######## range_stream_driver ########
Fig. 1: range_stream_driver, M3 wires
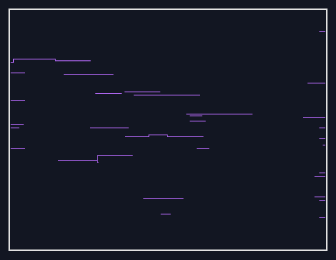
Fig. 2: range_stream_driver, port wiring
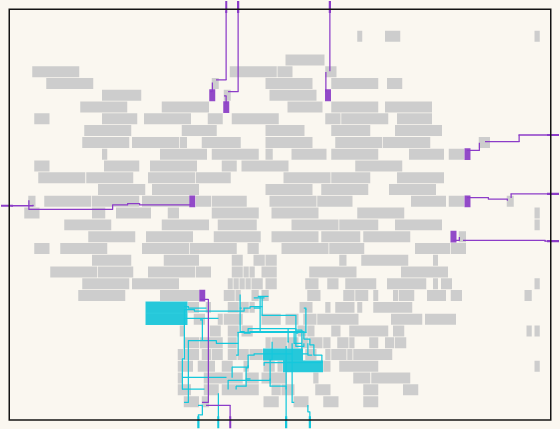
[src/rtl/range_pkg.sv]
// range_pkg: shared FSM states, default word width and count-width helper for the range stream driver.
package range_pkg;
  localparam int RANGE_WIDTH = 8;
  typedef enum logic [1:0] {IDLE, SEND, WAIT} state_e;
  function automatic int cnt_w(input int depth);
    return $clog2(depth) + 1;
  endfunction
endpackage

[src/rtl/range_tracker.sv]
// range_tracker: running min/max over a word stream, reporting max-min.
module range_tracker
  import range_pkg::*;
#(
  parameter int WIDTH = RANGE_WIDTH
) (
  input  logic             clock,
  input  logic             reset_n,
  input  logic             init,
  input  logic             update,
  input  logic [WIDTH-1:0] din,
  output logic [WIDTH-1:0] span
);
  logic [WIDTH-1:0] min_q, min_d, max_q, max_d;
  always_comb begin
    min_d = init ? din : (update && din < min_q) ? din : min_q;
    max_d = init ? din : (update && din > max_q) ? din : max_q;
  end
  always_ff @(posedge clock or negedge reset_n) begin
    if (!reset_n) begin
      min_q <= '0;
      max_q <= '0;
    end else begin
      min_q <= min_d;
      max_q <= max_d;
    end
  end
  assign span = max_q - min_q;
endmodule

[src/rtl/range_stream_driver.sv]
// range_stream_driver: buffers host words, replays them as a go/finish framed stream and checks the returned range.
// Define RANGE_DRV_CHECK_EN to build the local max-min comparison; otherwise mismatch reflects error_in only.
module range_stream_driver
  import range_pkg::*;
#(
  parameter int WIDTH = RANGE_WIDTH,
  parameter int DEPTH = 8
) (
  input  logic                    clock,
  input  logic                    reset_n,
  input  logic                    load,
  input  logic [WIDTH-1:0]        load_data,
  input  logic                    start,
  input  logic [WIDTH-1:0]        range_in,
  input  logic                    error_in,
  output logic [WIDTH-1:0]        data_out,
  output logic                    go,
  output logic                    finish,
  output logic                    busy,
  output logic                    full,
  output logic [cnt_w(DEPTH)-1:0] count,
  output logic                    done,
  output logic [WIDTH-1:0]        expected,
  output logic                    mismatch
);
  localparam int CW = cnt_w(DEPTH);
  localparam int IW = $clog2(DEPTH);
  state_e           state_q, state_d;
  logic [IW-1:0]    idx_q, idx_d;
  logic [CW-1:0]    count_q, count_d;
  logic             done_q, done_d, mismatch_q, mismatch_d;
  logic [WIDTH-1:0] expected_q, expected_d, span;
  logic [WIDTH-1:0] buf_q [DEPTH];
  logic             wr, sending, last, hit;
  assign sending = state_q == SEND;
  assign last    = {1'b0, idx_q} == count_q - CW'(1);
  assign full    = count_q == CW'(DEPTH);
`ifdef RANGE_DRV_CHECK_EN
  range_tracker #(.WIDTH(WIDTH)) u_tracker (
    .clock   (clock),
    .reset_n (reset_n),
    .init    (sending && idx_q == '0),
    .update  (sending),
    .din     (data_out),
    .span    (span)
  );
  assign hit = range_in != span;
`else
  logic unused_range;
  assign unused_range = ^range_in;
  assign span = '0;
  assign hit  = 1'b0;
`endif
  always_comb begin
    state_d = state_q;
    idx_d   = idx_q;
    count_d = count_q;
    wr      = 1'b0;
    case (state_q)
      IDLE: begin
        wr      = load && !full;
        count_d = count_q + CW'(wr);
        if (start && count_d != '0) state_d = SEND;
      end
      SEND: begin
        idx_d = idx_q + 1'b1;
        if (last) state_d = WAIT;
      end
      default: begin
        state_d = IDLE;
        idx_d   = '0;
        count_d = '0;
      end
    endcase
    done_d     = state_q == WAIT;
    expected_d = done_d ? span : expected_q;
    mismatch_d = done_d ? hit | error_in : mismatch_q;
  end
  always_ff @(posedge clock or negedge reset_n) begin
    if (!reset_n) begin
      state_q    <= IDLE;
      idx_q      <= '0;
      count_q    <= '0;
      done_q     <= 1'b0;
      expected_q <= '0;
      mismatch_q <= 1'b0;
    end else begin
      state_q    <= state_d;
      idx_q      <= idx_d;
      count_q    <= count_d;
      done_q     <= done_d;
      expected_q <= expected_d;
      mismatch_q <= mismatch_d;
    end
  end
  // Buffer contents survive reset; only count decides what is valid.
  always_ff @(posedge clock) begin
    if (wr) buf_q[count_q[IW-1:0]] <= load_data;
  end
  assign data_out = sending ? buf_q[idx_q] : '0;
  assign go       = sending && idx_q == '0;
  assign finish   = sending && last;
  assign busy     = state_q != IDLE;
  assign count    = count_q;
  assign done     = done_q;
  assign expected = expected_q;
  assign mismatch = mismatch_q;
endmodule

[config.mk]
export PLATFORM = sky130hd
export DESIGN_NAME = range_stream_driver
export DESIGN_NICKNAME = d
export VERILOG_FILES = /design/src/rtl/range_pkg.sv /design/src/rtl/range_tracker.sv /design/src/rtl/range_stream_driver.sv
export SDC_FILE = /design/constraint.sdc
export NUM_CORES = 1
export LEC_CHECK = 0
export ABC_AREA = 0
export CAP_MARGIN = 20
export CORE_ASPECT_RATIO = 0.75
export CORE_MARGIN = 2
export CORE_UTILIZATION = 30
export CTS_CLUSTER_DIAMETER = 200
export CTS_CLUSTER_SIZE = 28
export DETAILED_ROUTE_END_ITERATION = 12
export SYNTH_ARGS = -nofsm -noshare
export SYNTH_HDL_FRONTEND = slang
export SYNTH_HIERARCHICAL = 1
export SYNTH_SLANG_ARGS = --single-unit
[constraint.sdc]
create_clock -name clock -period 2.15 [get_ports clock]
set_clock_uncertainty 0.05 [all_clocks]
set_input_delay 0.3225 -clock clock [delete_from_list [all_inputs] [get_ports clock]]
set_output_delay 0.3225 -clock clock [all_outputs]
set_load 0.02 [all_outputs]
==> flow_summary.rst <==
Physical design figures
=======================

.. list-table::
   :header-rows: 1

   * - Metric
     - Value
   * - Violated checks
     - setup timing
   * - Setup TNS
     - -0.563 ns
   * - Count of endpoints failing setup in the final report
     - 8
   * - Largest net degree at the start of global routing
     - 21
   * - Std-Cell Core Area
     - 10500 sq um
   * - Hold_ws
     - 0.295 ns
   * - Fraction of layout instances using a drive strength above 1
     - 31.6%
   * - Number of logged tool warnings
     - 39
   * - Worst path max stage delay
     - 0.50 ns
   * - Net count, final
     - 278
   * - Cell area power density
     - 1410 nW/um^2
   * - Clk tree area frac
     - 6.47%
   * - Count of final hold-check violations
     - 0
   * - Critical path's slowest cell
     - sky130_fd_sc_hd__mux4_2
   * - Post-synthesis instance total
     - 194
   * - Routed length per placed instance
     - around 16 um
   * - Clock buffer depth
     - 2
   * - Reg-to-Reg End
     - state_q[0]
   * - Cell with the most instances after synthesis
     - sky130_fd_sc_hd__edfxtp_1
   * - Clock tree from TritonCTS
     - done
   * - Post-placement cell area
     - 3890 sq um
   * - Maximum clock frequency
     - ~440 MHz
   * - Diodes inserted
     - 0
   * - Number of slew-limit violations in the final report
     - 0
   * - Most used cells in the layout excluding fill and tap cells
     - sky130_fd_sc_hd__edfxtp_1, sky130_fd_sc_hd__buf_4, sky130_fd_sc_hd__nor2_1
   * - Status
     - complete, but fails checks
   * - Worst-margin pin slew
     - 0.543 ns
   * - Remaining global-route overflow
     - 0
   * - Final worst setup slack
     - -0.102 ns
## Picture notes: Fig. 1
main direction: horizontal
longest straight run: 25.8 um

## Picture notes: Fig. 2
legend:
  purple:
    port: data_out
    bits: 8
    direction: output
    end_cells: 8
    buffers: 8
    wire: 205 um
  cyan:
    port: count
    bits: 4
    direction: output
    end_cells: 4
    buffers: 8
    wire: 343 um
IO Count: 47
port buffer count: 30

## metal layers
layer	wire (um)	track usage, %
met4	51	2.81
met2	2910	17.8
met1	3160	15.9
met5	0	0
met3	301	3.80
## where the power goes
group	internal (W)	total [W]	switching, W
sequential	0.00179	0.00190	0.000113
clock	0.000775	0.00134	0.000569
combinational	0.00130	0.00263	0.00133
## worst max-delay path by stage
stage / startpoint / end / slack (ns) / depth (start not counted)
5_1_grt: idx_q[0] / data_out[4] / -0.19 / 5
3_3_place_gp: idx_q[0] / data_out[2] / -0.17 / 5
2_1_floorplan: count[1] / state_q[0] / -0.01 / 11
6_report: idx_q[0] / data_out[6] / -0.10 / 5
4_1_cts: idx_q[0] / data_out[1] / -0.14 / 5
3_5_place_dp: idx_q[0] / data_out[2] / -0.16 / 5
## sequential cells by signal (all words and copies together) (netlist names)
signal,flops
mismatch,1
state_q,2
count,4
idx_q,3
buf_q,64
done,1
## cells by family after synthesis
kind of cell    share of synthesized area [%]
mux                                      15.7
simple gates                             6.76
xor+xnor                                 2.14
compound gates                          0.879
fa+ha+maj                                2.29
buf+inv                                  4.97
flops                                    67.1
other cells                             0.115

######## game_select_ctrl_flat ########
==> src/rtl/game_select_ctrl_if.sv <==
// Front-panel button and game-select status bundle between the panel side
// (master: drives buttons) and game_select_ctrl (slave: drives the select outputs).
interface game_select_ctrl_if;
  logic       btn_up;
  logic       btn_dn;
  logic       btn_sel;
  logic       btn_back;
  logic [2:0] ctrl;
  logic [2:0] cursor;
  logic       menu_active;
  logic       game_start;
  logic       exit_pulse;

  modport master (
    output btn_up, btn_dn, btn_sel, btn_back,
    input  ctrl, cursor, menu_active, game_start, exit_pulse
  );

  modport slave (
    input  btn_up, btn_dn, btn_sel, btn_back,
    output ctrl, cursor, menu_active, game_start, exit_pulse
  );
endinterface

==> src/rtl/game_select_ctrl.sv <==
// Menu/game-launch controller feeding the top-level game multiplexer.
// Optional build macro CURSOR_WRAP_EN: cursor wraps at both ends instead of saturating.
module game_select_ctrl #(
  parameter int NUM_GAMES   = 5,
  parameter int DB_CYCLES   = 1000000,
  parameter int HOLD_CYCLES = 200000000
) (
  input  logic              sys_clk,
  input  logic              reset,
  game_select_ctrl_if.slave gs
);

  localparam int NB     = 4;
  localparam int BTN_UP = 0;
  localparam int BTN_DN = 1;
  localparam int BTN_SL = 2;
  localparam int BTN_BK = 3;

  localparam int DB_W   = $clog2(DB_CYCLES + 1);
  localparam int HOLD_W = $clog2(HOLD_CYCLES + 1);

  localparam logic [DB_W-1:0]   DB_LAST   = DB_W'(DB_CYCLES - 1);
  localparam logic [HOLD_W-1:0] HOLD_LAST = HOLD_W'(HOLD_CYCLES - 1);
  localparam logic [2:0]        ID_MIN    = 3'd1;
  localparam logic [2:0]        ID_MAX    = 3'(NUM_GAMES);

`ifdef CURSOR_WRAP_EN
  localparam bit WRAP_EN = 1'b1;
`else
  localparam bit WRAP_EN = 1'b0;
`endif

  typedef enum logic [1:0] {
    S_MENU,
    S_LAUNCH,
    S_PLAY,
    S_EXIT
  } state_e;

  // ---------------------------------------------------------------------------
  // Synchronisers and debouncers, one lane per button
  // ---------------------------------------------------------------------------
  logic [NB-1:0]   btn_raw;
  logic [NB-1:0]   sync1_q, sync2_q;
  logic [NB-1:0]   stable_q, stable_d;
  logic [NB-1:0]   press_q, press_d;
  logic [DB_W-1:0] db_cnt_q [NB];
  logic [DB_W-1:0] db_cnt_d [NB];

  assign btn_raw = {gs.btn_back, gs.btn_sel, gs.btn_dn, gs.btn_up};

  // NOTE: every output of a combinational block gets a default first so no
  // path leaves it unassigned and a latch can never be inferred.
  always_comb begin
    for (int i = 0; i < NB; i++) begin
      stable_d[i] = stable_q[i];
      press_d[i]  = 1'b0;
      db_cnt_d[i] = '0;
      if (sync2_q[i] != stable_q[i]) begin
        if (db_cnt_q[i] == DB_LAST) begin
          stable_d[i] = sync2_q[i];
          press_d[i]  = sync2_q[i];
        end else begin
          db_cnt_d[i] = db_cnt_q[i] + DB_W'(1);
        end
      end
    end
  end

  // NOTE: sequential state is updated with non-blocking assignments only, so
  // every flop samples the pre-edge value of its neighbours.
  always_ff @(posedge sys_clk) begin
    if (reset) begin
      sync1_q  <= '0;
      sync2_q  <= '0;
      stable_q <= '0;
      press_q  <= '0;
      for (int i = 0; i < NB; i++) db_cnt_q[i] <= '0;
    end else begin
      sync1_q  <= btn_raw;
      sync2_q  <= sync1_q;
      stable_q <= stable_d;
      press_q  <= press_d;
      for (int i = 0; i < NB; i++) db_cnt_q[i] <= db_cnt_d[i];
    end
  end

  logic up_p, dn_p, sel_p, back_lvl;

  assign up_p     = press_q[BTN_UP];
  assign dn_p     = press_q[BTN_DN];
  assign sel_p    = press_q[BTN_SL];
  assign back_lvl = stable_q[BTN_BK];

  // ---------------------------------------------------------------------------
  // Menu / launch / play / exit FSM with registered outputs
  // ---------------------------------------------------------------------------
  state_e            state_q, state_d;
  logic [2:0]        cursor_q, cursor_d;
  logic [HOLD_W-1:0] hold_q, hold_d;
  logic              back_armed_q, back_armed_d;
  logic [2:0]        ctrl_q, ctrl_d;
  logic              menu_active_q, menu_active_d;
  logic              game_start_q, game_start_d;
  logic              exit_pulse_q, exit_pulse_d;

  always_comb begin
    state_d      = state_q;
    cursor_d     = cursor_q;
    hold_d       = '0;
    // A back press that caused an exit must be released before it can count again.
    back_armed_d = back_armed_q | ~back_lvl;

    case (state_q)
      S_MENU: begin
        if (sel_p) begin
          state_d = S_LAUNCH;
        end else if (up_p && !dn_p) begin
          cursor_d = (cursor_q == ID_MIN) ? (WRAP_EN ? ID_MAX : ID_MIN)
                                          : cursor_q - 3'd1;
        end else if (dn_p && !up_p) begin
          cursor_d = (cursor_q == ID_MAX) ? (WRAP_EN ? ID_MIN : ID_MAX)
                                          : cursor_q + 3'd1;
        end
      end

      S_LAUNCH: state_d = S_PLAY;

      S_PLAY: begin
        if (back_lvl && back_armed_q) begin
          if (hold_q == HOLD_LAST) begin
            state_d      = S_EXIT;
            back_armed_d = 1'b0;
          end else begin
            hold_d = hold_q + HOLD_W'(1);
          end
        end
      end

      S_EXIT:  state_d = S_MENU;

      default: state_d = S_MENU;
    endcase

    // Outputs follow the state being entered so they change on that same edge.
    ctrl_d        = (state_d == S_PLAY) ? cursor_d : 3'd0;
    menu_active_d = (state_d == S_MENU) || (state_d == S_LAUNCH);
    game_start_d  = (state_d == S_LAUNCH);
    exit_pulse_d  = (state_d == S_EXIT);
  end

  always_ff @(posedge sys_clk) begin
    if (reset) begin
      state_q       <= S_MENU;
      cursor_q      <= ID_MIN;
      hold_q        <= '0;
      back_armed_q  <= 1'b1;
      ctrl_q        <= 3'd0;
      menu_active_q <= 1'b1;
      game_start_q  <= 1'b0;
      exit_pulse_q  <= 1'b0;
    end else begin
      state_q       <= state_d;
      cursor_q      <= cursor_d;
      hold_q        <= hold_d;
      back_armed_q  <= back_armed_d;
      ctrl_q        <= ctrl_d;
      menu_active_q <= menu_active_d;
      game_start_q  <= game_start_d;
      exit_pulse_q  <= exit_pulse_d;
    end
  end

  assign gs.ctrl        = ctrl_q;
  assign gs.cursor      = cursor_q;
  assign gs.menu_active = menu_active_q;
  assign gs.game_start  = game_start_q;
  assign gs.exit_pulse  = exit_pulse_q;

endmodule

==> src/flat_wrapper.sv <==
// flat-port wrapper written by rule: the top's interface ports become plain ports
module game_select_ctrl_flat 
#(
  parameter int NUM_GAMES   = 5,
  parameter int DB_CYCLES   = 1000000,
  parameter int HOLD_CYCLES = 200000000
)
  (sys_clk, reset, gs_btn_up, gs_btn_dn, gs_btn_sel, gs_btn_back, gs_ctrl, gs_cursor, gs_menu_active, gs_game_start, gs_exit_pulse);
  game_select_ctrl_if gs_i ();
  input  logic sys_clk;
  input  logic reset;
  input wire logic [$bits(gs_i.btn_up)-1:0] gs_btn_up;
  input wire logic [$bits(gs_i.btn_dn)-1:0] gs_btn_dn;
  input wire logic [$bits(gs_i.btn_sel)-1:0] gs_btn_sel;
  input wire logic [$bits(gs_i.btn_back)-1:0] gs_btn_back;
  output wire logic [$bits(gs_i.ctrl)-1:0] gs_ctrl;
  output wire logic [$bits(gs_i.cursor)-1:0] gs_cursor;
  output wire logic [$bits(gs_i.menu_active)-1:0] gs_menu_active;
  output wire logic [$bits(gs_i.game_start)-1:0] gs_game_start;
  output wire logic [$bits(gs_i.exit_pulse)-1:0] gs_exit_pulse;
  assign gs_i.btn_up = gs_btn_up;
  assign gs_i.btn_dn = gs_btn_dn;
  assign gs_i.btn_sel = gs_btn_sel;
  assign gs_i.btn_back = gs_btn_back;
  assign gs_ctrl = gs_i.ctrl;
  assign gs_cursor = gs_i.cursor;
  assign gs_menu_active = gs_i.menu_active;
  assign gs_game_start = gs_i.game_start;
  assign gs_exit_pulse = gs_i.exit_pulse;
  game_select_ctrl #(.NUM_GAMES(NUM_GAMES), .DB_CYCLES(DB_CYCLES), .HOLD_CYCLES(HOLD_CYCLES)) u_core (.sys_clk(sys_clk), .reset(reset), .gs(gs_i));
endmodule
==> config.mk <==
export PLATFORM = sky130hd
export DESIGN_NAME = game_select_ctrl_flat
export DESIGN_NICKNAME = d
export VERILOG_FILES = /design/src/rtl/game_select_ctrl_if.sv /design/src/rtl/game_select_ctrl.sv /design/src/flat_wrapper.sv
export SDC_FILE = /design/constraint.sdc
export NUM_CORES = 1
export LEC_CHECK = 0
export ABC_CLOCK_PERIOD_IN_PS = 2300
export CAP_MARGIN = 15
export CORE_ASPECT_RATIO = 1.5
export CORE_MARGIN = 8
export CORE_UTILIZATION = 35
export CTS_CLUSTER_SIZE = 8
export DETAILED_ROUTE_END_ITERATION = 10
export PLACE_DENSITY = 0.61
export SYNTH_ARGS = -nofsm -noshare
export SYNTH_HDL_FRONTEND = slang
export SYNTH_SLANG_ARGS = --single-unit
export TNS_END_PERCENT = 100
==> constraint.sdc <==
create_clock -name sys_clk -period 2.3 [get_ports sys_clk]
set_input_delay 0.345 -clock sys_clk [delete_from_list [all_inputs] [get_ports sys_clk]]
set_output_delay 0.345 -clock sys_clk [all_outputs]
set_load 0.01 [all_outputs]
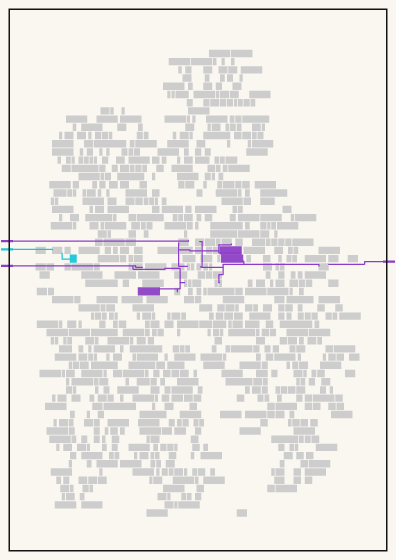
Fig. 3. Port wiring (game_select_ctrl_flat).
legend:
  purple:
    port: gs_cursor
    bits: 3
    direction: output
    end_cells: 3
    buffers: 3
    wire: 253 um
  cyan:
    port: gs_btn_back
    bits: 1
    direction: input
    end_cells: 1
    buffers: 1
    wire: 18.5 um
IO Count: 15
port buffer count: 14

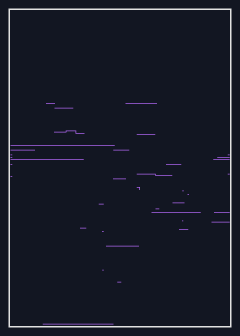
Fig. 4. M3 wires (game_select_ctrl_flat).
longest straight run: 58.6 um
share of all routed wire: 2.9%
nets with wire on the layer: 24
wire length on this layer: 369 um
main direction: horizontal
met3 Usage GRT: 3.70%
total length of routed wires: 12800 um
total number of vias: 5014

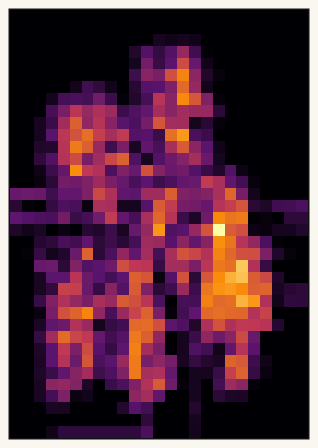
Fig. 5. Wire density map (game_select_ctrl_flat).
The die is cut into 25 by 36 equal tiles; black is low, pale yellow is high, scaled to the fullest tile. Values are wire area over tile area, all layers added.
mean over tiles: 0.088
nearly empty tiles: 40%
emptiest ninth of the die: north-east
fullest tile: 0.46
tiles over half the peak: 12%

==> flow_summary.rst <==
Physical design figures
=======================

.. list-table::
   :header-rows: 1

   * - Metric
     - Value
   * - Clock tree from TritonCTS
     - done
   * - Yosys cell count
     - 707
   * - Starting DRT DRC Count
     - roughly 260
   * - Total power
     - 0.00553 W
   * - Max-area cell share
     - a little over two fifths
   * - Worst Setup End Kind
     - flip-flop
   * - Chip area in the Yosys report
     - around 6200 sq um
   * - Simple-Gate Fraction of Synth Area
     - 30.7%
   * - Worst path required time
     - around 2.6 ns
   * - Portion of the clock cycle consumed by the worst path in the final layout
     - 87.4%
   * - Status
     - complete, no violations
   * - Remaining global-route overflow
     - 0
   * - Floorplan Utilization
     - between 30% and 40%
   * - Leading cell types by total area after synthesis
     - sky130_fd_sc_hd__dfxtp_1, sky130_fd_sc_hd__xnor2_1, sky130_fd_sc_hd__nor2_1, sky130_fd_sc_hd__nand4_1, sky130_fd_sc_hd__xor2_1
   * - Fraction of layout instances using a drive strength above 1
     - under 10%
   * - DRC
     - 0
   * - Cells on Worst Hold Path
     - 1
   * - Late-Pin Clk Latency
     - 0.41 ns
   * - Cell area power density
     - 757 nW/um^2
   * - Class of the most critical setup path
     - reg2reg
   * - Die extent in y
     - 179 um
   * - Switching share of power
     - 18.8%
   * - Fraction of synthesis flops using an asynchronous set or reset pin
     - 0%
## area by class of cell
| type | count | area (sq um) |
|---|---|---|
| Fill cell | 1669 | 10000 |
| Clock buffer | 21 | 470 |
| Tap cell | 213 | 267 |
| Sequential cell | 135 | 2700 |
| Clock inverter | 11 | 218 |
| Timing Repair Buffer | 30 | 260 |
| Inverter | 26 | 97.6 |
| Multi-Input combinational cell | 520 | 3290 |
## routing by layer
metal | wire, um | share of wire [%] | track usage (%)
met3 | 369 | 2.9 | 3.70
met5 | 0 | 0 | 0
met4 | 172 | 1.3 | 6.15
met1 | 5760 | 45 | 12.6
met2 | 6500 | 51 | 21.0
## stage by stage
step	util, %	cell area [sq um]	cells	hold slack (ns)	setup WS, ns
after global routing	42.1	7310	956	0.464	0.0727
after CTS	42.1	7310	956	0.438	0.304
after global placement	38.2	6620	924	0.422	0.337
after detailed placement	38.2	6620	924	0.425	0.336
after floorplan	-	6200	707	0.414	0.400
final	42.1	7310	956	0.433	0.290
## logic make-up after synthesis
logic type,Yosys count
AND/OR/NAND/NOR,339
flip-flops,135
AND-OR/OR-AND,101
XOR/XNOR,67
buffers and inverters,52
adder cells (fa/ha/maj),12
multiplexers,1

######## gf2m_mul_arbiter ########
===== config.mk =====
export PLATFORM = sky130hd
export DESIGN_NAME = gf2m_mul_arbiter
export DESIGN_NICKNAME = d
export VERILOG_FILES = /design/src/rtl/gf2m_mul_arbiter.sv
export SDC_FILE = /design/constraint.sdc
export NUM_CORES = 1
export LEC_CHECK = 0
export ABC_CLOCK_PERIOD_IN_PS = 4000
export CORE_AREA = 2 2 481 483
export CTS_CLUSTER_SIZE = 25
export DETAILED_ROUTE_END_ITERATION = 8
export DIE_AREA = 0 0 483 485
export SYNTH_ARGS = -nofsm -noshare
export SYNTH_HDL_FRONTEND = slang
export SYNTH_SLANG_ARGS = --single-unit
export TNS_END_PERCENT = 1

===== constraint.sdc =====
create_clock -name clk -period 4 [get_ports clk]
set_input_delay 0.8 -clock clk [delete_from_list [all_inputs] [get_ports clk]]
set_output_delay 0.8 -clock clk [all_outputs]
set_load 0.005 [all_outputs]

===== src/rtl/gf2m_mul_arbiter.sv =====
// Round-robin sharing of one digit-serial gf2m_mul among N_REQ requesters; one operation in flight,
// grant one cycle after request, result one cycle after mul_done; requests wait while busy, watchdog aborts a stuck multiplier.
module gf2m_mul_arbiter #(
   parameter int WIDTH   = 101,
   parameter int N_REQ   = 4,
   parameter int TIMEOUT = 31
) (
   input  logic                   clk,
   input  logic                   rst_b,
   input  logic [N_REQ-1:0]       req,
   input  logic [N_REQ*WIDTH-1:0] op_a,
   input  logic [N_REQ*WIDTH-1:0] op_b,
   output logic [N_REQ-1:0]       gnt,
   output logic [N_REQ-1:0]       res_valid,
   output logic [WIDTH-1:0]       res,
   output logic                   err,
   output logic [2:0]             err_id,
   output logic                   busy,
   output logic                   mul_start,
   output logic [WIDTH-1:0]       mul_op_a,
   output logic [WIDTH-1:0]       mul_op_b,
   input  logic                   mul_done,
   input  logic [WIDTH-1:0]       mul_op_c
);
   localparam int IDX_W  = $clog2(N_REQ);
   localparam int IDX_W1 = IDX_W + 1;
   localparam int WD_W   = $clog2(TIMEOUT + 1);
   localparam logic [IDX_W:0]   N_REQ_W  = IDX_W1'(N_REQ);
   localparam logic [IDX_W-1:0] LAST_RST = IDX_W'(N_REQ - 1);
   localparam logic [WD_W-1:0]  WD_MAX   = WD_W'(TIMEOUT);

   typedef enum logic {IDLE, BUSY} state_t;

   state_t             state, state_nxt;
   logic [IDX_W-1:0]   last, last_nxt;
   logic [IDX_W-1:0]   cur_id, cur_id_nxt;
   logic [WD_W-1:0]    wd, wd_nxt;
   logic               pick_vld;
   logic [IDX_W-1:0]   pick_id;
   logic [IDX_W:0]     cand;

   logic [N_REQ-1:0]   gnt_nxt, res_valid_nxt;
   logic [WIDTH-1:0]   res_nxt, op_a_nxt, op_b_nxt;
   logic               err_nxt, start_nxt, busy_nxt;
   logic [2:0]         err_id_nxt;

   // Search starts just after the last winner so every requester gets a turn.
   always_comb begin
      pick_vld = 1'b0;
      pick_id  = '0;
      cand     = '0;
      for (int k = 1; k <= N_REQ; k++) begin
         cand = {1'b0, last} + IDX_W1'(k);
         if (cand >= N_REQ_W) cand = cand - N_REQ_W;
         if (!pick_vld && req[cand[IDX_W-1:0]]) begin
            pick_vld = 1'b1;
            pick_id  = cand[IDX_W-1:0];
         end
      end
   end

   always_comb begin
      state_nxt     = state;
      last_nxt      = last;
      cur_id_nxt    = cur_id;
      wd_nxt        = wd;
      gnt_nxt       = '0;
      res_valid_nxt = '0;
      res_nxt       = res;
      err_nxt       = 1'b0;
      err_id_nxt    = err_id;
      start_nxt     = 1'b0;
      op_a_nxt      = mul_op_a;
      op_b_nxt      = mul_op_b;
      case (state)
         IDLE: begin
            if (pick_vld) begin
               state_nxt        = BUSY;
               gnt_nxt[pick_id] = 1'b1;
               start_nxt        = 1'b1;
               op_a_nxt         = op_a[int'(pick_id)*WIDTH +: WIDTH];
               op_b_nxt         = op_b[int'(pick_id)*WIDTH +: WIDTH];
               last_nxt         = pick_id;
               cur_id_nxt       = pick_id;
               wd_nxt           = '0;
            end
         end
         BUSY: begin
            if (mul_done) begin
               state_nxt             = IDLE;
               res_nxt               = mul_op_c;
               res_valid_nxt[cur_id] = 1'b1;
            end else if (wd == WD_MAX) begin
               state_nxt  = IDLE;
               err_nxt    = 1'b1;
               err_id_nxt = 3'(cur_id);
            end else begin
               wd_nxt = wd + 1'b1;
            end
         end
         default: state_nxt = IDLE;
      endcase
      busy_nxt = (state_nxt != IDLE);
   end

   always_ff @(posedge clk) begin
      if (!rst_b) begin
         state     <= IDLE;
         last      <= LAST_RST;
         cur_id    <= '0;
         wd        <= '0;
         gnt       <= '0;
         res_valid <= '0;
         res       <= '0;
         err       <= 1'b0;
         err_id    <= '0;
         busy      <= 1'b0;
         mul_start <= 1'b0;
         mul_op_a  <= '0;
         mul_op_b  <= '0;
      end else begin
         state     <= state_nxt;
         last      <= last_nxt;
         cur_id    <= cur_id_nxt;
         wd        <= wd_nxt;
         gnt       <= gnt_nxt;
         res_valid <= res_valid_nxt;
         res       <= res_nxt;
         err       <= err_nxt;
         err_id    <= err_id_nxt;
         busy      <= busy_nxt;
         mul_start <= start_nxt;
         mul_op_a  <= op_a_nxt;
         mul_op_b  <= op_b_nxt;
      end
   end
endmodule


==> flow_summary.rst <==
Physical design figures
=======================

.. list-table::
   :header-rows: 1

   * - Metric
     - Value
   * - Yosys cell count
     - 1653
   * - Std-Cell Core Area
     - 229000 sq um
   * - Crit-path leading delay family
     - buffers and inverters
   * - Clock buffer depth
     - 3
   * - Internal power
     - 0.00889 W
   * - Reg-to-Reg End
     - mul_op_a[0]
   * - Largest area contributor in the netlist
     - sky130_fd_sc_hd__dfxtp_1
   * - Global-route met1 utilization
     - 16.4%
   * - Post-placement cell area
     - 32000 sq um
   * - Worst reg-to-reg setup slack
     - 1.39 ns
   * - Chip area in the Yosys report
     - roughly 16000 sq um
   * - Top cell excl fill/tap
     - sky130_fd_sc_hd__clkdlybuf4s50_1
   * - Met2 Track Usage GR
     - 25.5%
   * - Gp weighted congestion
     - 1.02
   * - DRC
     - 0
   * - Number of warnings issued by yosys
     - 0
   * - CP cell instances
     - clkdlybuf4s50_1 > nor2b_4 > o21ai_1 > o311a_4 > buf_12 > buf_4 > mux2i_1 > o221ai_1
   * - Cell depth of the worst flop-to-flop path
     - 7
   * - Status
     - complete, no violations
   * - Net count, final
     - approximately 3.8k
   * - Power drawn by the clock network
     - 0.00508 W
   * - Relative area change from synthesis to final layout
     - 111%
   * - Max-capacitance violation count
     - 0
   * - Number of logged tool warnings
     - 27
   * - Worst setup skew after layout
     - between 0.02 and 0.03 ns
   * - Clk root buf
     - sky130_fd_sc_hd__clkbuf_16
-- cells by family after synthesis --
logic type	count (synthesis)	synth area share, %
buffers and inverters	149	8.05
other	1	0.0233
xor gates and xnor gates	2	0.109
adders and majority gates	2	0.155
AOI/OAI and AO/OA	316	14.9
muxes	407	25.3
and+or+nand+nor	451	11.0
DFF	325	40.4
-- area by class of cell --
| cell class | count | area (sq um) | share of cell area, % |
|---|---|---|---|
| antenna | 69 | 173 | 0.509 |
| clock buffer | 61 | 1300 | 3.83 |
| clock inverter | 26 | 505 | 1.49 |
| inverter | 2 | 10.0 | 0.0295 |
| multi-input combinational | 1179 | 8350 | 24.6 |
| sequential | 325 | 6510 | 19.2 |
| tap | 3026 | 3790 | 11.2 |
| timing repair buffer | 1333 | 13300 | 39.2 |
-- worst min-delay path, cell delays in order, from the launching register on --
cell and delay [ns]:
sky130_fd_sc_hd__dfxtp_1 0.30, sky130_fd_sc_hd__nand2_1 0.05, sky130_fd_sc_hd__a21oi_1 0.05
-- per-stage QoR --
step                hold WS [ns]  total power [W]
floorplan                  0.425          0.00545
global route               0.469           0.0137
finish                     0.453           0.0131
global placement           0.441          0.00813
detailed placement         0.448          0.00820
CTS                        0.457           0.0134
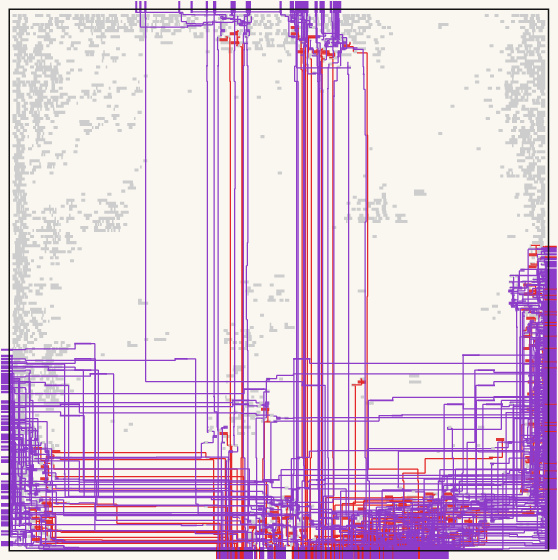
Fig. 6. Port wiring (gf2m_mul_arbiter).
legend:
  red:
    port: mul_op_a
    bits: 101
    direction: output
    end_cells: 101
    buffers: 101
    wire: 13500 um
  purple:
    port: op_a
    bits: 404
    direction: input
    end_cells: 202
    buffers: 404
    wire: 47.1 mm
port buffer count: 1231
IO Count: 1233

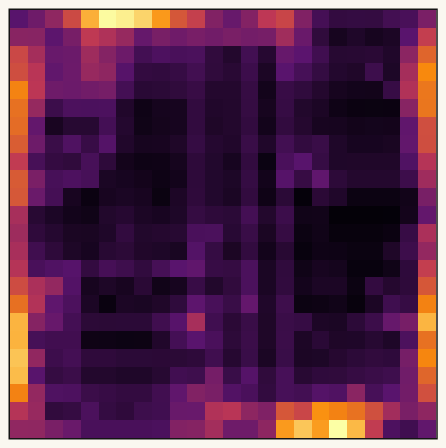
Fig. 7. Wire density map (gf2m_mul_arbiter).
The die is cut into 24 by 24 equal tiles; black is low, pale yellow is high, scaled to the fullest tile. Values are wire area over tile area, all layers added.
mean over tiles: 0.14
fullest tile: 0.66
tiles over half the peak: 9.2%
nearly empty tiles: 0.90%
densest ninth of the die: north-west


######## pipe_hazard_ctrl ########
### src/rtl/pipe_hazard_ctrl.sv
// Hazard/stall controller for the 5-stage pipeline: load-use, jr, branch flush, mul/div occupancy.
// Optional stall performance counters are built when HAZARD_PERF_EN is defined.
module pipe_hazard_ctrl #(
  parameter int MULDIV_LAT = 4,
  parameter int CNT_W      = 16
) (
  input  logic             Clk,
  input  logic             Rst,
  input  logic [4:0]       IFID_Rs,
  input  logic [4:0]       IFID_Rt,
  input  logic             IFID_UsesRt,
  input  logic             IDEX_MemRead,
  input  logic [4:0]       IDEX_Rt,
  input  logic             JRegControl,
  input  logic             BranchTaken_MEM,
  input  logic             MulDivStart,
`ifdef HAZARD_PERF_EN
  output logic [CNT_W-1:0] LoadStallCnt,
  output logic [CNT_W-1:0] FlushCnt,
  output logic [CNT_W-1:0] MulDivCnt,
`endif
  output logic             PCWrite,
  output logic             IFID_Write,
  output logic             IFID_Flush,
  output logic             IDEX_Write,
  output logic             IDEX_Flush,
  output logic             EXMEM_Flush,
  output logic             MulDivBusy,
  output logic             MulDivAbort
);

  typedef enum logic {RUN, MD_BUSY} state_e;

  localparam logic [3:0] LAT_M1 = 4'(MULDIV_LAT - 1);

  state_e     state_q, state_d;
  logic [3:0] cnt_q, cnt_d;
  logic       lu;
  logic       lu_stall;

  assign lu = IDEX_MemRead && (IDEX_Rt != 5'd0) &&
              ((IDEX_Rt == IFID_Rs) || (IFID_UsesRt && (IDEX_Rt == IFID_Rt)));

  always_comb begin
    // NOTE: every output and next-state value gets a default first so no path infers a latch.
    PCWrite     = 1'b1;
    IFID_Write  = 1'b1;
    IFID_Flush  = 1'b0;
    IDEX_Write  = 1'b1;
    IDEX_Flush  = 1'b0;
    EXMEM_Flush = 1'b0;
    MulDivBusy  = 1'b0;
    MulDivAbort = 1'b0;
    lu_stall    = 1'b0;
    state_d     = state_q;
    cnt_d       = cnt_q;

    if (!Rst) begin
      // Hold the front end and bubble everything; an in-flight mul/div dies silently.
      PCWrite     = 1'b0;
      IFID_Write  = 1'b0;
      IDEX_Write  = 1'b0;
      IFID_Flush  = 1'b1;
      IDEX_Flush  = 1'b1;
      EXMEM_Flush = 1'b1;
      state_d     = RUN;
      cnt_d       = 4'd0;
    end else if (BranchTaken_MEM) begin
      IFID_Flush  = 1'b1;
      IDEX_Flush  = 1'b1;
      EXMEM_Flush = 1'b1;
      if (state_q == MD_BUSY) begin
        MulDivBusy  = 1'b1;
        MulDivAbort = 1'b1;
      end
      state_d = RUN;
      cnt_d   = 4'd0;
    end else begin
      unique case (state_q)
        RUN: begin
          if (lu) begin
            PCWrite    = 1'b0;
            IFID_Write = 1'b0;
            IDEX_Flush = 1'b1;
            lu_stall   = 1'b1;
          end else if (JRegControl) begin
            IFID_Flush = 1'b1;
          end
          // The mul/div is already in EX, so it starts even under a load-use stall.
          if (MulDivStart) begin
            state_d = MD_BUSY;
            cnt_d   = LAT_M1;
          end
        end
        MD_BUSY: begin
          PCWrite     = 1'b0;
          IFID_Write  = 1'b0;
          IDEX_Write  = 1'b0;
          EXMEM_Flush = 1'b1;
          MulDivBusy  = 1'b1;
          cnt_d       = cnt_q - 4'd1;
          if (cnt_q <= 4'd1) begin
            state_d = RUN;
            cnt_d   = 4'd0;
          end
        end
        default: begin
          state_d = RUN;
          cnt_d   = 4'd0;
        end
      endcase
    end
  end

  always_ff @(posedge Clk) begin
    // NOTE: sequential state uses non-blocking assignments so all registers update together.
    if (!Rst) begin
      state_q <= RUN;
      cnt_q   <= 4'd0;
    end else begin
      state_q <= state_d;
      cnt_q   <= cnt_d;
    end
  end

`ifdef HAZARD_PERF_EN
  function automatic logic [CNT_W-1:0] sat_inc(input logic [CNT_W-1:0] v, input logic ev);
    return (ev && !(&v)) ? v + 1'b1 : v;
  endfunction

  always_ff @(posedge Clk) begin
    if (!Rst) begin
      LoadStallCnt <= '0;
      FlushCnt     <= '0;
      MulDivCnt    <= '0;
    end else begin
      LoadStallCnt <= sat_inc(LoadStallCnt, lu_stall);
      FlushCnt     <= sat_inc(FlushCnt, BranchTaken_MEM);
      MulDivCnt    <= sat_inc(MulDivCnt, MulDivBusy);
    end
  end
`endif

endmodule

### config.mk
export PLATFORM = sky130hd
export DESIGN_NAME = pipe_hazard_ctrl
export DESIGN_NICKNAME = d
export VERILOG_FILES = /design/src/rtl/pipe_hazard_ctrl.sv
export SDC_FILE = /design/constraint.sdc
export NUM_CORES = 1
export LEC_CHECK = 0
export CELL_PAD_IN_SITES_DETAIL_PLACEMENT = 1
export CELL_PAD_IN_SITES_GLOBAL_PLACEMENT = 1
export CORE_MARGIN = 3
export CORE_UTILIZATION = 23
export CTS_BUF_LIST = sky130_fd_sc_hd__clkbuf_16
export DETAILED_ROUTE_END_ITERATION = 10
export GPL_TIMING_DRIVEN = 0
export PLACE_DENSITY_LB_ADDON = 0.1
export SLEW_MARGIN = 20
export SYNTH_ARGS = -nofsm -noshare
export SYNTH_HDL_FRONTEND = slang
export SYNTH_SLANG_ARGS = --single-unit
### constraint.sdc
create_clock -name Clk -period 2.1 [get_ports Clk]
set_input_delay 0.42 -clock Clk [delete_from_list [all_inputs] [get_ports Clk]]
set_output_delay 0.42 -clock Clk [all_outputs]
set_load 0.01 [all_outputs]
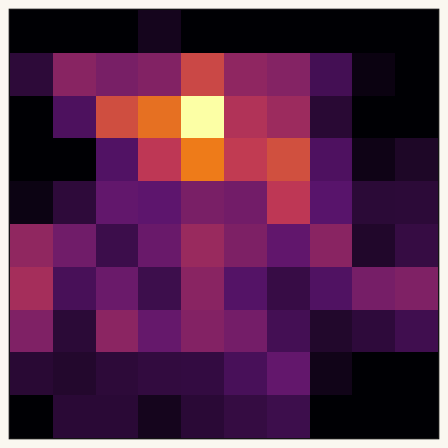
Fig. 8. Wire density map (pipe_hazard_ctrl).
The die is cut into 10 by 10 equal tiles; black is low, pale yellow is high, scaled to the fullest tile. Values are wire area over tile area, all layers added.
fullest tile: 0.44
tiles over half the peak: 7.0%
mean over tiles: 0.093
emptiest ninth of the die: north-east
nearly empty tiles: 21%
global-route usage over all layers: 12.9%
total length of routed wires: 1500 um
total number of vias: 556

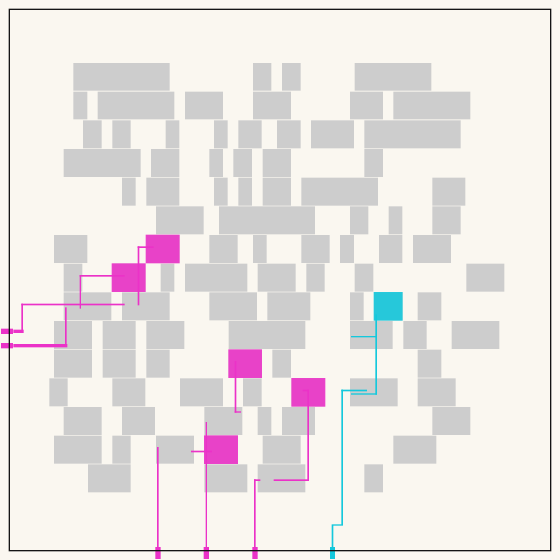
Fig. 9. Port wiring (pipe_hazard_ctrl).
legend:
  magenta:
    port: IFID_Rs
    bits: 5
    direction: input
    end_cells: 5
    buffers: 5
    wire: 82.4 um
  cyan:
    port: IDEX_Write
    bits: 1
    direction: output
    end_cells: 1
    buffers: 1
    wire: 30.1 um
IO Count: 30
port buffer count: 29

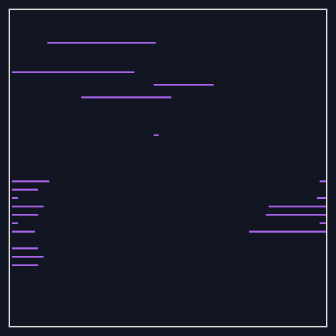
Fig. 10. M3 wires (pipe_hazard_ctrl).
share of all routed wire: 8.6%
nets with wire on the layer: 19
longest straight run: 19.6 um
main direction: horizontal

==> flow_summary.rst <==
Physical design figures
=======================

.. list-table::
   :header-rows: 1

   * - Metric
     - Value
   * - Synthesis-stage register bit count
     - 5
   * - H-Tree Level Count
     - 1
   * - Flop pwr share
     - a little under a fifth
   * - Status
     - complete, no violations
   * - Number of standard cells in the layout, taps in and fillers out
     - roughly 120
   * - Cell depth of the worst flop-to-flop path
     - 6
   * - Leading cell types by total area after synthesis
     - sky130_fd_sc_hd__dfxtp_1, sky130_fd_sc_hd__xnor2_1, sky130_fd_sc_hd__nor2_1, sky130_fd_sc_hd__ha_1, sky130_fd_sc_hd__a21oi_1
   * - Worst path required time
     - 1.68 ns
   * - Largest net degree at the start of global routing
     - 11
   * - Cells on Worst Hold Path
     - 2
   * - Floorplan die width
     - slightly above 50 um
   * - Portion of the clock cycle consumed by the worst path in the final layout
     - around 99%
   * - Count of sequential standard cells
     - 5
   * - Floorplan Utilization
     - 25.8%
   * - Gp weighted congestion
     - 0.761
   * - Via count of the first global-routing pass
     - 590
   * - Relative area change from synthesis to final layout
     - 92.3%
   * - Area taken by flip-flops and latches
     - 100 sq um
   * - Starting DRT DRC Count
     - 3
   * - Worst hold-check path type
     - reg2reg
   * - Source of the worst register-to-register timing path
     - cnt_q[0]
   * - Setup TNS
     - 0 ns
   * - Die ar.
     - 2620 sq um
   * - Mean post-synth cell area
     - 7.59 sq um
[logic make-up (layout without fill, tap and decap cells)]
family	Yosys count	count (layout)	synth area share, %
AND-OR/OR-AND	16	16	23.1
XOR/XNOR	10	10	18.6
adder cells (fa/ha/maj)	2	2	5.32
buffers and inverters	6	39	6.65
flip-flops	5	5	21.3
AND/OR/NAND/NOR	23	23	25.0
[sequential cells by signal, summed over array words and instances, names as in the netlist]
| register | flops |
|---|---|
| cnt_q | 4 |
| state_q | 1 |
[worst max-delay path by stage]
stage | cells after the start | slack (ns) | to
4_1_cts | 7 | -0.05 | PCWrite
3_3_place_gp | 7 | -0.87 | PCWrite
3_5_place_dp | 7 | -0.91 | PCWrite
6_report | 7 | 0.03 | IDEX_Flush
5_1_grt | 7 | -0.03 | IFID_Flush
2_1_floorplan | 5 | 0.09 | PCWrite
[per-layer routing]
| layer | vias to the layer above | routed length, um | track usage [%] | share of wire, % |
|---|---|---|---|---|
| met5 | - | 0 | 0 | 0 |
| met1 | 248 | 636 | 14.6 | 42 |
| met3 | 3 | 129 | 5.54 | 8.6 |
| li1 | 283 | - | - | - |
| met2 | 22 | 722 | 21.7 | 48 |
| met4 | 0 | 14 | 3.93 | 0.93 |

######## uart_frame_ctrl ########
<file path="config.mk">
export PLATFORM = sky130hd
export DESIGN_NAME = uart_frame_ctrl
export DESIGN_NICKNAME = d
export VERILOG_FILES = /design/src/rtl/uart_pkg.sv /design/src/rtl/uart_frame_buf.sv /design/src/rtl/uart_frame_ctrl.sv
export SDC_FILE = /design/constraint.sdc
export NUM_CORES = 1
export LEC_CHECK = 0
export CAP_MARGIN = 0
export CORE_ASPECT_RATIO = 1.4
export CORE_MARGIN = 2
export CORE_UTILIZATION = 40
export DETAILED_ROUTE_END_ITERATION = 6
export PLACE_DENSITY = 0.68
export SLEW_MARGIN = 0
export SYNTH_ARGS = -nofsm -noshare
export SYNTH_HDL_FRONTEND = slang
export SYNTH_SLANG_ARGS = --single-unit
</file>
<file path="constraint.sdc">
create_clock -name clk -period 4.15 [get_ports clk]
set_input_delay 1.245 -clock clk [delete_from_list [all_inputs] [get_ports clk]]
set_output_delay 1.245 -clock clk [all_outputs]
set_load 0.01 [all_outputs]
</file>
<file path="src/rtl/uart_pkg.sv">
// Shared types and constants for the UART receive-side frame controller.
package uart_pkg;

  typedef enum logic [2:0] {
    ST_IDLE    = 3'd0,
    ST_CMD     = 3'd1,
    ST_LEN     = 3'd2,
    ST_PAYLOAD = 3'd3,
    ST_CHK     = 3'd4,
    ST_HOLD    = 3'd5
  } state_e;

  localparam logic [1:0] ERR_NONE = 2'd0;
  localparam logic [1:0] ERR_LEN  = 2'd1;
  localparam logic [1:0] ERR_TMO  = 2'd2;
  localparam logic [1:0] ERR_CHK  = 2'd3;

  localparam logic [7:0] HEADER_DEF = 8'h55;

endpackage

</file>
<file path="src/rtl/uart_frame_buf.sv">
// Payload buffer: 8-bit x 2**ADDR_W register file, synchronous write, asynchronous read.
module uart_frame_buf #(
  parameter int ADDR_W = 4
) (
  input  logic              clk,
  input  logic              wr_en,
  input  logic [ADDR_W-1:0] wr_addr,
  input  logic [7:0]        wr_data,
  input  logic [ADDR_W-1:0] rd_addr,
  output logic [7:0]        rd_data
);

  logic [7:0] mem_q [2**ADDR_W];

  // Payload contents carry no reset; only bytes below frame_len are ever read.
  always_ff @(posedge clk) begin
    if (wr_en) begin
      mem_q[wr_addr] <= wr_data;
    end
  end

  assign rd_data = mem_q[rd_addr];

endmodule

</file>
<file path="src/rtl/uart_frame_ctrl.sv">
// Frame parser: header, cmd, len, payload[len], checksum; validated frames are
// held for the consumer until acknowledged.
module uart_frame_ctrl
  import uart_pkg::*;
#(
  parameter logic [7:0] HEADER  = HEADER_DEF,
  parameter int         MAX_LEN = 16,
  parameter int         ADDR_W  = 4,
  parameter int         TIMEOUT = 50000
) (
  input  logic              clk,
  input  logic              rst_n,
  input  logic [7:0]        rx_data,
  input  logic              rx_valid,
  output logic              frame_valid,
  output logic [7:0]        frame_cmd,
  output logic [7:0]        frame_len,
  input  logic [ADDR_W-1:0] rd_addr,
  output logic [7:0]        rd_data,
  input  logic              frame_ack,
  output logic              err,
  output logic [1:0]        err_code,
  output logic              overrun
);

  localparam int               TMO_W     = $clog2(TIMEOUT);
  localparam logic [TMO_W-1:0] TMO_LAST  = TMO_W'(TIMEOUT - 1);
  localparam logic [7:0]       MAX_LEN_B = 8'(MAX_LEN);

  state_e           state_q, state_d;
  logic [7:0]       cmd_q, cmd_d, len_q, len_d, sum_q, sum_d, cnt_q, cnt_d;
  logic [TMO_W-1:0] tmo_q, tmo_d;
  logic             frame_valid_q, frame_valid_d;
  logic [7:0]       frame_cmd_q, frame_cmd_d, frame_len_q, frame_len_d;
  logic             err_q, err_d, overrun_q, overrun_d;
  logic [1:0]       err_code_q, err_code_d;
  logic             active_s, tmo_hit_s, wr_en_s;

  // Inter-byte gap watchdog; a byte landing in the expiry cycle takes priority.
  always_comb begin
    active_s  = state_q inside {ST_CMD, ST_LEN, ST_PAYLOAD, ST_CHK};
    tmo_hit_s = 1'b0;
    tmo_d     = '0;
    if (active_s && !rx_valid) begin
      if (tmo_q == TMO_LAST) begin
        tmo_hit_s = 1'b1;
      end else begin
        tmo_d = tmo_q + TMO_W'(1);
      end
    end else begin
      tmo_d = '0;
    end
  end

  // Next-state, checksum and output decode.
  always_comb begin
    state_d       = state_q;
    cmd_d         = cmd_q;
    len_d         = len_q;
    sum_d         = sum_q;
    cnt_d         = cnt_q;
    frame_valid_d = frame_valid_q;
    frame_cmd_d   = frame_cmd_q;
    frame_len_d   = frame_len_q;
    err_d         = 1'b0;
    err_code_d    = err_code_q;
    overrun_d     = 1'b0;
    wr_en_s       = 1'b0;

    if (tmo_hit_s) begin
      err_d      = 1'b1;
      err_code_d = ERR_TMO;
      state_d    = ST_IDLE;
    end else if (rx_valid) begin
      case (state_q)
        ST_IDLE: begin
          if (rx_data == HEADER) begin
            state_d = ST_CMD;
          end else begin
            state_d = ST_IDLE;
          end
        end
        ST_CMD: begin
          cmd_d   = rx_data;
          sum_d   = rx_data;
          state_d = ST_LEN;
        end
        ST_LEN: begin
          if (rx_data > MAX_LEN_B) begin
            err_d      = 1'b1;
            err_code_d = ERR_LEN;
            state_d    = ST_IDLE;
          end else begin
            len_d   = rx_data;
            sum_d   = sum_q + rx_data;
            cnt_d   = 8'd0;
            state_d = (rx_data == 8'd0) ? ST_CHK : ST_PAYLOAD;
          end
        end
        ST_PAYLOAD: begin
          wr_en_s = 1'b1;
          sum_d   = sum_q + rx_data;
          cnt_d   = cnt_q + 8'd1;
          if (cnt_q == len_q - 8'd1) begin
            state_d = ST_CHK;
          end else begin
            state_d = ST_PAYLOAD;
          end
        end
        ST_CHK: begin
          if (rx_data == sum_q) begin
            frame_valid_d = 1'b1;
            frame_cmd_d   = cmd_q;
            frame_len_d   = len_q;
            state_d       = ST_HOLD;
          end else begin
            err_d      = 1'b1;
            err_code_d = ERR_CHK;
            state_d    = ST_IDLE;
          end
        end
        ST_HOLD: begin
          // With a simultaneous ack the byte is judged as if already idle.
          if (frame_ack) begin
            frame_valid_d = 1'b0;
            state_d       = (rx_data == HEADER) ? ST_CMD : ST_IDLE;
          end else begin
            overrun_d = 1'b1;
          end
        end
        default: state_d = ST_IDLE;
      endcase
    end else if (state_q == ST_HOLD && frame_ack) begin
      frame_valid_d = 1'b0;
      state_d       = ST_IDLE;
    end else begin
      state_d = state_q;
    end
  end

  // State and registered outputs.
  always_ff @(posedge clk or negedge rst_n) begin
    if (!rst_n) begin
      state_q       <= ST_IDLE;
      cmd_q         <= 8'd0;
      len_q         <= 8'd0;
      sum_q         <= 8'd0;
      cnt_q         <= 8'd0;
      tmo_q         <= '0;
      frame_valid_q <= 1'b0;
      frame_cmd_q   <= 8'd0;
      frame_len_q   <= 8'd0;
      err_q         <= 1'b0;
      err_code_q    <= ERR_NONE;
      overrun_q     <= 1'b0;
    end else begin
      state_q       <= state_d;
      cmd_q         <= cmd_d;
      len_q         <= len_d;
      sum_q         <= sum_d;
      cnt_q         <= cnt_d;
      tmo_q         <= tmo_d;
      frame_valid_q <= frame_valid_d;
      frame_cmd_q   <= frame_cmd_d;
      frame_len_q   <= frame_len_d;
      err_q         <= err_d;
      err_code_q    <= err_code_d;
      overrun_q     <= overrun_d;
    end
  end

  uart_frame_buf #(.ADDR_W(ADDR_W)) u_buf (
    .clk     (clk),
    .wr_en   (wr_en_s),
    .wr_addr (cnt_q[ADDR_W-1:0]),
    .wr_data (rx_data),
    .rd_addr (rd_addr),
    .rd_data (rd_data)
  );

  assign frame_valid = frame_valid_q;
  assign frame_cmd   = frame_cmd_q;
  assign frame_len   = frame_len_q;
  assign err         = err_q;
  assign err_code    = err_code_q;
  assign overrun     = overrun_q;

endmodule

</file>
==> flow_summary.rst <==
Physical design figures
=======================

.. list-table::
   :header-rows: 1

   * - Metric
     - Value
   * - Max FFs per register
     - roughly 130
   * - Top routing layer in use
     - met5
   * - Relative area of non-clock buffer cells in the final design
     - 8.25%
   * - Clock slew at the register clock pins of the worst setup and hold paths
     - 0.08 ns
   * - Vias/cell
     - 5.47
   * - Most used cells in the layout excluding fill and tap cells
     - sky130_fd_sc_hd__edfxtp_1, sky130_fd_sc_hd__dfrtp_1, sky130_fd_sc_hd__nand2_1
   * - Worst setup skew after layout
     - 0.0163 ns
   * - Clk root buf
     - sky130_fd_sc_hd__clkbuf_16
   * - Remaining global-route overflow
     - 0
   * - Number of nets at floorplan
     - 624
   * - Mean post-synth cell area
     - 14.7 sq um
   * - Leading cell types by total area after synthesis
     - sky130_fd_sc_hd__edfxtp_1, sky130_fd_sc_hd__dfrtp_1, sky130_fd_sc_hd__mux4_2, sky130_fd_sc_hd__mux2_2, sky130_fd_sc_hd__nand2_1
   * - Status
     - complete, no violations
   * - Post-synthesis instance total
     - 594
   * - Portion of the clock cycle consumed by the worst path in the final layout
     - 99.0%
   * - Count of sequential standard cells
     - 200
   * - Hold_ws
     - about 0.46 ns
   * - Total length of routed wires
     - 19300 um
   * - Most used flip-flop cell after synthesis
     - sky130_fd_sc_hd__edfxtp_1
   * - End point of the critical path
     - rd_data[7]
   * - Reg-to-Reg End
     - u_buf.mem_q[1][7]
   * - Setup TNS
     - 0 ns
   * - Unrepaired setup endpoints after global routing
     - no
[worst max-delay path, cell delays in order]
cell,delay (ns)
sky130_fd_sc_hd__buf_4,0.17
sky130_fd_sc_hd__clkbuf_16,0.18
sky130_fd_sc_hd__mux4_2,0.50
sky130_fd_sc_hd__mux4_2,0.47
sky130_fd_sc_hd__dlygate4sd2_1,0.31
[repair_timing]
| action | CTS | global route |
|---|---|---|
| endpoints found under the hold margin | 0 | 0 |
| resized | 13 | 5 |
| endpoints found under the setup margin | 8 | 6 |
| cloned | 1 | 2 |
[power by group]
part | total, W | switching [W] | internal [W]
Sequential | 0.00221 | 0.0000369 | 0.00217
Combinational | 0.000400 | 0.000210 | 0.000190
Clock | 0.00162 | 0.000806 | 0.000815
Total | 0.00423 | 0.00105 | 0.00317
[kinds of logic after synthesis]
kind of cell	after synthesis	share of synthesized area [%]
AOI/OAI and AO/OA	63	4.91
xor gates and xnor gates	30	3.01
adders and majority gates	15	2.20
buffers and inverters	40	1.80
DFF	200	64.6
muxes	60	12.9
and+or+nand+nor	186	10.6
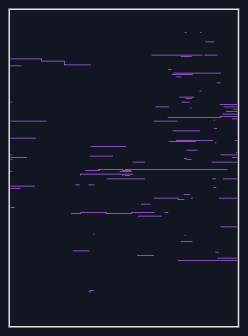
Fig. 11. M3 wires (uart_frame_ctrl).
wire length on this layer: 796 um
longest straight run: 58.0 um
nets with wire on the layer: 62
main direction: horizontal

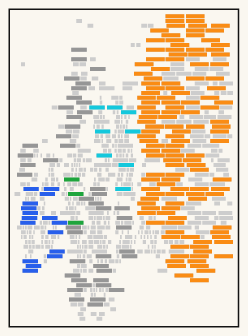
Fig. 12. Register map, names as in the netlist (uart_frame_ctrl).
Other sequential cells in the stronger gray, the rest of the logic in the fainter gray.
legend:
  blue:
    signal: tmo_q
    placed_flops: 16
  green:
    signal: state_q
    placed_flops: 3
  orange:
    signal: u_buf.mem_q
    placed_flops: 128
  cyan:
    signal: sum_q
    placed_flops: 8
    where: center


######## drv_switch_entry_ctrl ########
**config.mk**
```make
export PLATFORM = sky130hd
export DESIGN_NAME = drv_switch_entry_ctrl
export DESIGN_NICKNAME = d
export VERILOG_FILES = /design/src/rtl/drv_switch_entry_ctrl.sv
export SDC_FILE = /design/constraint.sdc
export NUM_CORES = 1
export LEC_CHECK = 0
export ABC_AREA = 1
export CAP_MARGIN = 40
export CORE_MARGIN = 2
export CORE_UTILIZATION = 35
export CTS_BUF_LIST = sky130_fd_sc_hd__clkbuf_16
export DETAILED_ROUTE_END_ITERATION = 6
export GPL_TIMING_DRIVEN = 1
export SYNTH_ARGS = -nofsm -noshare
export SYNTH_HDL_FRONTEND = slang
export SYNTH_SLANG_ARGS = --single-unit
```
**constraint.sdc**
```tcl
create_clock -name i_clk -period 2.3 [get_ports i_clk]
set_input_delay 0.46 -clock i_clk [delete_from_list [all_inputs] [get_ports i_clk]]
set_output_delay 0.46 -clock i_clk [all_outputs]
set_load 0.005 [all_outputs]
```
**src/rtl/drv_switch_entry_ctrl.sv**
```systemverilog
// Purpose: assembles a multi-digit BCD number from 10-key switch events, with commit, clear, timeout and overflow; option DRV_SWITCH_ENTRY_AUTOCOMMIT_EN commits when the buffer fills.
// Latency: key event -> o_digit 1 cycle; i_enter -> o_valid/o_bcd 1 cycle (autocommit: o_valid 1 cycle after the filling o_digit).
// Backpressure: none; inputs arriving during the one-cycle commit state are dropped.
module drv_switch_entry_ctrl #(
    parameter int p_digits  = 4,
    parameter int p_timeout = 50_000_000
) (
    input  logic                  i_clk,
    input  logic                  i_rst,
    input  logic [3:0]            i_val,
    input  logic                  i_unknown,
    input  logic                  i_toggle,
    input  logic                  i_enter,
    input  logic                  i_clear,
    output logic [4*p_digits-1:0] o_bcd,
    output logic [3:0]            o_count,
    output logic                  o_valid,
    output logic                  o_busy,
    output logic                  o_digit,
    output logic                  o_overflow,
    output logic                  o_timeout
);
    localparam int W  = 4 * p_digits;
    localparam int TW = (p_timeout > 0) ? $clog2(p_timeout + 1) : 1;
    localparam logic [TW-1:0] TO_LAST = (p_timeout > 0) ? TW'(p_timeout - 1) : '0;
    localparam logic [3:0]    FULL    = 4'(p_digits);
`ifdef DRV_SWITCH_ENTRY_AUTOCOMMIT_EN
    localparam bit AUTO = 1'b1;
`else
    localparam bit AUTO = 1'b0;
`endif

    typedef enum logic [1:0] {S_IDLE, S_ENTRY, S_COMMIT} state_t;

    state_t          state;
    logic [W-1:0]    buf_q;
    logic [3:0]      cnt_q;
    logic [TW-1:0]   idle_cnt;
    logic            commit_pend;
    logic            key_evt;
    logic [W-1:0]    buf_shift;

    // Releases and multi-key chords arrive with i_unknown set and never count as a key.
    assign key_evt   = i_toggle && !i_unknown && (i_val <= 4'd9);
    assign buf_shift = (buf_q << 4) | W'(i_val);
    assign o_busy    = (state != S_IDLE);

    always_ff @(posedge i_clk) begin
        if (i_rst) begin
            state       <= S_IDLE;
            buf_q       <= '0;
            cnt_q       <= '0;
            idle_cnt    <= '0;
            commit_pend <= 1'b0;
            o_bcd       <= '0;
            o_count     <= '0;
            o_valid     <= 1'b0;
            o_digit     <= 1'b0;
            o_overflow  <= 1'b0;
            o_timeout   <= 1'b0;
        end else begin
            o_valid    <= 1'b0;
            o_digit    <= 1'b0;
            o_overflow <= 1'b0;
            o_timeout  <= 1'b0;
            case (state)
                S_IDLE: begin
                    if (key_evt) begin
                        buf_q    <= W'(i_val);
                        cnt_q    <= 4'd1;
                        idle_cnt <= '0;
                        o_digit  <= 1'b1;
                        if (AUTO && FULL == 4'd1) begin
                            state       <= S_COMMIT;
                            commit_pend <= 1'b1;
                        end else begin
                            state <= S_ENTRY;
                        end
                    end
                end
                S_ENTRY: begin
                    if (i_clear) begin
                        buf_q <= '0;
                        cnt_q <= '0;
                        state <= S_IDLE;
                    end else if (i_enter) begin
                        // Outputs load here so o_valid lands one cycle after i_enter.
                        o_bcd       <= buf_q;
                        o_count     <= cnt_q;
                        o_valid     <= 1'b1;
                        commit_pend <= 1'b0;
                        state       <= S_COMMIT;
                    end else if (key_evt) begin
                        idle_cnt <= '0;
                        if (cnt_q < FULL) begin
                            buf_q   <= buf_shift;
                            cnt_q   <= cnt_q + 4'd1;
                            o_digit <= 1'b1;
                            if (AUTO && (cnt_q + 4'd1) == FULL) begin
                                state       <= S_COMMIT;
                                commit_pend <= 1'b1;
                            end
                        end else begin
                            o_overflow <= 1'b1;
                        end
                    end else if (p_timeout > 0 && idle_cnt == TO_LAST) begin
                        buf_q     <= '0;
                        cnt_q     <= '0;
                        o_timeout <= 1'b1;
                        state     <= S_IDLE;
                    end else begin
                        idle_cnt <= idle_cnt + 1'b1;
                    end
                end
                S_COMMIT: begin
                    // Autocommit arrives here without having loaded the outputs yet.
                    if (commit_pend) begin
                        o_bcd   <= buf_q;
                        o_count <= cnt_q;
                        o_valid <= 1'b1;
                    end
                    commit_pend <= 1'b0;
                    buf_q       <= '0;
                    cnt_q       <= '0;
                    state       <= S_IDLE;
                end
                default: state <= S_IDLE;
            endcase
        end
    end
endmodule

```
==> flow_summary.rst <==
Physical design figures
=======================

.. list-table::
   :header-rows: 1

   * - Metric
     - Value
   * - Status
     - complete, no violations
   * - Switching power
     - 0.000843 W
   * - Kind of start point of the critical path
     - flip-flop
   * - Area taken by flip-flops and latches
     - 1440 sq um
   * - Diodes inserted
     - 0
   * - Worst-margin pin slew
     - 0.339 ns
   * - Most used cells in the layout excluding fill and tap cells
     - sky130_fd_sc_hd__nand2_1, sky130_fd_sc_hd__nor2_1, sky130_fd_sc_hd__nand3_1
   * - Antenna violation net count after detailed routing
     - 0
   * - Number of slew-limit violations in the final report
     - 0
   * - Worst Setup End Kind
     - output pin
   * - Number of warnings issued by yosys
     - 0
   * - Dominant kind of cell
     - multi-input combinational cells
   * - DRC
     - 0
   * - Clock slew at the register clock pins of the worst setup and hold paths
     - ~0.060 ns
   * - Layout clock buffers
     - 9
   * - Global-route wire length before repair
     - 17700 um
   * - Crit-path leading delay family
     - buffers and inverters
   * - Cell depth of the worst flop-to-flop path
     - 13
   * - Routed length per placed instance
     - approximately 13 um
## stage by stage
stage | std cells | hold WS (ns) | utilization (%) | setup WS [ns]
final | 807 | 0.476 | 43.8 | 0.174
after global routing | 807 | 0.513 | 43.8 | 0.0649
after CTS | 807 | 0.479 | 43.8 | 0.140
after detailed placement | 792 | 0.465 | 41.1 | 0.00795
after global placement | 792 | 0.459 | 41.1 | 0.0576
after floorplan | 622 | 0.430 | - | 0.399
## layer usage
layer	routed length, um	global-route usage [%]	up-vias
met5	0	0	-
met4	252	8.59	0
met3	464	4.15	19
met2	4880	30.6	83
met1	5040	24.3	1845
li1	-	-	2060
## power groups by stage
stage                     Sequential, W  Clock, W  Combinational (W)
final                           0.00134   0.00143           0.000344
after floorplan                 0.00136         0           0.000229
after global routing            0.00135   0.00152           0.000389
after global placement          0.00137         0           0.000337
after detailed placement        0.00137         0           0.000343
after CTS                       0.00134   0.00147           0.000346
## logic make-up (layout without fill, tap and decap cells)
family	Yosys count	count (layout)	share of synthesized area (%)
AOI/OAI and AO/OA	59	59	8.00
xor gates and xnor gates	4	4	0.896
buffers and inverters	74	119	8.15
adders and majority gates	6	6	1.92
and+or+nand+nor	407	407	44.2
DFF	72	72	36.8
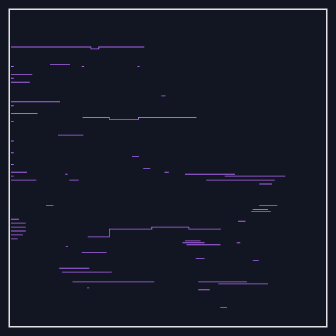
Fig. 13. M3 wires (drv_switch_entry_ctrl).
wire length on this layer: 465 um
nets with wire on the layer: 45
share of all routed wire: 4.4%
longest straight run: 28.1 um
main direction: horizontal
total number of vias: 4007
total length of routed wires: 10600 um

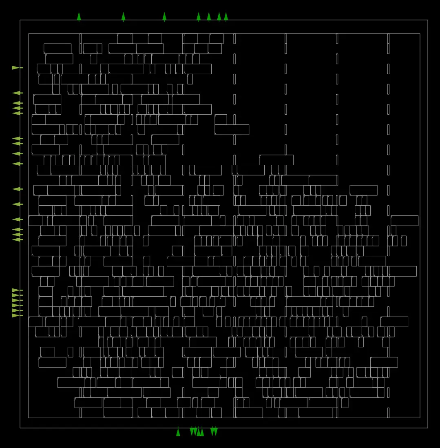
Fig. 14. Placed standard cells (drv_switch_entry_ctrl).
flop share of the area: 30.2%
Std-Cell Core Area: 10900 sq um
FILL cells: 1149
well-tap cell count: 140
floorplan row count: 38


######## prj_processor_switch_pio ########
Fig. 15: prj_processor_switch_pio, port wiring
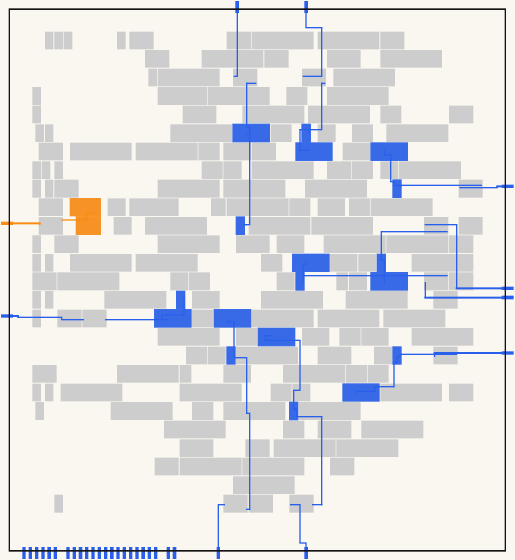
Fig. 16: prj_processor_switch_pio, placed standard cells
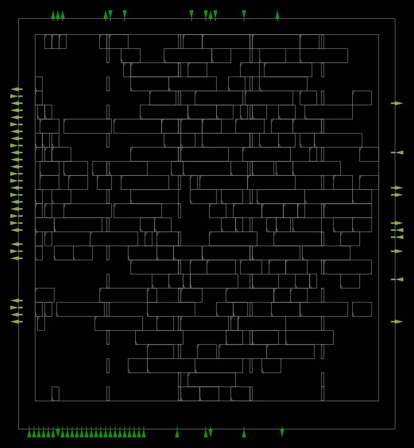
[src/rtl/prj_processor_pio_pkg.sv]
// Shared definitions for the switch/key input PIO: Avalon word offsets of the
// register map and a constant clog2 used to size the debounce counters.
package prj_processor_pio_pkg;

    localparam logic [1:0] ADDR_DATA    = 2'd0;
    localparam logic [1:0] ADDR_RSVD    = 2'd1;
    localparam logic [1:0] ADDR_IRQMASK = 2'd2;
    localparam logic [1:0] ADDR_EDGE    = 2'd3;

    // Ceiling log2, usable in constant expressions. clog2(1) returns 0.
    function automatic int clog2(input int unsigned value);
        int          result;
        int unsigned v;
        result = 0;
        v      = value - 1;
        while (v > 0) begin
            result = result + 1;
            v      = v >> 1;
        end
        return result;
    endfunction

endpackage

[src/rtl/prj_processor_debounce_bit.sv]
// One input bit: SYNC_STAGES-deep synchroniser followed, when
// SWITCH_PIO_DEBOUNCE_EN is defined, by a stability counter. The debounced
// value only changes after DEBOUNCE_CYCLES consecutive sync samples that
// disagree with it. Without the macro the bit follows the synchroniser output.
module prj_processor_debounce_bit
    import prj_processor_pio_pkg::*;
#(
    parameter int SYNC_STAGES     = 2,
    parameter int DEBOUNCE_CYCLES = 50000
) (
    input  logic clk,
    input  logic reset,
    input  logic din,
    output logic stable
);

    logic [SYNC_STAGES-1:0] sync_q;
    logic                   sync;

    // Shift the asynchronous input through the synchroniser chain.
    always_ff @(posedge clk or posedge reset) begin
        if (reset) begin
            sync_q <= '0;
        end else begin
            sync_q <= {sync_q[SYNC_STAGES-2:0], din};
        end
    end

    assign sync = sync_q[SYNC_STAGES-1];

`ifdef SWITCH_PIO_DEBOUNCE_EN
    localparam int               CNT_W    = clog2(DEBOUNCE_CYCLES);
    localparam logic [CNT_W-1:0] CNT_LAST = CNT_W'(DEBOUNCE_CYCLES - 1);

    logic [CNT_W-1:0] cnt_q;
    logic             stable_q;

    // Count consecutive disagreeing samples; accept the new level on the last one.
    always_ff @(posedge clk or posedge reset) begin
        if (reset) begin
            cnt_q    <= '0;
            stable_q <= 1'b0;
        end else if (sync == stable_q) begin
            cnt_q <= '0;
        end else if (cnt_q == CNT_LAST) begin
            stable_q <= sync;
            cnt_q    <= '0;
        end else begin
            cnt_q <= cnt_q + CNT_W'(1);
        end
    end

    assign stable = stable_q;
`else
    // No debounce: the bit follows the synchroniser output. DEBOUNCE_CYCLES
    // only picks the scope name here and has no functional effect.
    if (DEBOUNCE_CYCLES >= 2) begin : g_direct
        assign stable = sync;
    end else begin : g_direct_short
        assign stable = sync;
    end
`endif

endmodule

[src/rtl/prj_processor_switch_pio.sv]
// Avalon-MM input PIO for board switches and keys. Each bit is synchronised
// and (with SWITCH_PIO_DEBOUNCE_EN defined) debounced; any change of a
// debounced bit is latched in edgecapture, and irq is the registered OR of
// edgecapture & irqmask. Build option: SWITCH_PIO_DEBOUNCE_EN.
module prj_processor_switch_pio
    import prj_processor_pio_pkg::*;
#(
    parameter int WIDTH           = 9,
    parameter int SYNC_STAGES     = 2,
    parameter int DEBOUNCE_CYCLES = 50000
) (
    input  logic             clk,
    input  logic             reset,
    input  logic [1:0]       address,
    input  logic             chipselect,
    input  logic             write_n,
    input  logic [31:0]      writedata,
    input  logic [WIDTH-1:0] in_port,
    output logic [31:0]      readdata,
    output logic             irq
);

    // Bus protocol: fixed-latency slave with no wait states. A write is
    // accepted on any clock edge where chipselect=1 and write_n=0. Reads are
    // not gated by chipselect: readdata is reloaded from the address every
    // clock, so it is valid on the cycle after the address is presented.

    logic [WIDTH-1:0] stable;
    logic [WIDTH-1:0] stable_d;
    logic [WIDTH-1:0] edge_det;
    logic [WIDTH-1:0] edge_clr;
    logic [WIDTH-1:0] irqmask;
    logic [WIDTH-1:0] edgecapture;
    logic             wr_en;
    logic [31:0]      rd_mux;
    logic             unused_wdata;

    for (genvar i = 0; i < WIDTH; i++) begin : g_bit
        prj_processor_debounce_bit #(
            .SYNC_STAGES     (SYNC_STAGES),
            .DEBOUNCE_CYCLES (DEBOUNCE_CYCLES)
        ) u_bit (
            .clk    (clk),
            .reset  (reset),
            .din    (in_port[i]),
            .stable (stable[i])
        );
    end

    assign wr_en        = chipselect & ~write_n;
    assign edge_det     = stable ^ stable_d;
    assign edge_clr     = (wr_en && (address == ADDR_EDGE)) ? writedata[WIDTH-1:0] : '0;
    assign unused_wdata = ^writedata;

    // Delayed copy of the debounced inputs for any-edge detection.
    always_ff @(posedge clk or posedge reset) begin
        if (reset) begin
            stable_d <= '0;
        end else begin
            stable_d <= stable;
        end
    end

    // Interrupt mask register, written from the bus.
    always_ff @(posedge clk or posedge reset) begin
        if (reset) begin
            irqmask <= '0;
        end else if (wr_en && (address == ADDR_IRQMASK)) begin
            irqmask <= writedata[WIDTH-1:0];
        end
    end

    // Edge capture: write-1-to-clear, a new edge in the same cycle wins.
    always_ff @(posedge clk or posedge reset) begin
        if (reset) begin
            edgecapture <= '0;
        end else begin
            edgecapture <= (edgecapture & ~edge_clr) | edge_det;
        end
    end

    // Read mux; unused upper bits and the reserved word read as zero.
    always_comb begin
        rd_mux = '0;
        case (address)
            ADDR_DATA:    rd_mux[WIDTH-1:0] = stable;
            ADDR_RSVD:    rd_mux            = '0;
            ADDR_IRQMASK: rd_mux[WIDTH-1:0] = irqmask;
            ADDR_EDGE:    rd_mux[WIDTH-1:0] = edgecapture;
        endcase
    end

    // Registered read data and level interrupt.
    always_ff @(posedge clk or posedge reset) begin
        if (reset) begin
            readdata <= '0;
            irq      <= 1'b0;
        end else begin
            readdata <= rd_mux;
            irq      <= |(edgecapture & irqmask);
        end
    end

endmodule

[config.mk]
export PLATFORM = sky130hd
export DESIGN_NAME = prj_processor_switch_pio
export DESIGN_NICKNAME = d
export VERILOG_FILES = /design/src/rtl/prj_processor_pio_pkg.sv /design/src/rtl/prj_processor_debounce_bit.sv /design/src/rtl/prj_processor_switch_pio.sv
export SDC_FILE = /design/constraint.sdc
export NUM_CORES = 1
export LEC_CHECK = 0
export CAP_MARGIN = 30
export CORE_ASPECT_RATIO = 1.1
export CORE_MARGIN = 3
export CORE_UTILIZATION = 44
export DETAILED_ROUTE_END_ITERATION = 10
export MAX_ROUTING_LAYER = met4
export PLACE_DENSITY = 0.91
export SYNTH_ARGS = -nofsm -noshare
export SYNTH_HDL_FRONTEND = slang
export SYNTH_SLANG_ARGS = --single-unit
[constraint.sdc]
create_clock -name clk -period 2 [get_ports clk]
set_input_delay 0.2 -clock clk [delete_from_list [all_inputs] [get_ports clk]]
set_output_delay 0.2 -clock clk [all_outputs]
set_load 0.01 [all_outputs]
==> flow_summary.rst <==
Physical design figures
=======================

.. list-table::
   :header-rows: 1

   * - Metric
     - Value
   * - Status
     - complete, no violations
   * - Gp weighted congestion
     - roughly 0.80
   * - HPWL Detailed
     - approximately 2400 um
   * - Source of the worst register-to-register timing path
     - irqmask[6]
   * - Largest area contributor in the netlist
     - sky130_fd_sc_hd__dfrtp_1
   * - # Post-CTS Setup Buffers
     - 0
   * - Cell depth of the worst flop-to-flop path
     - 3
   * - Min Tclk post-route
     - 1.36 ns
   * - Port buffer count
     - 33
   * - Global-route met1 utilization
     - 17.1%
   * - Yosys cell count
     - 146
   * - Clock tree from TritonCTS
     - done
   * - Antenna violation net count after detailed routing
     - 0
   * - Levels on crit path
     - 1
   * - Leakage power total
     - 1.12 nW
   * - Fraction of layout instances using a drive strength above 1
     - 16.8%
   * - Reg-to-Reg End
     - irq
Notes on Fig. 15 above:
legend:
  orange:
    port: chipselect
    bits: 1
    direction: input
    end_cells: 2
    buffers: 1
    wire: 9.70 um
  blue:
    port: writedata
    bits: 32
    direction: input
    end_cells: 18
    buffers: 9
    wire: 309 um

Notes on Fig. 16 above:
FILL cells: 409
floorplan row count: 26
fin util: 54.9%
number of standard cells in the layout, taps in and fillers out: 241

cell usage after synthesis, drive strengths merged:
master / number
a21o: 9
a221oi: 1
a222oi: 1
a22o: 10
a22oi: 1
and4b: 1
and4bb: 1
buf: 27
conb: 1
dfrtp: 55
inv: 1
mux2: 18
nand2: 9
nand3: 1
nor2: 1
xor2: 9
cell families after synthesis:
| family | share of synthesized area [%] |
|---|---|
| simple gates | 3.15 |
| compound gates | 8.45 |
| other cells | 0.175 |
| flops | 64.1 |
| mux | 11.0 |
| buf+inv | 9.44 |
| xor+xnor | 3.67 |
where the power goes:
group	internal, W	switching (W)	leakage (nW)
Clock	0.000272	0.000329	0.0470
Sequential	0.00120	0.0000569	0.621
Combinational	0.000197	0.000125	0.455
sequential cells by signal, summed over array words and instances (netlist names):
name                count
edgecapture             9
g_bit.u_bit.sync_q     18
irq                     1
irqmask                 9
readdata                9
stable_d                9
layout make-up:
type	count	area (sq um)	share of cell area (%)
inverters	1	3.75	0.146
flip-flops and latches	55	1380	53.5
clock buffers	6	82.6	3.21
clock inverters	1	5.00	0.194
well taps	56	70.1	2.72
repair buffers	37	385	15.0
multi-input cells	85	651	25.3

######## vga_layer_compositor ########
Fig. 17: vga_layer_compositor, wire density map
The die is cut into 38 by 38 equal tiles; black is low, pale yellow is high, scaled to the fullest tile. Values are wire area over tile area, all layers added.
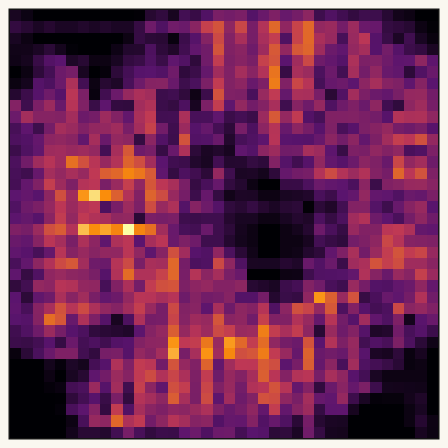
==> config.mk <==
export PLATFORM = sky130hd
export DESIGN_NAME = vga_layer_compositor
export DESIGN_NICKNAME = d
export VERILOG_FILES = /design/src/rtl/vga_layer_compositor_pkg.sv /design/src/rtl/vga_rect_hit.sv /design/src/rtl/vga_layer_compositor.sv
export SDC_FILE = /design/constraint.sdc
export NUM_CORES = 1
export LEC_CHECK = 0
export CAP_MARGIN = 20
export CORE_UTILIZATION = 55
export CTS_BUF_LIST = sky130_fd_sc_hd__clkbuf_8
export CTS_CLUSTER_DIAMETER = 80
export CTS_CLUSTER_SIZE = 40
export DETAILED_ROUTE_END_ITERATION = 16
export PLACE_DENSITY = 0.87
export RECOVER_POWER = 100
export SLEW_MARGIN = 15
export SYNTH_ARGS = -nofsm -noshare
export SYNTH_HDL_FRONTEND = slang
export SYNTH_SLANG_ARGS = --single-unit
==> constraint.sdc <==
create_clock -name clk -period 6.8 [get_ports clk]
set_input_delay 0.68 -clock clk [delete_from_list [all_inputs] [get_ports clk]]
set_output_delay 0.68 -clock clk [all_outputs]
set_load 0.05 [all_outputs]
==> src/rtl/vga_layer_compositor_pkg.sv <==
// Shared definitions for the VGA layer compositor.
//   flash_state_e : screen-flash FSM states
//   FRAME_CNT_W   : width of the free-running frame counter
//   field_lsb()   : bit offset of layer k's field inside a packed per-layer bus
package vga_layer_compositor_pkg;

  typedef enum logic {
    ST_IDLE  = 1'b0,
    ST_FLASH = 1'b1
  } flash_state_e;

  localparam int FRAME_CNT_W = 8;
  localparam int RGB_CH      = 3;

  function automatic int field_lsb(input int k, input int field_w);
    return k * field_w;
  endfunction

endpackage

==> src/rtl/vga_rect_hit.sv <==
// Combinational containment test of one scan position against one rectangle.
//   px, py : scan position
//   rx, ry : rectangle top-left corner
//   rw, rh : rectangle width / height (zero gives no hit)
//   en     : rectangle enabled
//   hit    : position lies inside the enabled rectangle
module vga_rect_hit #(
  parameter int COORD_W = 10
) (
  input  logic [COORD_W-1:0] px,
  input  logic [COORD_W-1:0] py,
  input  logic [COORD_W-1:0] rx,
  input  logic [COORD_W-1:0] ry,
  input  logic [COORD_W-1:0] rw,
  input  logic [COORD_W-1:0] rh,
  input  logic               en,
  output logic               hit
);

  // One extra bit so a rectangle reaching past the coordinate range never wraps.
  logic [COORD_W:0] x_end;
  logic [COORD_W:0] y_end;

  assign x_end = {1'b0, rx} + {1'b0, rw};
  assign y_end = {1'b0, ry} + {1'b0, rh};

  assign hit = en && (px >= rx) && ({1'b0, px} < x_end)
                  && (py >= ry) && ({1'b0, py} < y_end);

endmodule

==> src/rtl/vga_layer_compositor.sv <==
// Registered VGA compositor: NUM_LAYERS priority rectangles over a background,
// per-layer blink, timed screen flash and per-frame collision flags of layer 0.
//   clk, rst            : pixel clock, asynchronous active-low reset
//   x, y, active_pixels : scan position and visible-region flag
//   hsync_in, vsync_in  : syncs from the timing generator
//   frame_start         : one pulse per frame in vertical blanking; latches geometry
//   layer_*             : packed per-layer geometry, enables, blink flags, colours
//   bg_rgb, flash_trig  : background colour, start/restart of the screen flash
//   VGA_*               : RGB and syncs, all delayed by 2 clocks
//   collision, flashing : layer-0 overlaps seen last frame, flash active
module vga_layer_compositor
  import vga_layer_compositor_pkg::*;
#(
  parameter int NUM_LAYERS   = 4,
  parameter int COORD_W      = 10,
  parameter int COLOR_W      = 8,
  parameter int BLINK_BIT    = 4,
  parameter int FLASH_FRAMES = 30
) (
  input  logic                            clk,
  input  logic                            rst,
  input  logic [COORD_W-1:0]              x,
  input  logic [COORD_W-1:0]              y,
  input  logic                            active_pixels,
  input  logic                            hsync_in,
  input  logic                            vsync_in,
  input  logic                            frame_start,
  input  logic [NUM_LAYERS*COORD_W-1:0]   layer_x,
  input  logic [NUM_LAYERS*COORD_W-1:0]   layer_y,
  input  logic [NUM_LAYERS*COORD_W-1:0]   layer_w,
  input  logic [NUM_LAYERS*COORD_W-1:0]   layer_h,
  input  logic [NUM_LAYERS-1:0]           layer_en,
  input  logic [NUM_LAYERS-1:0]           layer_blink,
  input  logic [NUM_LAYERS*3*COLOR_W-1:0] layer_rgb,
  input  logic [3*COLOR_W-1:0]            bg_rgb,
  input  logic                            flash_trig,
  output logic [COLOR_W-1:0]              VGA_R,
  output logic [COLOR_W-1:0]              VGA_G,
  output logic [COLOR_W-1:0]              VGA_B,
  output logic                            VGA_HS,
  output logic                            VGA_VS,
  output logic                            VGA_BLANK_N,
  output logic [NUM_LAYERS-1:0]           collision,
  output logic                            flashing
);

  localparam int RGB_W  = RGB_CH * COLOR_W;
  localparam int FCNT_W = $clog2(FLASH_FRAMES + 1);
  localparam logic [FCNT_W-1:0] FLASH_LOAD = FCNT_W'(FLASH_FRAMES);

  // Lowest-index hit wins; background when nothing hits.
  function automatic logic [RGB_W-1:0] pick_rgb(
    input logic [NUM_LAYERS-1:0]       h,
    input logic [NUM_LAYERS*RGB_W-1:0] rgbs,
    input logic [RGB_W-1:0]            bg
  );
    pick_rgb = bg;
    for (int k = NUM_LAYERS - 1; k >= 0; k--) begin
      if (h[k]) pick_rgb = rgbs[field_lsb(k, RGB_W) +: RGB_W];
    end
  endfunction

  function automatic logic [RGB_W-1:0] shade_rgb(
    input logic [RGB_W-1:0] rgb,
    input logic             vis,
    input logic             invert
  );
    if (!vis)        shade_rgb = '0;
    else if (invert) shade_rgb = ~rgb;
    else             shade_rgb = rgb;
  endfunction

  logic [NUM_LAYERS*COORD_W-1:0] sh_x, sh_y, sh_w, sh_h;
  logic [NUM_LAYERS-1:0]         sh_en, sh_blink;
  logic [NUM_LAYERS*RGB_W-1:0]   sh_rgb;
  logic [RGB_W-1:0]              sh_bg;
  logic [FRAME_CNT_W-1:0]        frame_cnt;

  // Geometry shadows change only at frame_start, so a frame never tears.
  always_ff @(posedge clk or negedge rst) begin
    if (!rst) begin
      sh_x      <= '0;
      sh_y      <= '0;
      sh_w      <= '0;
      sh_h      <= '0;
      sh_en     <= '0;
      sh_blink  <= '0;
      sh_rgb    <= '0;
      sh_bg     <= '0;
      frame_cnt <= '0;
    end else if (frame_start) begin
      sh_x      <= layer_x;
      sh_y      <= layer_y;
      sh_w      <= layer_w;
      sh_h      <= layer_h;
      sh_en     <= layer_en;
      sh_blink  <= layer_blink;
      sh_rgb    <= layer_rgb;
      sh_bg     <= bg_rgb;
      frame_cnt <= frame_cnt + 1'b1;
    end
  end

  logic [NUM_LAYERS-1:0] hit_raw, hit_p0;

  for (genvar k = 0; k < NUM_LAYERS; k++) begin : g_hit
    localparam int LSB = field_lsb(k, COORD_W);
    vga_rect_hit #(.COORD_W(COORD_W)) u_hit (
      .px  (x),
      .py  (y),
      .rx  (sh_x[LSB +: COORD_W]),
      .ry  (sh_y[LSB +: COORD_W]),
      .rw  (sh_w[LSB +: COORD_W]),
      .rh  (sh_h[LSB +: COORD_W]),
      .en  (sh_en[k]),
      .hit (hit_raw[k])
    );
  end

  assign hit_p0 = hit_raw & ~(sh_blink & {NUM_LAYERS{frame_cnt[BLINK_BIT]}});

  // ---- stage 1: hit vector and delayed control ----
  logic [NUM_LAYERS-1:0] hit_p1;
  logic                  vld_p1, hs_p1, vs_p1;

  always_ff @(posedge clk or negedge rst) begin
    if (!rst) begin
      hit_p1 <= '0;
      vld_p1 <= 1'b0;
      hs_p1  <= 1'b0;
      vs_p1  <= 1'b0;
    end else begin
      hit_p1 <= hit_p0;
      vld_p1 <= active_pixels;
      hs_p1  <= hsync_in;
      vs_p1  <= vsync_in;
    end
  end

  // ---- stage 2: priority select, flash inversion, blanking ----
  logic [RGB_W-1:0] rgb_p1;

  always_comb begin
    rgb_p1 = shade_rgb(pick_rgb(hit_p1, sh_rgb, sh_bg), vld_p1, flashing);
  end

  always_ff @(posedge clk or negedge rst) begin
    if (!rst) begin
      VGA_R       <= '0;
      VGA_G       <= '0;
      VGA_B       <= '0;
      VGA_HS      <= 1'b0;
      VGA_VS      <= 1'b0;
      VGA_BLANK_N <= 1'b0;
    end else begin
      VGA_R       <= rgb_p1[2*COLOR_W +: COLOR_W];
      VGA_G       <= rgb_p1[COLOR_W +: COLOR_W];
      VGA_B       <= rgb_p1[0 +: COLOR_W];
      VGA_HS      <= hs_p1;
      VGA_VS      <= vs_p1;
      VGA_BLANK_N <= vld_p1;
    end
  end

  // Flash: retrigger reloads the counter even when frame_start arrives the same cycle.
  flash_state_e      state;
  logic [FCNT_W-1:0] flash_cnt;

  always_ff @(posedge clk or negedge rst) begin
    if (!rst) begin
      state     <= ST_IDLE;
      flash_cnt <= '0;
      flashing  <= 1'b0;
    end else begin
      case (state)
        ST_IDLE: begin
          if (flash_trig) begin
            state     <= ST_FLASH;
            flash_cnt <= FLASH_LOAD;
            flashing  <= 1'b1;
          end
        end
        ST_FLASH: begin
          if (flash_trig) begin
            flash_cnt <= FLASH_LOAD;
          end else if (frame_start) begin
            if (flash_cnt == FCNT_W'(1)) begin
              state     <= ST_IDLE;
              flash_cnt <= '0;
              flashing  <= 1'b0;
            end else begin
              flash_cnt <= flash_cnt - 1'b1;
            end
          end
        end
        default: state <= ST_IDLE;
      endcase
    end
  end

  // Collision term uses the stage-1 hit vector; bit 0 (player vs itself) is never set.
  logic [NUM_LAYERS-1:0] coll_term, coll_acc;

  always_comb begin
    coll_term    = hit_p1 & {NUM_LAYERS{hit_p1[0] & vld_p1}};
    coll_term[0] = 1'b0;
  end

  always_ff @(posedge clk or negedge rst) begin
    if (!rst) begin
      coll_acc  <= '0;
      collision <= '0;
    end else if (frame_start) begin
      collision <= coll_acc;
      coll_acc  <= coll_term;
    end else begin
      coll_acc  <= coll_acc | coll_term;
    end
  end

endmodule

==> flow_summary.rst <==
Physical design figures
=======================

.. list-table::
   :header-rows: 1

   * - Metric
     - Value
   * - Antenna violation net count after detailed routing
     - 0
   * - IO Count
     - 347
   * - Worst Setup End Kind
     - flip-flop
   * - Violated checks
     - capacitance limit, slew limit
   * - IR Drop Worst-Case VDD
     - between 200 and 300 uV
   * - Critical-path maximum fanout
     - 157
   * - Worst path required time
     - around 7.3 ns
   * - Register ranked first by flip-flop count
     - sh_rgb
   * - Pre-CTS setup slack
     - between 3 and 4 ns
   * - Number of warnings issued by yosys
     - 0
   * - Number of logged tool warnings
     - 39
   * - Dominant kind of cell
     - multi-input combinational cells
   * - Leakage power total
     - ~11 nW
   * - Post-synthesis instance total
     - ~1.8k
   * - Arrival time of data at the critical path endpoint
     - roughly 5 ns
   * - Max-capacitance violation count
     - 4
   * - Max-slew headroom
     - -125%
   * - Unrepaired setup endpoints after global routing
     - no
   * - Status
     - complete, but fails checks
   * - Number of slew-limit violations in the final report
     - 396
   * - Flop share of the area
     - 35.2%
   * - Cells after DPL
     - 2578
   * - Clock tree from TritonCTS
     - done
   * - Number of clock sinks
     - 340
   * - # Post-CTS Setup Buffers
     - 0
   * - Number of antenna violations at the first check in global routing
     - 5
   * - WL met2
     - about 25000 um
   * - FILL cells
     - 2616
   * - Power drawn by the clock network
     - about 0.0011 W
Notes on Fig. 17 above:
mean over tiles: 0.23
tiles over half the peak: 11%
fullest tile: 0.79
nearly empty tiles: 6.6%
total number of vias: 15.1k
global-route usage over all layers: 27.6%
routed length per placed instance: 19.8 um

layer usage:
layer  GRT usage [%]  up-vias
met5               0        -
met2            47.2      458
met4            11.8        6
li1                -     7145
met1            34.6     7411
met3            4.29      118
final timing paths:
check / startpoint / to / slack, ns
setup / recovery: frame_start / frame_cnt[3] / 2.20
hold / removal: hs_p1 / VGA_HS / 0.37
setup reg to reg: sh_x[20] / hit_p1[2] / 3.10
hold reg to reg: hs_p1 / VGA_HS / 0.37
max in group asynchronous: rst / sh_h[20] / 3.30
min in group asynchronous: rst / VGA_B[7] / 1.06
worst reg2reg max path, cell delays in order (launching register included):
cell,delay (ns)
sky130_fd_sc_hd__dfrtp_1,0.44
sky130_fd_sc_hd__ha_1,0.22
sky130_fd_sc_hd__fa_1,0.41
sky130_fd_sc_hd__a21oi_1,0.21
sky130_fd_sc_hd__o211ai_1,0.15
sky130_fd_sc_hd__o41ai_1,0.50
sky130_fd_sc_hd__xor2_1,0.22
sky130_fd_sc_hd__ha_1,0.26
sky130_fd_sc_hd__a2111oi_0,0.38
sky130_fd_sc_hd__nand2_1,0.11
sky130_fd_sc_hd__o221ai_1,0.48
sky130_fd_sc_hd__and4b_1,0.26

######## ddr_ib_packer ########
Fig. 18: ddr_ib_packer, M3 wires
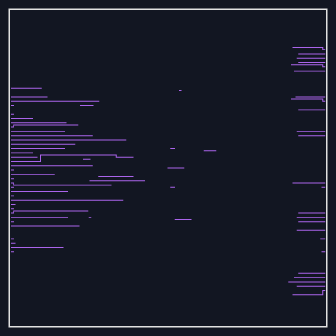
Fig. 19: ddr_ib_packer, placed standard cells
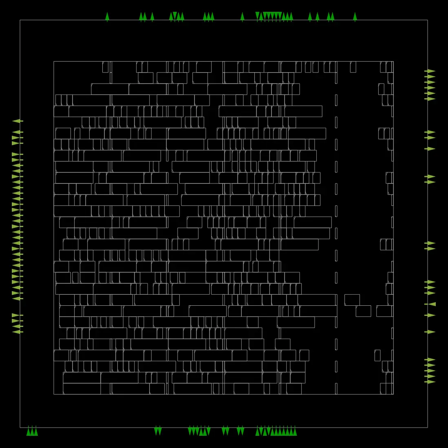
**src/rtl/ddr_pkg.sv**
```systemverilog
// ddr_pkg: shared definitions for the DDR input-buffer path.
// Holds the packer state encoding, the burst limits and the helper
// that turns an arbitrary burst_len request into a usable burst size.
package ddr_pkg;

    typedef enum logic [1:0] {
        S_RUN  = 2'd0,
        S_PAD  = 2'd1,
        S_DONE = 2'd2
    } state_t;

    localparam int DDR_FIFO_DEPTH = 2048;
    localparam int DDR_MAX_BURST  = 32;
    localparam int DDR_MIN_BURST  = 2;

    // Odd, too-small or too-large burst requests fall back to the minimum burst.
    function automatic logic [5:0] sanitize_burst_len(input logic [5:0] len);
        if (len[0] || (int'(len) < DDR_MIN_BURST) || (int'(len) > DDR_MAX_BURST)) begin
            return 6'(DDR_MIN_BURST);
        end
        return len;
    endfunction

endpackage

```
**src/rtl/ddr_ib_packer.sv**
```systemverilog
// ddr_ib_packer: packs 16-bit sample words into 32-bit DDR input FIFO
// entries and, on request, pads the stream with FILL_WORD until the FIFO
// contents end on a burst boundary.
// Optional macro DDR_IB_PACKER_STATS_EN builds the pad_count/word_count
// statistics counters; without it both outputs read as zero.
module ddr_ib_packer
    import ddr_pkg::*;
#(
    parameter int          FIFO_DEPTH   = DDR_FIFO_DEPTH,
    parameter logic [15:0] FILL_WORD    = 16'h0000,
    parameter int          SPACE_MARGIN = 8
) (
    input  logic        clk,
    input  logic        reset_n,
    input  logic        in_valid,
    input  logic [15:0] in_data,
    output logic        in_ready,
    input  logic [5:0]  burst_len,
    input  logic        flush_req,
    output logic        flush_busy,
    output logic        flush_done,
    output logic        ib_we,
    output logic [31:0] ib_din,
    input  logic [10:0] ib_count,
    output logic [6:0]  pad_count,
    output logic [31:0] word_count
);

    state_t      state;
    state_t      state_nxt;
    logic        half_pend;
    logic        half_nxt;
    logic [15:0] low_half;
    logic [5:0]  beat_cnt;
    logic [5:0]  beat_plus;
    logic [5:0]  beat_inc;
    logic [5:0]  beat_nxt;
    logic [5:0]  act_len;
    logic        accept;
    logic        space_ok;
    logic        wr_run;
    logic        wr_pad;
    logic        do_wr;
    logic [31:0] wr_data;

    assign accept    = in_valid && in_ready;
    assign space_ok  = 32'(ib_count) < 32'(FIFO_DEPTH - SPACE_MARGIN);
    assign beat_plus = beat_cnt + 6'd1;
    assign beat_inc  = (beat_plus == act_len) ? 6'd0 : beat_plus;

    // Decide this cycle's write, the next packing position and the next state.
    always_comb begin
        wr_run    = (state == S_RUN) && accept && half_pend;
        wr_pad    = (state == S_PAD) && space_ok;
        do_wr     = wr_run || wr_pad;
        wr_data   = {in_data, low_half};
        half_nxt  = half_pend;
        state_nxt = state;
        if (wr_pad) begin
            wr_data = half_pend ? {FILL_WORD, low_half} : {FILL_WORD, FILL_WORD};
        end
        if ((state == S_RUN) && accept) begin
            half_nxt = !half_pend;
        end else if (wr_pad) begin
            half_nxt = 1'b0;
        end
        beat_nxt = do_wr ? beat_inc : beat_cnt;
        case (state)
            S_RUN: begin
                if (flush_req) begin
                    state_nxt = (half_nxt || (beat_nxt != 6'd0)) ? S_PAD : S_DONE;
                end
            end
            S_PAD: begin
                if (wr_pad && (beat_inc == 6'd0)) begin
                    state_nxt = S_DONE;
                end
            end
            default: begin
                state_nxt = S_RUN;
            end
        endcase
    end

    // Flush FSM, packing registers and all registered handshake/write outputs.
    always_ff @(posedge clk or negedge reset_n) begin
        if (!reset_n) begin
            state      <= S_RUN;
            half_pend  <= 1'b0;
            low_half   <= '0;
            beat_cnt   <= '0;
            act_len    <= 6'(DDR_MIN_BURST);
            in_ready   <= 1'b0;
            ib_we      <= 1'b0;
            ib_din     <= '0;
            flush_busy <= 1'b0;
            flush_done <= 1'b0;
        end else begin
            state     <= state_nxt;
            half_pend <= half_nxt;
            beat_cnt  <= beat_nxt;
            if ((state == S_RUN) && accept && !half_pend) begin
                low_half <= in_data;
            end
            if ((beat_cnt == 6'd0) && !half_pend) begin
                act_len <= sanitize_burst_len(burst_len);
            end
            in_ready   <= (state_nxt == S_RUN) && space_ok;
            ib_we      <= do_wr;
            if (do_wr) begin
                ib_din <= wr_data;
            end
            flush_busy <= (state_nxt == S_PAD);
            flush_done <= (state == S_DONE);
        end
    end

`ifdef DDR_IB_PACKER_STATS_EN
    logic [6:0]  pad_cnt_q;
    logic [31:0] word_cnt_q;

    // Statistics: entries written in total and fill words added by the latest flush.
    always_ff @(posedge clk or negedge reset_n) begin
        if (!reset_n) begin
            pad_cnt_q  <= '0;
            word_cnt_q <= '0;
        end else begin
            if (do_wr) begin
                word_cnt_q <= word_cnt_q + 32'd1;
            end
            if ((state == S_RUN) && flush_req) begin
                pad_cnt_q <= '0;
            end else if (wr_pad) begin
                pad_cnt_q <= pad_cnt_q + (half_pend ? 7'd1 : 7'd2);
            end
        end
    end

    assign pad_count  = pad_cnt_q;
    assign word_count = word_cnt_q;
`else
    assign pad_count  = '0;
    assign word_count = '0;
`endif

endmodule

```
**config.mk**
```make
export PLATFORM = sky130hd
export DESIGN_NAME = ddr_ib_packer
export DESIGN_NICKNAME = d
export VERILOG_FILES = /design/src/rtl/ddr_pkg.sv /design/src/rtl/ddr_ib_packer.sv
export SDC_FILE = /design/constraint.sdc
export NUM_CORES = 1
export LEC_CHECK = 0
export ABC_AREA = 1
export CORE_MARGIN = 8
export CORE_UTILIZATION = 47
export CTS_BUF_LIST = sky130_fd_sc_hd__clkbuf_2 sky130_fd_sc_hd__clkbuf_4 sky130_fd_sc_hd__clkbuf_8
export DETAILED_ROUTE_END_ITERATION = 16
export GPL_TIMING_DRIVEN = 1
export PLACE_DENSITY = 0.82
export SYNTH_ARGS = -nofsm -noshare
export SYNTH_HDL_FRONTEND = slang
export SYNTH_SLANG_ARGS = --single-unit
```
**constraint.sdc**
```tcl
create_clock -name clk -period 2.7 [get_ports clk]
set_input_delay 0.54 -clock clk [delete_from_list [all_inputs] [get_ports clk]]
set_output_delay 0.54 -clock clk [all_outputs]
set_load 0.02 [all_outputs]
```
==> flow_summary.rst <==
Physical design figures
=======================

.. list-table::
   :header-rows: 1

   * - Metric
     - Value
   * - Clock tree from TritonCTS
     - done
   * - Logic family by area
     - simple AND/OR/NAND/NOR gates
   * - IO Count
     - 112
   * - Late-Pin Clk Latency
     - about 0.34 ns
   * - Setup TNS
     - 0 ns
   * - Die ar.
     - approximately 10000 sq um
   * - Count of different cell masters after synthesis
     - 34
   * - Adder share
     - 0.756%
   * - End point of the critical path
     - in_ready
   * - Cell with the most instances after synthesis
     - sky130_fd_sc_hd__nand2_1
   * - Worst-margin pin slew
     - 0.818 ns
   * - Number of antenna violations at the first check in global routing
     - 0
   * - Clock buffers created by TritonCTS
     - 9
   * - # Post-CTS Setup Buffers
     - 0
   * - Top cell excl fill/tap
     - sky130_fd_sc_hd__nand2_1
   * - Status
     - complete, no violations
   * - Relative area change from synthesis to final layout
     - 25.0%
   * - Yosys cell count
     - around 400
   * - Routed length per placed instance
     - 13.1 um
   * - Die extent in y
     - 99.9 um
## Picture notes: Fig. 18
nets with wire on the layer: 63
main direction: horizontal
wire length on this layer: 727 um
longest straight run: 36.1 um
share of all routed wire: 9.9%
total number of vias: 2588
total length of routed wires: 7380 um

## Picture notes: Fig. 19
well-tap cell count: 96
fin util: 60.9%
Std-Cell Core Area: 6790 sq um

where the power goes:
part           switching [W]  internal (W)  total, W
logic               0.000943      0.000547   0.00149
registers           0.000216       0.00130   0.00151
clock network       0.000407      0.000432  0.000839
total                0.00157       0.00228   0.00384
layer usage:
layer  global-route usage (%)  part of all wire, %  vias to the layer above
met4                     5.94                  1.2                        0
met5                        0                    0                        -
li1                         -                    -                     1298
met1                     17.2                   41                     1209
met2                     25.8                   47                       72
met3                     6.37                  9.9                        9
stage by stage:
step                worst slack [ns]  power, W  std cells  instance area [sq um]  util [%]
floorplan                      0.772   0.00261        431                   3450         -
global placement               0.321   0.00297        547                   3940      57.9
detailed placement             0.248   0.00301        547                   3940      57.9
CTS                            0.500   0.00386        563                   4140      60.9
global route                   0.295   0.00413        563                   4140      60.9
finish                         0.502   0.00384        563                   4140      60.9
cell type report:
| type | count | area share, % |
|---|---|---|
| timing repair buffer | 72 | 17.4 |
| tap | 96 | 2.90 |
| clock inverter | 7 | 1.85 |
| sequential | 67 | 40.6 |
| clock buffer | 9 | 3.00 |
| inverter | 44 | 3.99 |
| multi-input combinational | 268 | 30.3 |

######## adder8_seq_ctrl ########
Fig. 20: adder8_seq_ctrl, placed standard cells
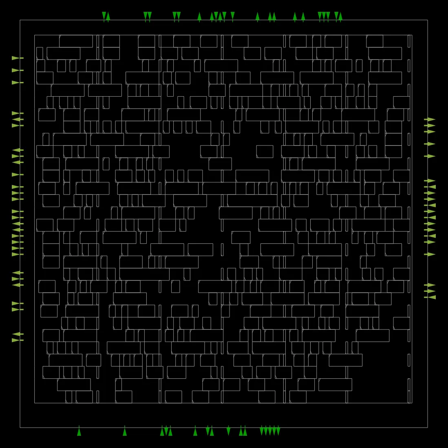
Fig. 21: adder8_seq_ctrl, wire density map
The die is cut into 18 by 18 equal tiles; black is low, pale yellow is high, scaled to the fullest tile. Values are wire area over tile area, all layers added.
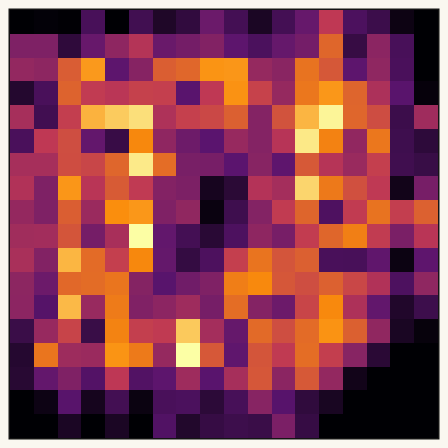
$ cat src/rtl/adder8_seq_ctrl.sv
// Multi-byte adder sequencer: walks one shared external 8-bit adder limb by limb, chaining carry internally.
// Optional subtract mode is enabled by defining ADDER8_SEQ_SUB_EN (adds the sub input port).
module adder8_seq_ctrl #(
    parameter int NBYTES = 2,
    parameter int IDXW   = 4
) (
    input  logic                  clk,
    input  logic                  rst,
    input  logic                  start,
    input  logic [8*NBYTES-1:0]   op_a,
    input  logic [8*NBYTES-1:0]   op_b,
    input  logic                  cin,
`ifdef ADDER8_SEQ_SUB_EN
    input  logic                  sub,
`endif
    output logic [7:0]            add_A,
    output logic [7:0]            add_B,
    output logic                  add_Cin,
    input  logic [7:0]            add_Sum,
    input  logic                  add_Cout,
    output logic [8*NBYTES-1:0]   result,
    output logic                  cout,
    output logic                  zero,
    output logic                  busy,
    output logic                  done,
    output logic [IDXW-1:0]       byte_idx
);

    localparam int              W        = 8 * NBYTES;
    localparam logic [IDXW-1:0] LAST_IDX = IDXW'(NBYTES - 1);

    typedef enum logic [1:0] {
        S_IDLE,
        S_ADD,
        S_DONE
    } state_t;

    state_t          r_state;
    logic [W-1:0]    r_a;
    logic [W-1:0]    r_b;
    logic [W-1:0]    r_result;
    logic            r_carry;
    logic            r_cout;
    logic            r_zero;
    logic            r_busy;
    logic            r_done;
    logic [IDXW-1:0] r_idx;
`ifdef ADDER8_SEQ_SUB_EN
    logic            r_sub;
`endif

    logic [7:0]      w_a_byte;
    logic [7:0]      w_b_byte;
    logic [7:0]      w_b_drive;
    logic [W-1:0]    w_result_next;
    logic            w_in_add;
    logic            w_init_carry;

    // Current limb select and the result with the current limb replaced by the adder's sum.
    // NOTE: every always_comb output gets a default first so no path leaves it unassigned (no latch).
    always_comb begin
        w_a_byte      = 8'h00;
        w_b_byte      = 8'h00;
        w_result_next = r_result;
        for (int i = 0; i < NBYTES; i++) begin
            if (r_idx == IDXW'(i)) begin
                w_a_byte                = r_a[8*i +: 8];
                w_b_byte                = r_b[8*i +: 8];
                w_result_next[8*i +: 8] = add_Sum;
            end
        end
    end

`ifdef ADDER8_SEQ_SUB_EN
    assign w_b_drive    = r_sub ? ~w_b_byte : w_b_byte;
    assign w_init_carry = sub ? 1'b1 : cin;
`else
    assign w_b_drive    = w_b_byte;
    assign w_init_carry = cin;
`endif

    assign w_in_add = (r_state == S_ADD);
    assign add_A    = w_in_add ? w_a_byte  : 8'h00;
    assign add_B    = w_in_add ? w_b_drive : 8'h00;
    assign add_Cin  = w_in_add & r_carry;

    // NOTE: all state is updated with non-blocking assignments so every register samples pre-edge values.
    always_ff @(posedge clk) begin
        if (rst) begin
            r_state  <= S_IDLE;
            r_a      <= '0;
            r_b      <= '0;
            r_result <= '0;
            r_carry  <= 1'b0;
            r_cout   <= 1'b0;
            r_zero   <= 1'b0;
            r_busy   <= 1'b0;
            r_done   <= 1'b0;
            r_idx    <= '0;
`ifdef ADDER8_SEQ_SUB_EN
            r_sub    <= 1'b0;
`endif
        end else begin
            case (r_state)
                S_IDLE: begin
                    r_done <= 1'b0;
                    if (start) begin
                        r_a      <= op_a;
                        r_b      <= op_b;
                        r_carry  <= w_init_carry;
                        r_idx    <= '0;
                        r_result <= '0;
                        r_busy   <= 1'b1;
`ifdef ADDER8_SEQ_SUB_EN
                        r_sub    <= sub;
`endif
                        r_state  <= S_ADD;
                    end
                end
                S_ADD: begin
                    r_result <= w_result_next;
                    r_carry  <= add_Cout;
                    if (r_idx == LAST_IDX) begin
                        r_cout  <= add_Cout;
                        r_zero  <= (w_result_next == '0);
                        r_busy  <= 1'b0;
                        r_done  <= 1'b1;
                        r_state <= S_DONE;
                    end else begin
                        r_idx <= r_idx + IDXW'(1);
                    end
                end
                S_DONE: begin
                    r_done  <= 1'b0;
                    r_state <= S_IDLE;
                end
                default: begin
                    r_busy  <= 1'b0;
                    r_done  <= 1'b0;
                    r_state <= S_IDLE;
                end
            endcase
        end
    end

    assign result   = r_result;
    assign cout     = r_cout;
    assign zero     = r_zero;
    assign busy     = r_busy;
    assign done     = r_done;
    assign byte_idx = r_idx;

endmodule
$ cat config.mk
export PLATFORM = sky130hd
export DESIGN_NAME = adder8_seq_ctrl
export DESIGN_NICKNAME = d
export VERILOG_FILES = /design/src/rtl/adder8_seq_ctrl.sv
export SDC_FILE = /design/constraint.sdc
export NUM_CORES = 1
export LEC_CHECK = 0
export CELL_PAD_IN_SITES_DETAIL_PLACEMENT = 1
export CELL_PAD_IN_SITES_GLOBAL_PLACEMENT = 1
export CORE_MARGIN = 3
export CORE_UTILIZATION = 34
export DETAILED_ROUTE_END_ITERATION = 7
export GPL_TIMING_DRIVEN = 0
export PLACE_DENSITY_LB_ADDON = 0.15
export REMOVE_ABC_BUFFERS = 1
export SLEW_MARGIN = 20
export SYNTH_ARGS = -nofsm -noshare
export SYNTH_HDL_FRONTEND = slang
export SYNTH_SLANG_ARGS = --single-unit
$ cat constraint.sdc
create_clock -name clk -period 4.18 [get_ports clk]
set_input_delay 0.418 -clock clk [delete_from_list [all_inputs] [get_ports clk]]
set_output_delay 0.418 -clock clk [all_outputs]
set_load 0.005 [all_outputs]
==> flow_summary.rst <==
Physical design figures
=======================

.. list-table::
   :header-rows: 1

   * - Metric
     - Value
   * - Status
     - complete, no violations
   * - Most used cells in the layout excluding fill and tap cells
     - sky130_fd_sc_hd__nand2_1, sky130_fd_sc_hd__clkdlybuf4s50_1, sky130_fd_sc_hd__dfxtp_1
   * - Max-slew headroom
     - 50.3%
   * - Nonclk buf count
     - 90
   * - Most used flip-flop cell after synthesis
     - sky130_fd_sc_hd__dfxtp_1
   * - Switching power
     - approximately 0.00035 W
   * - Largest area contributor in the netlist
     - sky130_fd_sc_hd__dfxtp_1
   * - Worst path max stage delay
     - 0.55 ns
   * - Synth cell count leaders
     - sky130_fd_sc_hd__nand2_1, sky130_fd_sc_hd__dfxtp_1, sky130_fd_sc_hd__a21oi_1
   * - Switching share of power
     - 25.2%
   * - Well-tap cell count
     - roughly 96
   * - IO Count
     - 86
   * - Top cell excl fill/tap
     - sky130_fd_sc_hd__nand2_1
   * - Largest Pwr Group
     - sequential cells
   * - Flop pwr share
     - 44.5%
   * - Std-Cell Core Area
     - 6830 sq um
   * - Clk root buf
     - sky130_fd_sc_hd__clkbuf_8
   * - Multi-input combinational area share
     - 31.4%
   * - Global-route usage over all layers
     - 17.7%
   * - Min Tclk post-route
     - 3.12 ns
   * - Number of antenna violations at the first check in global routing
     - 0
   * - Worst hold-check path type
     - reg2reg
   * - Cell with the most instances after synthesis
     - sky130_fd_sc_hd__nand2_1
   * - Worst setup path start
     - byte_idx[0]
About Fig. 20:
flop share of the area: 33.2%
floorplan row count: 30
count of sequential standard cells: 59
FILL cells: 818

About Fig. 21:
densest ninth of the die: west
emptiest ninth of the die: south-east
fullest tile: 0.35

-- stage by stage --
stage                     hold slack [ns]  instance area [sq um]
after CTS                           0.456                   3550
after detailed placement            0.447                   3350
after floorplan                     0.430                   2300
final                               0.454                   3550
after global placement              0.442                   3270
after global routing                0.477                   3550
-- final timing paths --
path,end,slack [ns],cells after the start
hold / removal,r_b[2],0.45,2
setup / recovery,add_A[1],1.06,5
setup reg to reg,zero,2.15,4
hold reg to reg,r_b[2],0.45,2
-- kinds of logic after synthesis --
kind of cell / count (synthesis) / synth area share [%]
adder cells (fa/ha/maj): 3 / 1.55
buffers and inverters: 25 / 5.37
AND-OR/OR-AND: 74 / 18.3
AND/OR/NAND/NOR: 132 / 25.3
flip-flops: 59 / 48.8
XOR/XNOR: 2 / 0.724
-- sequential cells by signal (all words and copies together), names as in the netlist --
signal    flops
cout          1
result       16
r_carry       1
r_b          16
done          1
busy          1
zero          1
byte_idx      4
r_state       2
r_a          16
-- metal layers --
metal	vias to the layer above	part of all wire, %	global-route usage [%]	routed length [um]
li1	1166	-	-	-
met1	1102	45	21.5	3090
met2	61	49	29.8	3370
met3	13	5.3	4.50	367
met4	0	1.6	7.40	112
met5	-	0	0	0

######## seg_scan ########
Fig. 22: seg_scan, M3 wires
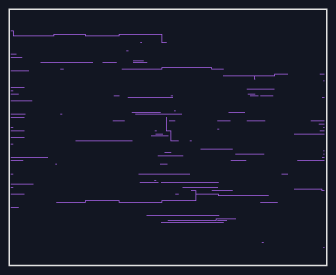
Fig. 23: seg_scan, register map, names as in the netlist
Other sequential cells in the stronger gray, the rest of the logic in the fainter gray.
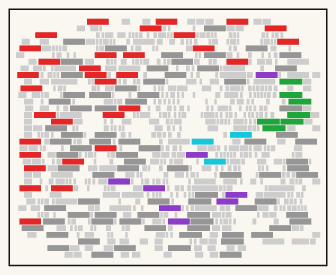
===== src/rtl/seg_pkg.sv =====
// Shared definitions for the seven-segment scan controller: segment
// lookup table, scan FSM state encoding and digit-index width.
package seg_pkg;

    // Width of the digit index; covers up to 8 digits.
    localparam int unsigned IDX_W = 3;

    // Width of the inter-digit guard counter; covers BLANK_CYCLES up to 255.
    localparam int unsigned CNT_W = 8;

    // Scan FSM states.
    typedef enum logic [1:0] {
        IDLE  = 2'd0,
        BLANK = 2'd1,
        SHOW  = 2'd2
    } scan_state_e;

    // Active-high segment patterns, bit0 = a ... bit6 = g; entry n is hex digit n.
    // 'b' and 'd' are the lowercase glyphs so they differ from '8' and '0'.
    localparam logic [15:0][6:0] HEX_SEG = {
        7'h71,  // F
        7'h79,  // E
        7'h5E,  // d
        7'h39,  // C
        7'h7C,  // b
        7'h77,  // A
        7'h6F,  // 9
        7'h7F,  // 8
        7'h07,  // 7
        7'h7D,  // 6
        7'h6D,  // 5
        7'h66,  // 4
        7'h4F,  // 3
        7'h5B,  // 2
        7'h06,  // 1
        7'h3F   // 0
    };

endpackage


===== src/rtl/seg_decode.sv =====
// Combinational digit decoder: hex nibble plus decimal point to
// active-high segment bits, with a per-digit blank override.
module seg_decode
    import seg_pkg::*;
(
    input  logic [3:0] nibble_i,
    input  logic       dp_i,
    input  logic       blank_i,
    output logic [6:0] seg_o,
    output logic       dp_o
);

    // Table lookup, then force everything dark when the digit is blanked.
    always_comb begin
        seg_o = HEX_SEG[nibble_i];
        dp_o  = dp_i;
        if (blank_i) begin
            seg_o = '0;
            dp_o  = 1'b0;
        end
    end

endmodule


===== src/rtl/seg_scan.sv =====
// Multiplexed seven-segment scan controller. Steps through NUM_DIGITS
// common-anode digits on each rising edge of the synchronized scan clock,
// with an all-off guard interval between digits and a double-buffered
// display image that only swaps when the scan wraps back to digit 0.
module seg_scan
    import seg_pkg::*;
#(
    parameter int unsigned NUM_DIGITS     = 8,
    parameter int unsigned BLANK_CYCLES   = 4,
    parameter bit          AN_ACTIVE_LOW  = 1'b1,
    parameter bit          SEG_ACTIVE_LOW = 1'b1
) (
    input  logic                    pixel_clk,
    input  logic                    reset,
    input  logic                    clk_div,
    input  logic [4*NUM_DIGITS-1:0] data_in,
    input  logic [NUM_DIGITS-1:0]   dp_in,
    input  logic [NUM_DIGITS-1:0]   blank_in,
    input  logic                    load,
    output logic [NUM_DIGITS-1:0]   an_out,
    output logic [6:0]              seg_out,
    output logic                    dp_out,
    output logic [IDX_W-1:0]        digit_idx,
    output logic                    frame_done
);

    localparam logic [IDX_W-1:0] IDX_LAST = IDX_W'(NUM_DIGITS - 1);
    localparam logic [CNT_W-1:0] CNT_LAST = CNT_W'(BLANK_CYCLES - 1);

    localparam logic [NUM_DIGITS-1:0] AN_OFF  = {NUM_DIGITS{AN_ACTIVE_LOW}};
    localparam logic [6:0]            SEG_OFF = {7{SEG_ACTIVE_LOW}};

    // Scan clock synchronizer and rising-edge detect.
    logic s1_q, s2_q, s3_q;
    logic tick;

    // Scan FSM.
    scan_state_e      state_q, state_d;
    logic [IDX_W-1:0] idx_q, idx_d;
    logic [CNT_W-1:0] cnt_q, cnt_d;
    logic             wrap;
    logic             frame_done_q, frame_done_d;

    // Double-buffered display image.
    logic [4*NUM_DIGITS-1:0] act_data_q, act_data_d;
    logic [NUM_DIGITS-1:0]   act_dp_q, act_dp_d;
    logic [NUM_DIGITS-1:0]   act_blank_q, act_blank_d;
    logic [4*NUM_DIGITS-1:0] pend_data_q, pend_data_d;
    logic [NUM_DIGITS-1:0]   pend_dp_q, pend_dp_d;
    logic [NUM_DIGITS-1:0]   pend_blank_q, pend_blank_d;
    logic                    pend_v_q, pend_v_d;

    // Output path.
    logic [3:0]            sel_nibble;
    logic                  sel_dp;
    logic                  sel_blank;
    logic [NUM_DIGITS-1:0] an_hot;
    logic [6:0]            dec_seg;
    logic                  dec_dp;
    logic [NUM_DIGITS-1:0] an_q, an_d;
    logic [6:0]            seg_q, seg_d;
    logic                  dp_q, dp_d;

    // Three-flop chain on the asynchronous scan clock level.
    always_ff @(posedge pixel_clk or negedge reset) begin
        if (!reset) begin
            s1_q <= 1'b0;
            s2_q <= 1'b0;
            s3_q <= 1'b0;
        end else begin
            s1_q <= clk_div;
            s2_q <= s1_q;
            s3_q <= s2_q;
        end
    end

    assign tick = s2_q & ~s3_q;

    // Next-state logic for the scan FSM; ticks seen in BLANK are dropped.
    always_comb begin
        state_d = state_q;
        idx_d   = idx_q;
        cnt_d   = cnt_q;
        wrap    = 1'b0;
        case (state_q)
            IDLE: begin
                if (tick) begin
                    state_d = BLANK;
                    idx_d   = '0;
                    cnt_d   = '0;
                end
            end
            BLANK: begin
                if (cnt_q == CNT_LAST) begin
                    state_d = SHOW;
                    cnt_d   = '0;
                end else begin
                    cnt_d = cnt_q + CNT_W'(1);
                end
            end
            SHOW: begin
                if (tick) begin
                    state_d = BLANK;
                    cnt_d   = '0;
                    if (idx_q == IDX_LAST) begin
                        idx_d = '0;
                        wrap  = 1'b1;
                    end else begin
                        idx_d = idx_q + IDX_W'(1);
                    end
                end
            end
            default: begin
                state_d = IDLE;
                idx_d   = '0;
                cnt_d   = '0;
            end
        endcase
        frame_done_d = wrap;
    end

    // Pending/active buffer update: a load coinciding with the wrap
    // bypasses the pending buffer; otherwise pending is promoted if valid.
    always_comb begin
        act_data_d   = act_data_q;
        act_dp_d     = act_dp_q;
        act_blank_d  = act_blank_q;
        pend_data_d  = pend_data_q;
        pend_dp_d    = pend_dp_q;
        pend_blank_d = pend_blank_q;
        pend_v_d     = pend_v_q;
        if (wrap) begin
            if (load) begin
                act_data_d  = data_in;
                act_dp_d    = dp_in;
                act_blank_d = blank_in;
            end else if (pend_v_q) begin
                act_data_d  = pend_data_q;
                act_dp_d    = pend_dp_q;
                act_blank_d = pend_blank_q;
            end
            pend_v_d = 1'b0;
        end else if (load) begin
            pend_data_d  = data_in;
            pend_dp_d    = dp_in;
            pend_blank_d = blank_in;
            pend_v_d     = 1'b1;
        end
    end

    // Select the digit the FSM is heading into, so anode and segments
    // register together on the edge that enters SHOW.
    always_comb begin
        sel_nibble = '0;
        sel_dp     = 1'b0;
        sel_blank  = 1'b0;
        an_hot     = '0;
        for (int unsigned i = 0; i < NUM_DIGITS; i++) begin
            if (idx_d == IDX_W'(i)) begin
                sel_nibble = act_data_q[4*i +: 4];
                sel_dp     = act_dp_q[i];
                sel_blank  = act_blank_q[i];
                an_hot[i]  = 1'b1;
            end
        end
    end

    seg_decode u_decode (
        .nibble_i (sel_nibble),
        .dp_i     (sel_dp),
        .blank_i  (sel_blank),
        .seg_o    (dec_seg),
        .dp_o     (dec_dp)
    );

    // Gate outputs off outside SHOW and apply pin polarity last.
    always_comb begin
        if (state_d == SHOW) begin
            an_d  = an_hot ^ AN_OFF;
            seg_d = dec_seg ^ SEG_OFF;
            dp_d  = dec_dp ^ SEG_ACTIVE_LOW;
        end else begin
            an_d  = AN_OFF;
            seg_d = SEG_OFF;
            dp_d  = SEG_ACTIVE_LOW;
        end
    end

    // State, buffer and output registers.
    always_ff @(posedge pixel_clk or negedge reset) begin
        if (!reset) begin
            state_q      <= IDLE;
            idx_q        <= '0;
            cnt_q        <= '0;
            frame_done_q <= 1'b0;
            act_data_q   <= '0;
            act_dp_q     <= '0;
            act_blank_q  <= '0;
            pend_data_q  <= '0;
            pend_dp_q    <= '0;
            pend_blank_q <= '0;
            pend_v_q     <= 1'b0;
            an_q         <= AN_OFF;
            seg_q        <= SEG_OFF;
            dp_q         <= SEG_ACTIVE_LOW;
        end else begin
            state_q      <= state_d;
            idx_q        <= idx_d;
            cnt_q        <= cnt_d;
            frame_done_q <= frame_done_d;
            act_data_q   <= act_data_d;
            act_dp_q     <= act_dp_d;
            act_blank_q  <= act_blank_d;
            pend_data_q  <= pend_data_d;
            pend_dp_q    <= pend_dp_d;
            pend_blank_q <= pend_blank_d;
            pend_v_q     <= pend_v_d;
            an_q         <= an_d;
            seg_q        <= seg_d;
            dp_q         <= dp_d;
        end
    end

    assign an_out     = an_q;
    assign seg_out    = seg_q;
    assign dp_out     = dp_q;
    assign digit_idx  = idx_q;
    assign frame_done = frame_done_q;

endmodule


===== config.mk =====
export PLATFORM = sky130hd
export DESIGN_NAME = seg_scan
export DESIGN_NICKNAME = d
export VERILOG_FILES = /design/src/rtl/seg_pkg.sv /design/src/rtl/seg_decode.sv /design/src/rtl/seg_scan.sv
export SDC_FILE = /design/constraint.sdc
export NUM_CORES = 1
export LEC_CHECK = 0
export ABC_AREA = 1
export CORE_ASPECT_RATIO = 0.8
export CORE_MARGIN = 2
export CORE_UTILIZATION = 49
export DETAILED_ROUTE_END_ITERATION = 10
export PLACE_DENSITY_LB_ADDON = 0.1
export SLEW_MARGIN = 0
export SYNTH_ARGS = -nofsm -noshare
export SYNTH_HDL_FRONTEND = slang
export SYNTH_SLANG_ARGS = --single-unit

===== constraint.sdc =====
create_clock -name pixel_clk -period 3.12 [get_ports pixel_clk]
set_input_delay 0.312 -clock pixel_clk [delete_from_list [all_inputs] [get_ports pixel_clk]]
set_output_delay 0.312 -clock pixel_clk [all_outputs]
set_load 0.02 [all_outputs]

==> flow_summary.rst <==
Physical design figures
=======================

.. list-table::
   :header-rows: 1

   * - Metric
     - Value
   * - Status
     - complete, no violations
   * - Worst reg-to-reg setup slack
     - 0.32 ns
   * - Floorplan Utilization
     - about half
   * - Critical-path maximum fanout
     - 9
   * - Number of standard cells in the layout, taps in and fillers out
     - 921
   * - Number of buffers inserted by hold repair at cts
     - 1
   * - Starting DRT DRC Count
     - around 400
   * - Via count of the first global-routing pass
     - 4759
   * - Reg-to-Reg End
     - seg_out[1]
   * - Min Tclk post-route
     - around 2.8 ns
   * - Number of slew-limit violations in the final report
     - 0
   * - Global-route wire length before repair
     - 23600 um
   * - Largest area contributor in the netlist
     - sky130_fd_sc_hd__dfrtp_1
   * - Unrepaired setup endpoints after global routing
     - no
   * - Switching power
     - ~0.0017 W
   * - Kind of start point of the critical path
     - flip-flop
   * - Relative contribution of combinational cells to total power
     - 25.6%
   * - Synthesis-stage register bit count
     - 130
   * - Clock buffers created by TritonCTS
     - 17
   * - Met2 Track Usage GR
     - between 30% and 40%
About Fig. 22:
longest straight run: 29.4 um
nets with wire on the layer: 68
wire length on this layer: 782 um
share of all routed wire: 5.6%
main direction: horizontal

About Fig. 23:
legend:
  purple:
    signal: act_blank_q
    placed_flops: 8
  cyan:
    signal: digit_idx
    placed_flops: 3
  green:
    signal: seg_out
    placed_flops: 7
    where: east
  red:
    signal: pend_data_q
    placed_flops: 32
not colored: 80
fin util: 62.8%
flop share of the area: 42.7%

cell families after synthesis:
group           count (synthesis)
fa+ha+maj                       9
xor+xnor                        2
flops                         130
buf+inv                        99
compound gates                 98
mux                            34
simple gates                  296
worst reg2reg max path: cells and delay by family, from the launching register on:
family	cells	cell delay [ns]
DFF	1	0.41
buffers and inverters	5	0.40
and+or+nand+nor	11	1.10
AOI/OAI and AO/OA	1	0.13
adders and majority gates	3	0.69
layout make-up:
class	instances	area share [%]
Clock buffer	21	6.01
Tap cell	171	2.79
Sequential cell	130	42.7
Antenna cell	1	0.0327
Clock inverter	10	2.06
Inverter	71	3.51
Multi-Input combinational cell	439	32.5
Timing Repair Buffer	78	10.4
power by group through the flow:
stage / registers [W] / clock network, W / logic, W
finish: 0.00200 / 0.00208 / 0.00141
global route: 0.00202 / 0.00219 / 0.00157
CTS: 0.00200 / 0.00212 / 0.00140
detailed placement: 0.00203 / 0 / 0.00138
global placement: 0.00202 / 0 / 0.00134
floorplan: 0.00206 / 0 / 0.000907


==> notes/layouts.md <==
Pictures saved along the way, in no particular order.

Wire density map.
Plate I
The die is cut into 25 by 19 equal tiles; black is low, pale yellow is high, scaled to the fullest tile. Values are wire area over tile area, all layers added.
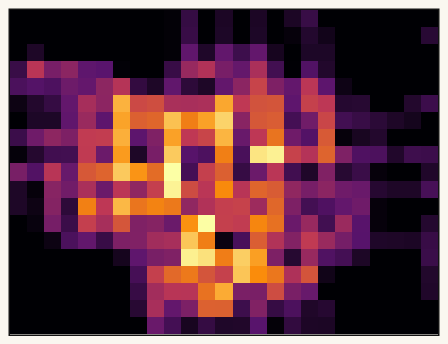
Plate II
The die is cut into 26 by 21 equal tiles; black is low, pale yellow is high, scaled to the fullest tile. Values are wire area over tile area, all layers added.
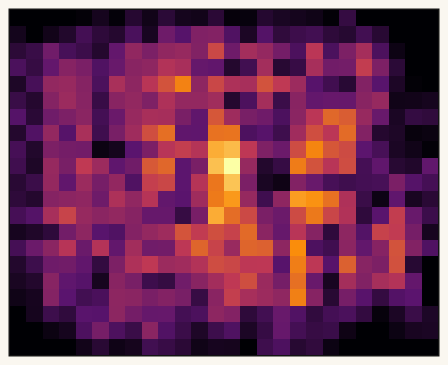
Plate III
The die is cut into 20 by 20 equal tiles; black is low, pale yellow is high, scaled to the fullest tile. Values are wire area over tile area, all layers added.
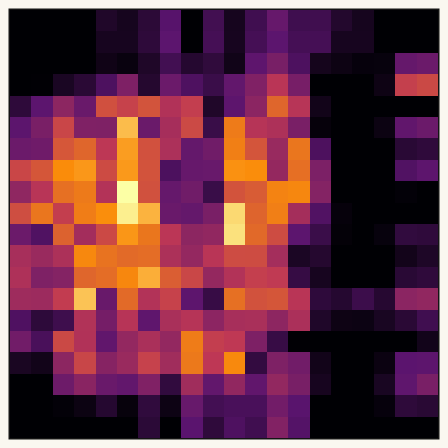
Plate IV
The die is cut into 15 by 16 equal tiles; black is low, pale yellow is high, scaled to the fullest tile. Values are wire area over tile area, all layers added.
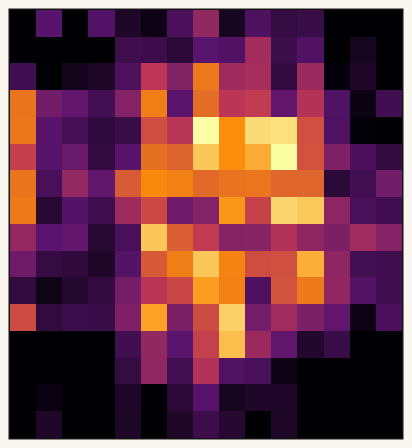
Plate V
The die is cut into 22 by 22 equal tiles; black is low, pale yellow is high, scaled to the fullest tile. Values are wire area over tile area, all layers added.
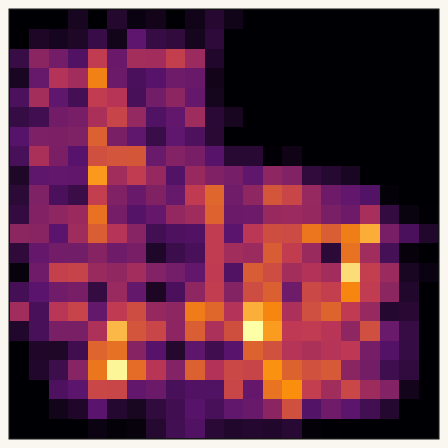
Plate VI
The die is cut into 26 by 36 equal tiles; black is low, pale yellow is high, scaled to the fullest tile. Values are wire area over tile area, all layers added.
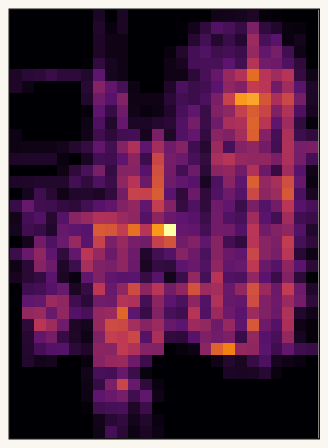
| from | picture |
|---|---|
| seg_scan | Plate II |
| range_stream_driver | Plate I |
| drv_switch_entry_ctrl | Plate V |
| ddr_ib_packer | Plate III |
| uart_frame_ctrl | Plate VI |
| prj_processor_switch_pio | Plate IV |


==> screenshots <==
Placed standard cells.
(a)
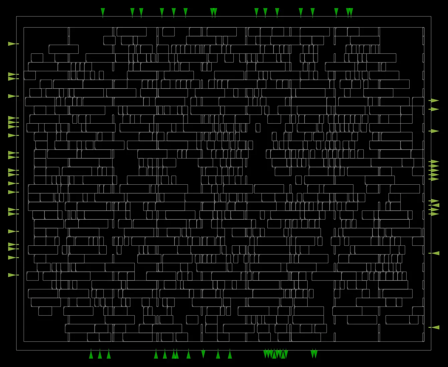
(b)
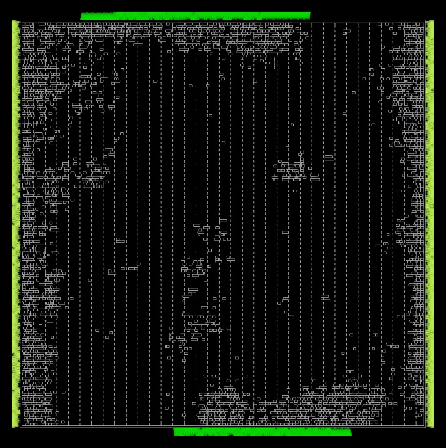
(c)
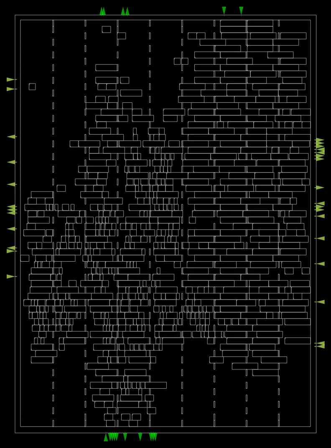
(d)
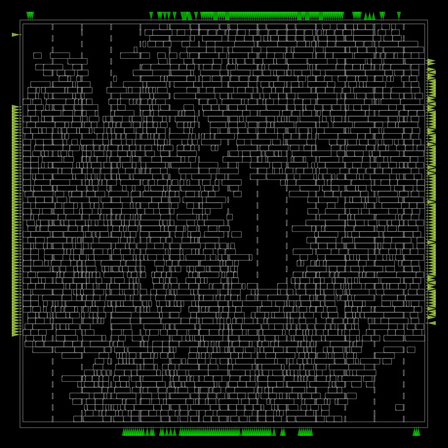
(e)
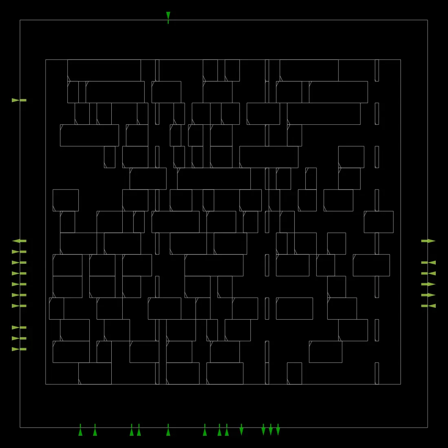
(f)
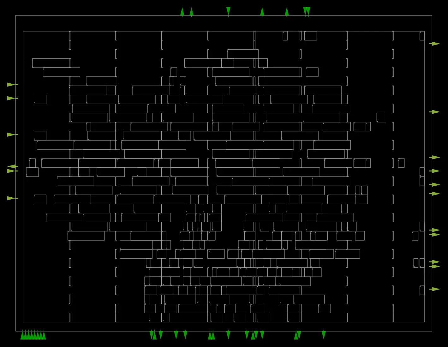
The one with the fewest cells is (e).
The one with the lowest utilization is (b).
vga_layer_compositor is (d).
uart_frame_ctrl is (c).
gf2m_mul_arbiter is (b).
seg_scan is (a).
range_stream_driver is (f).
pipe_hazard_ctrl is (e).

Power is estimated from default activity; no workload was simulated.
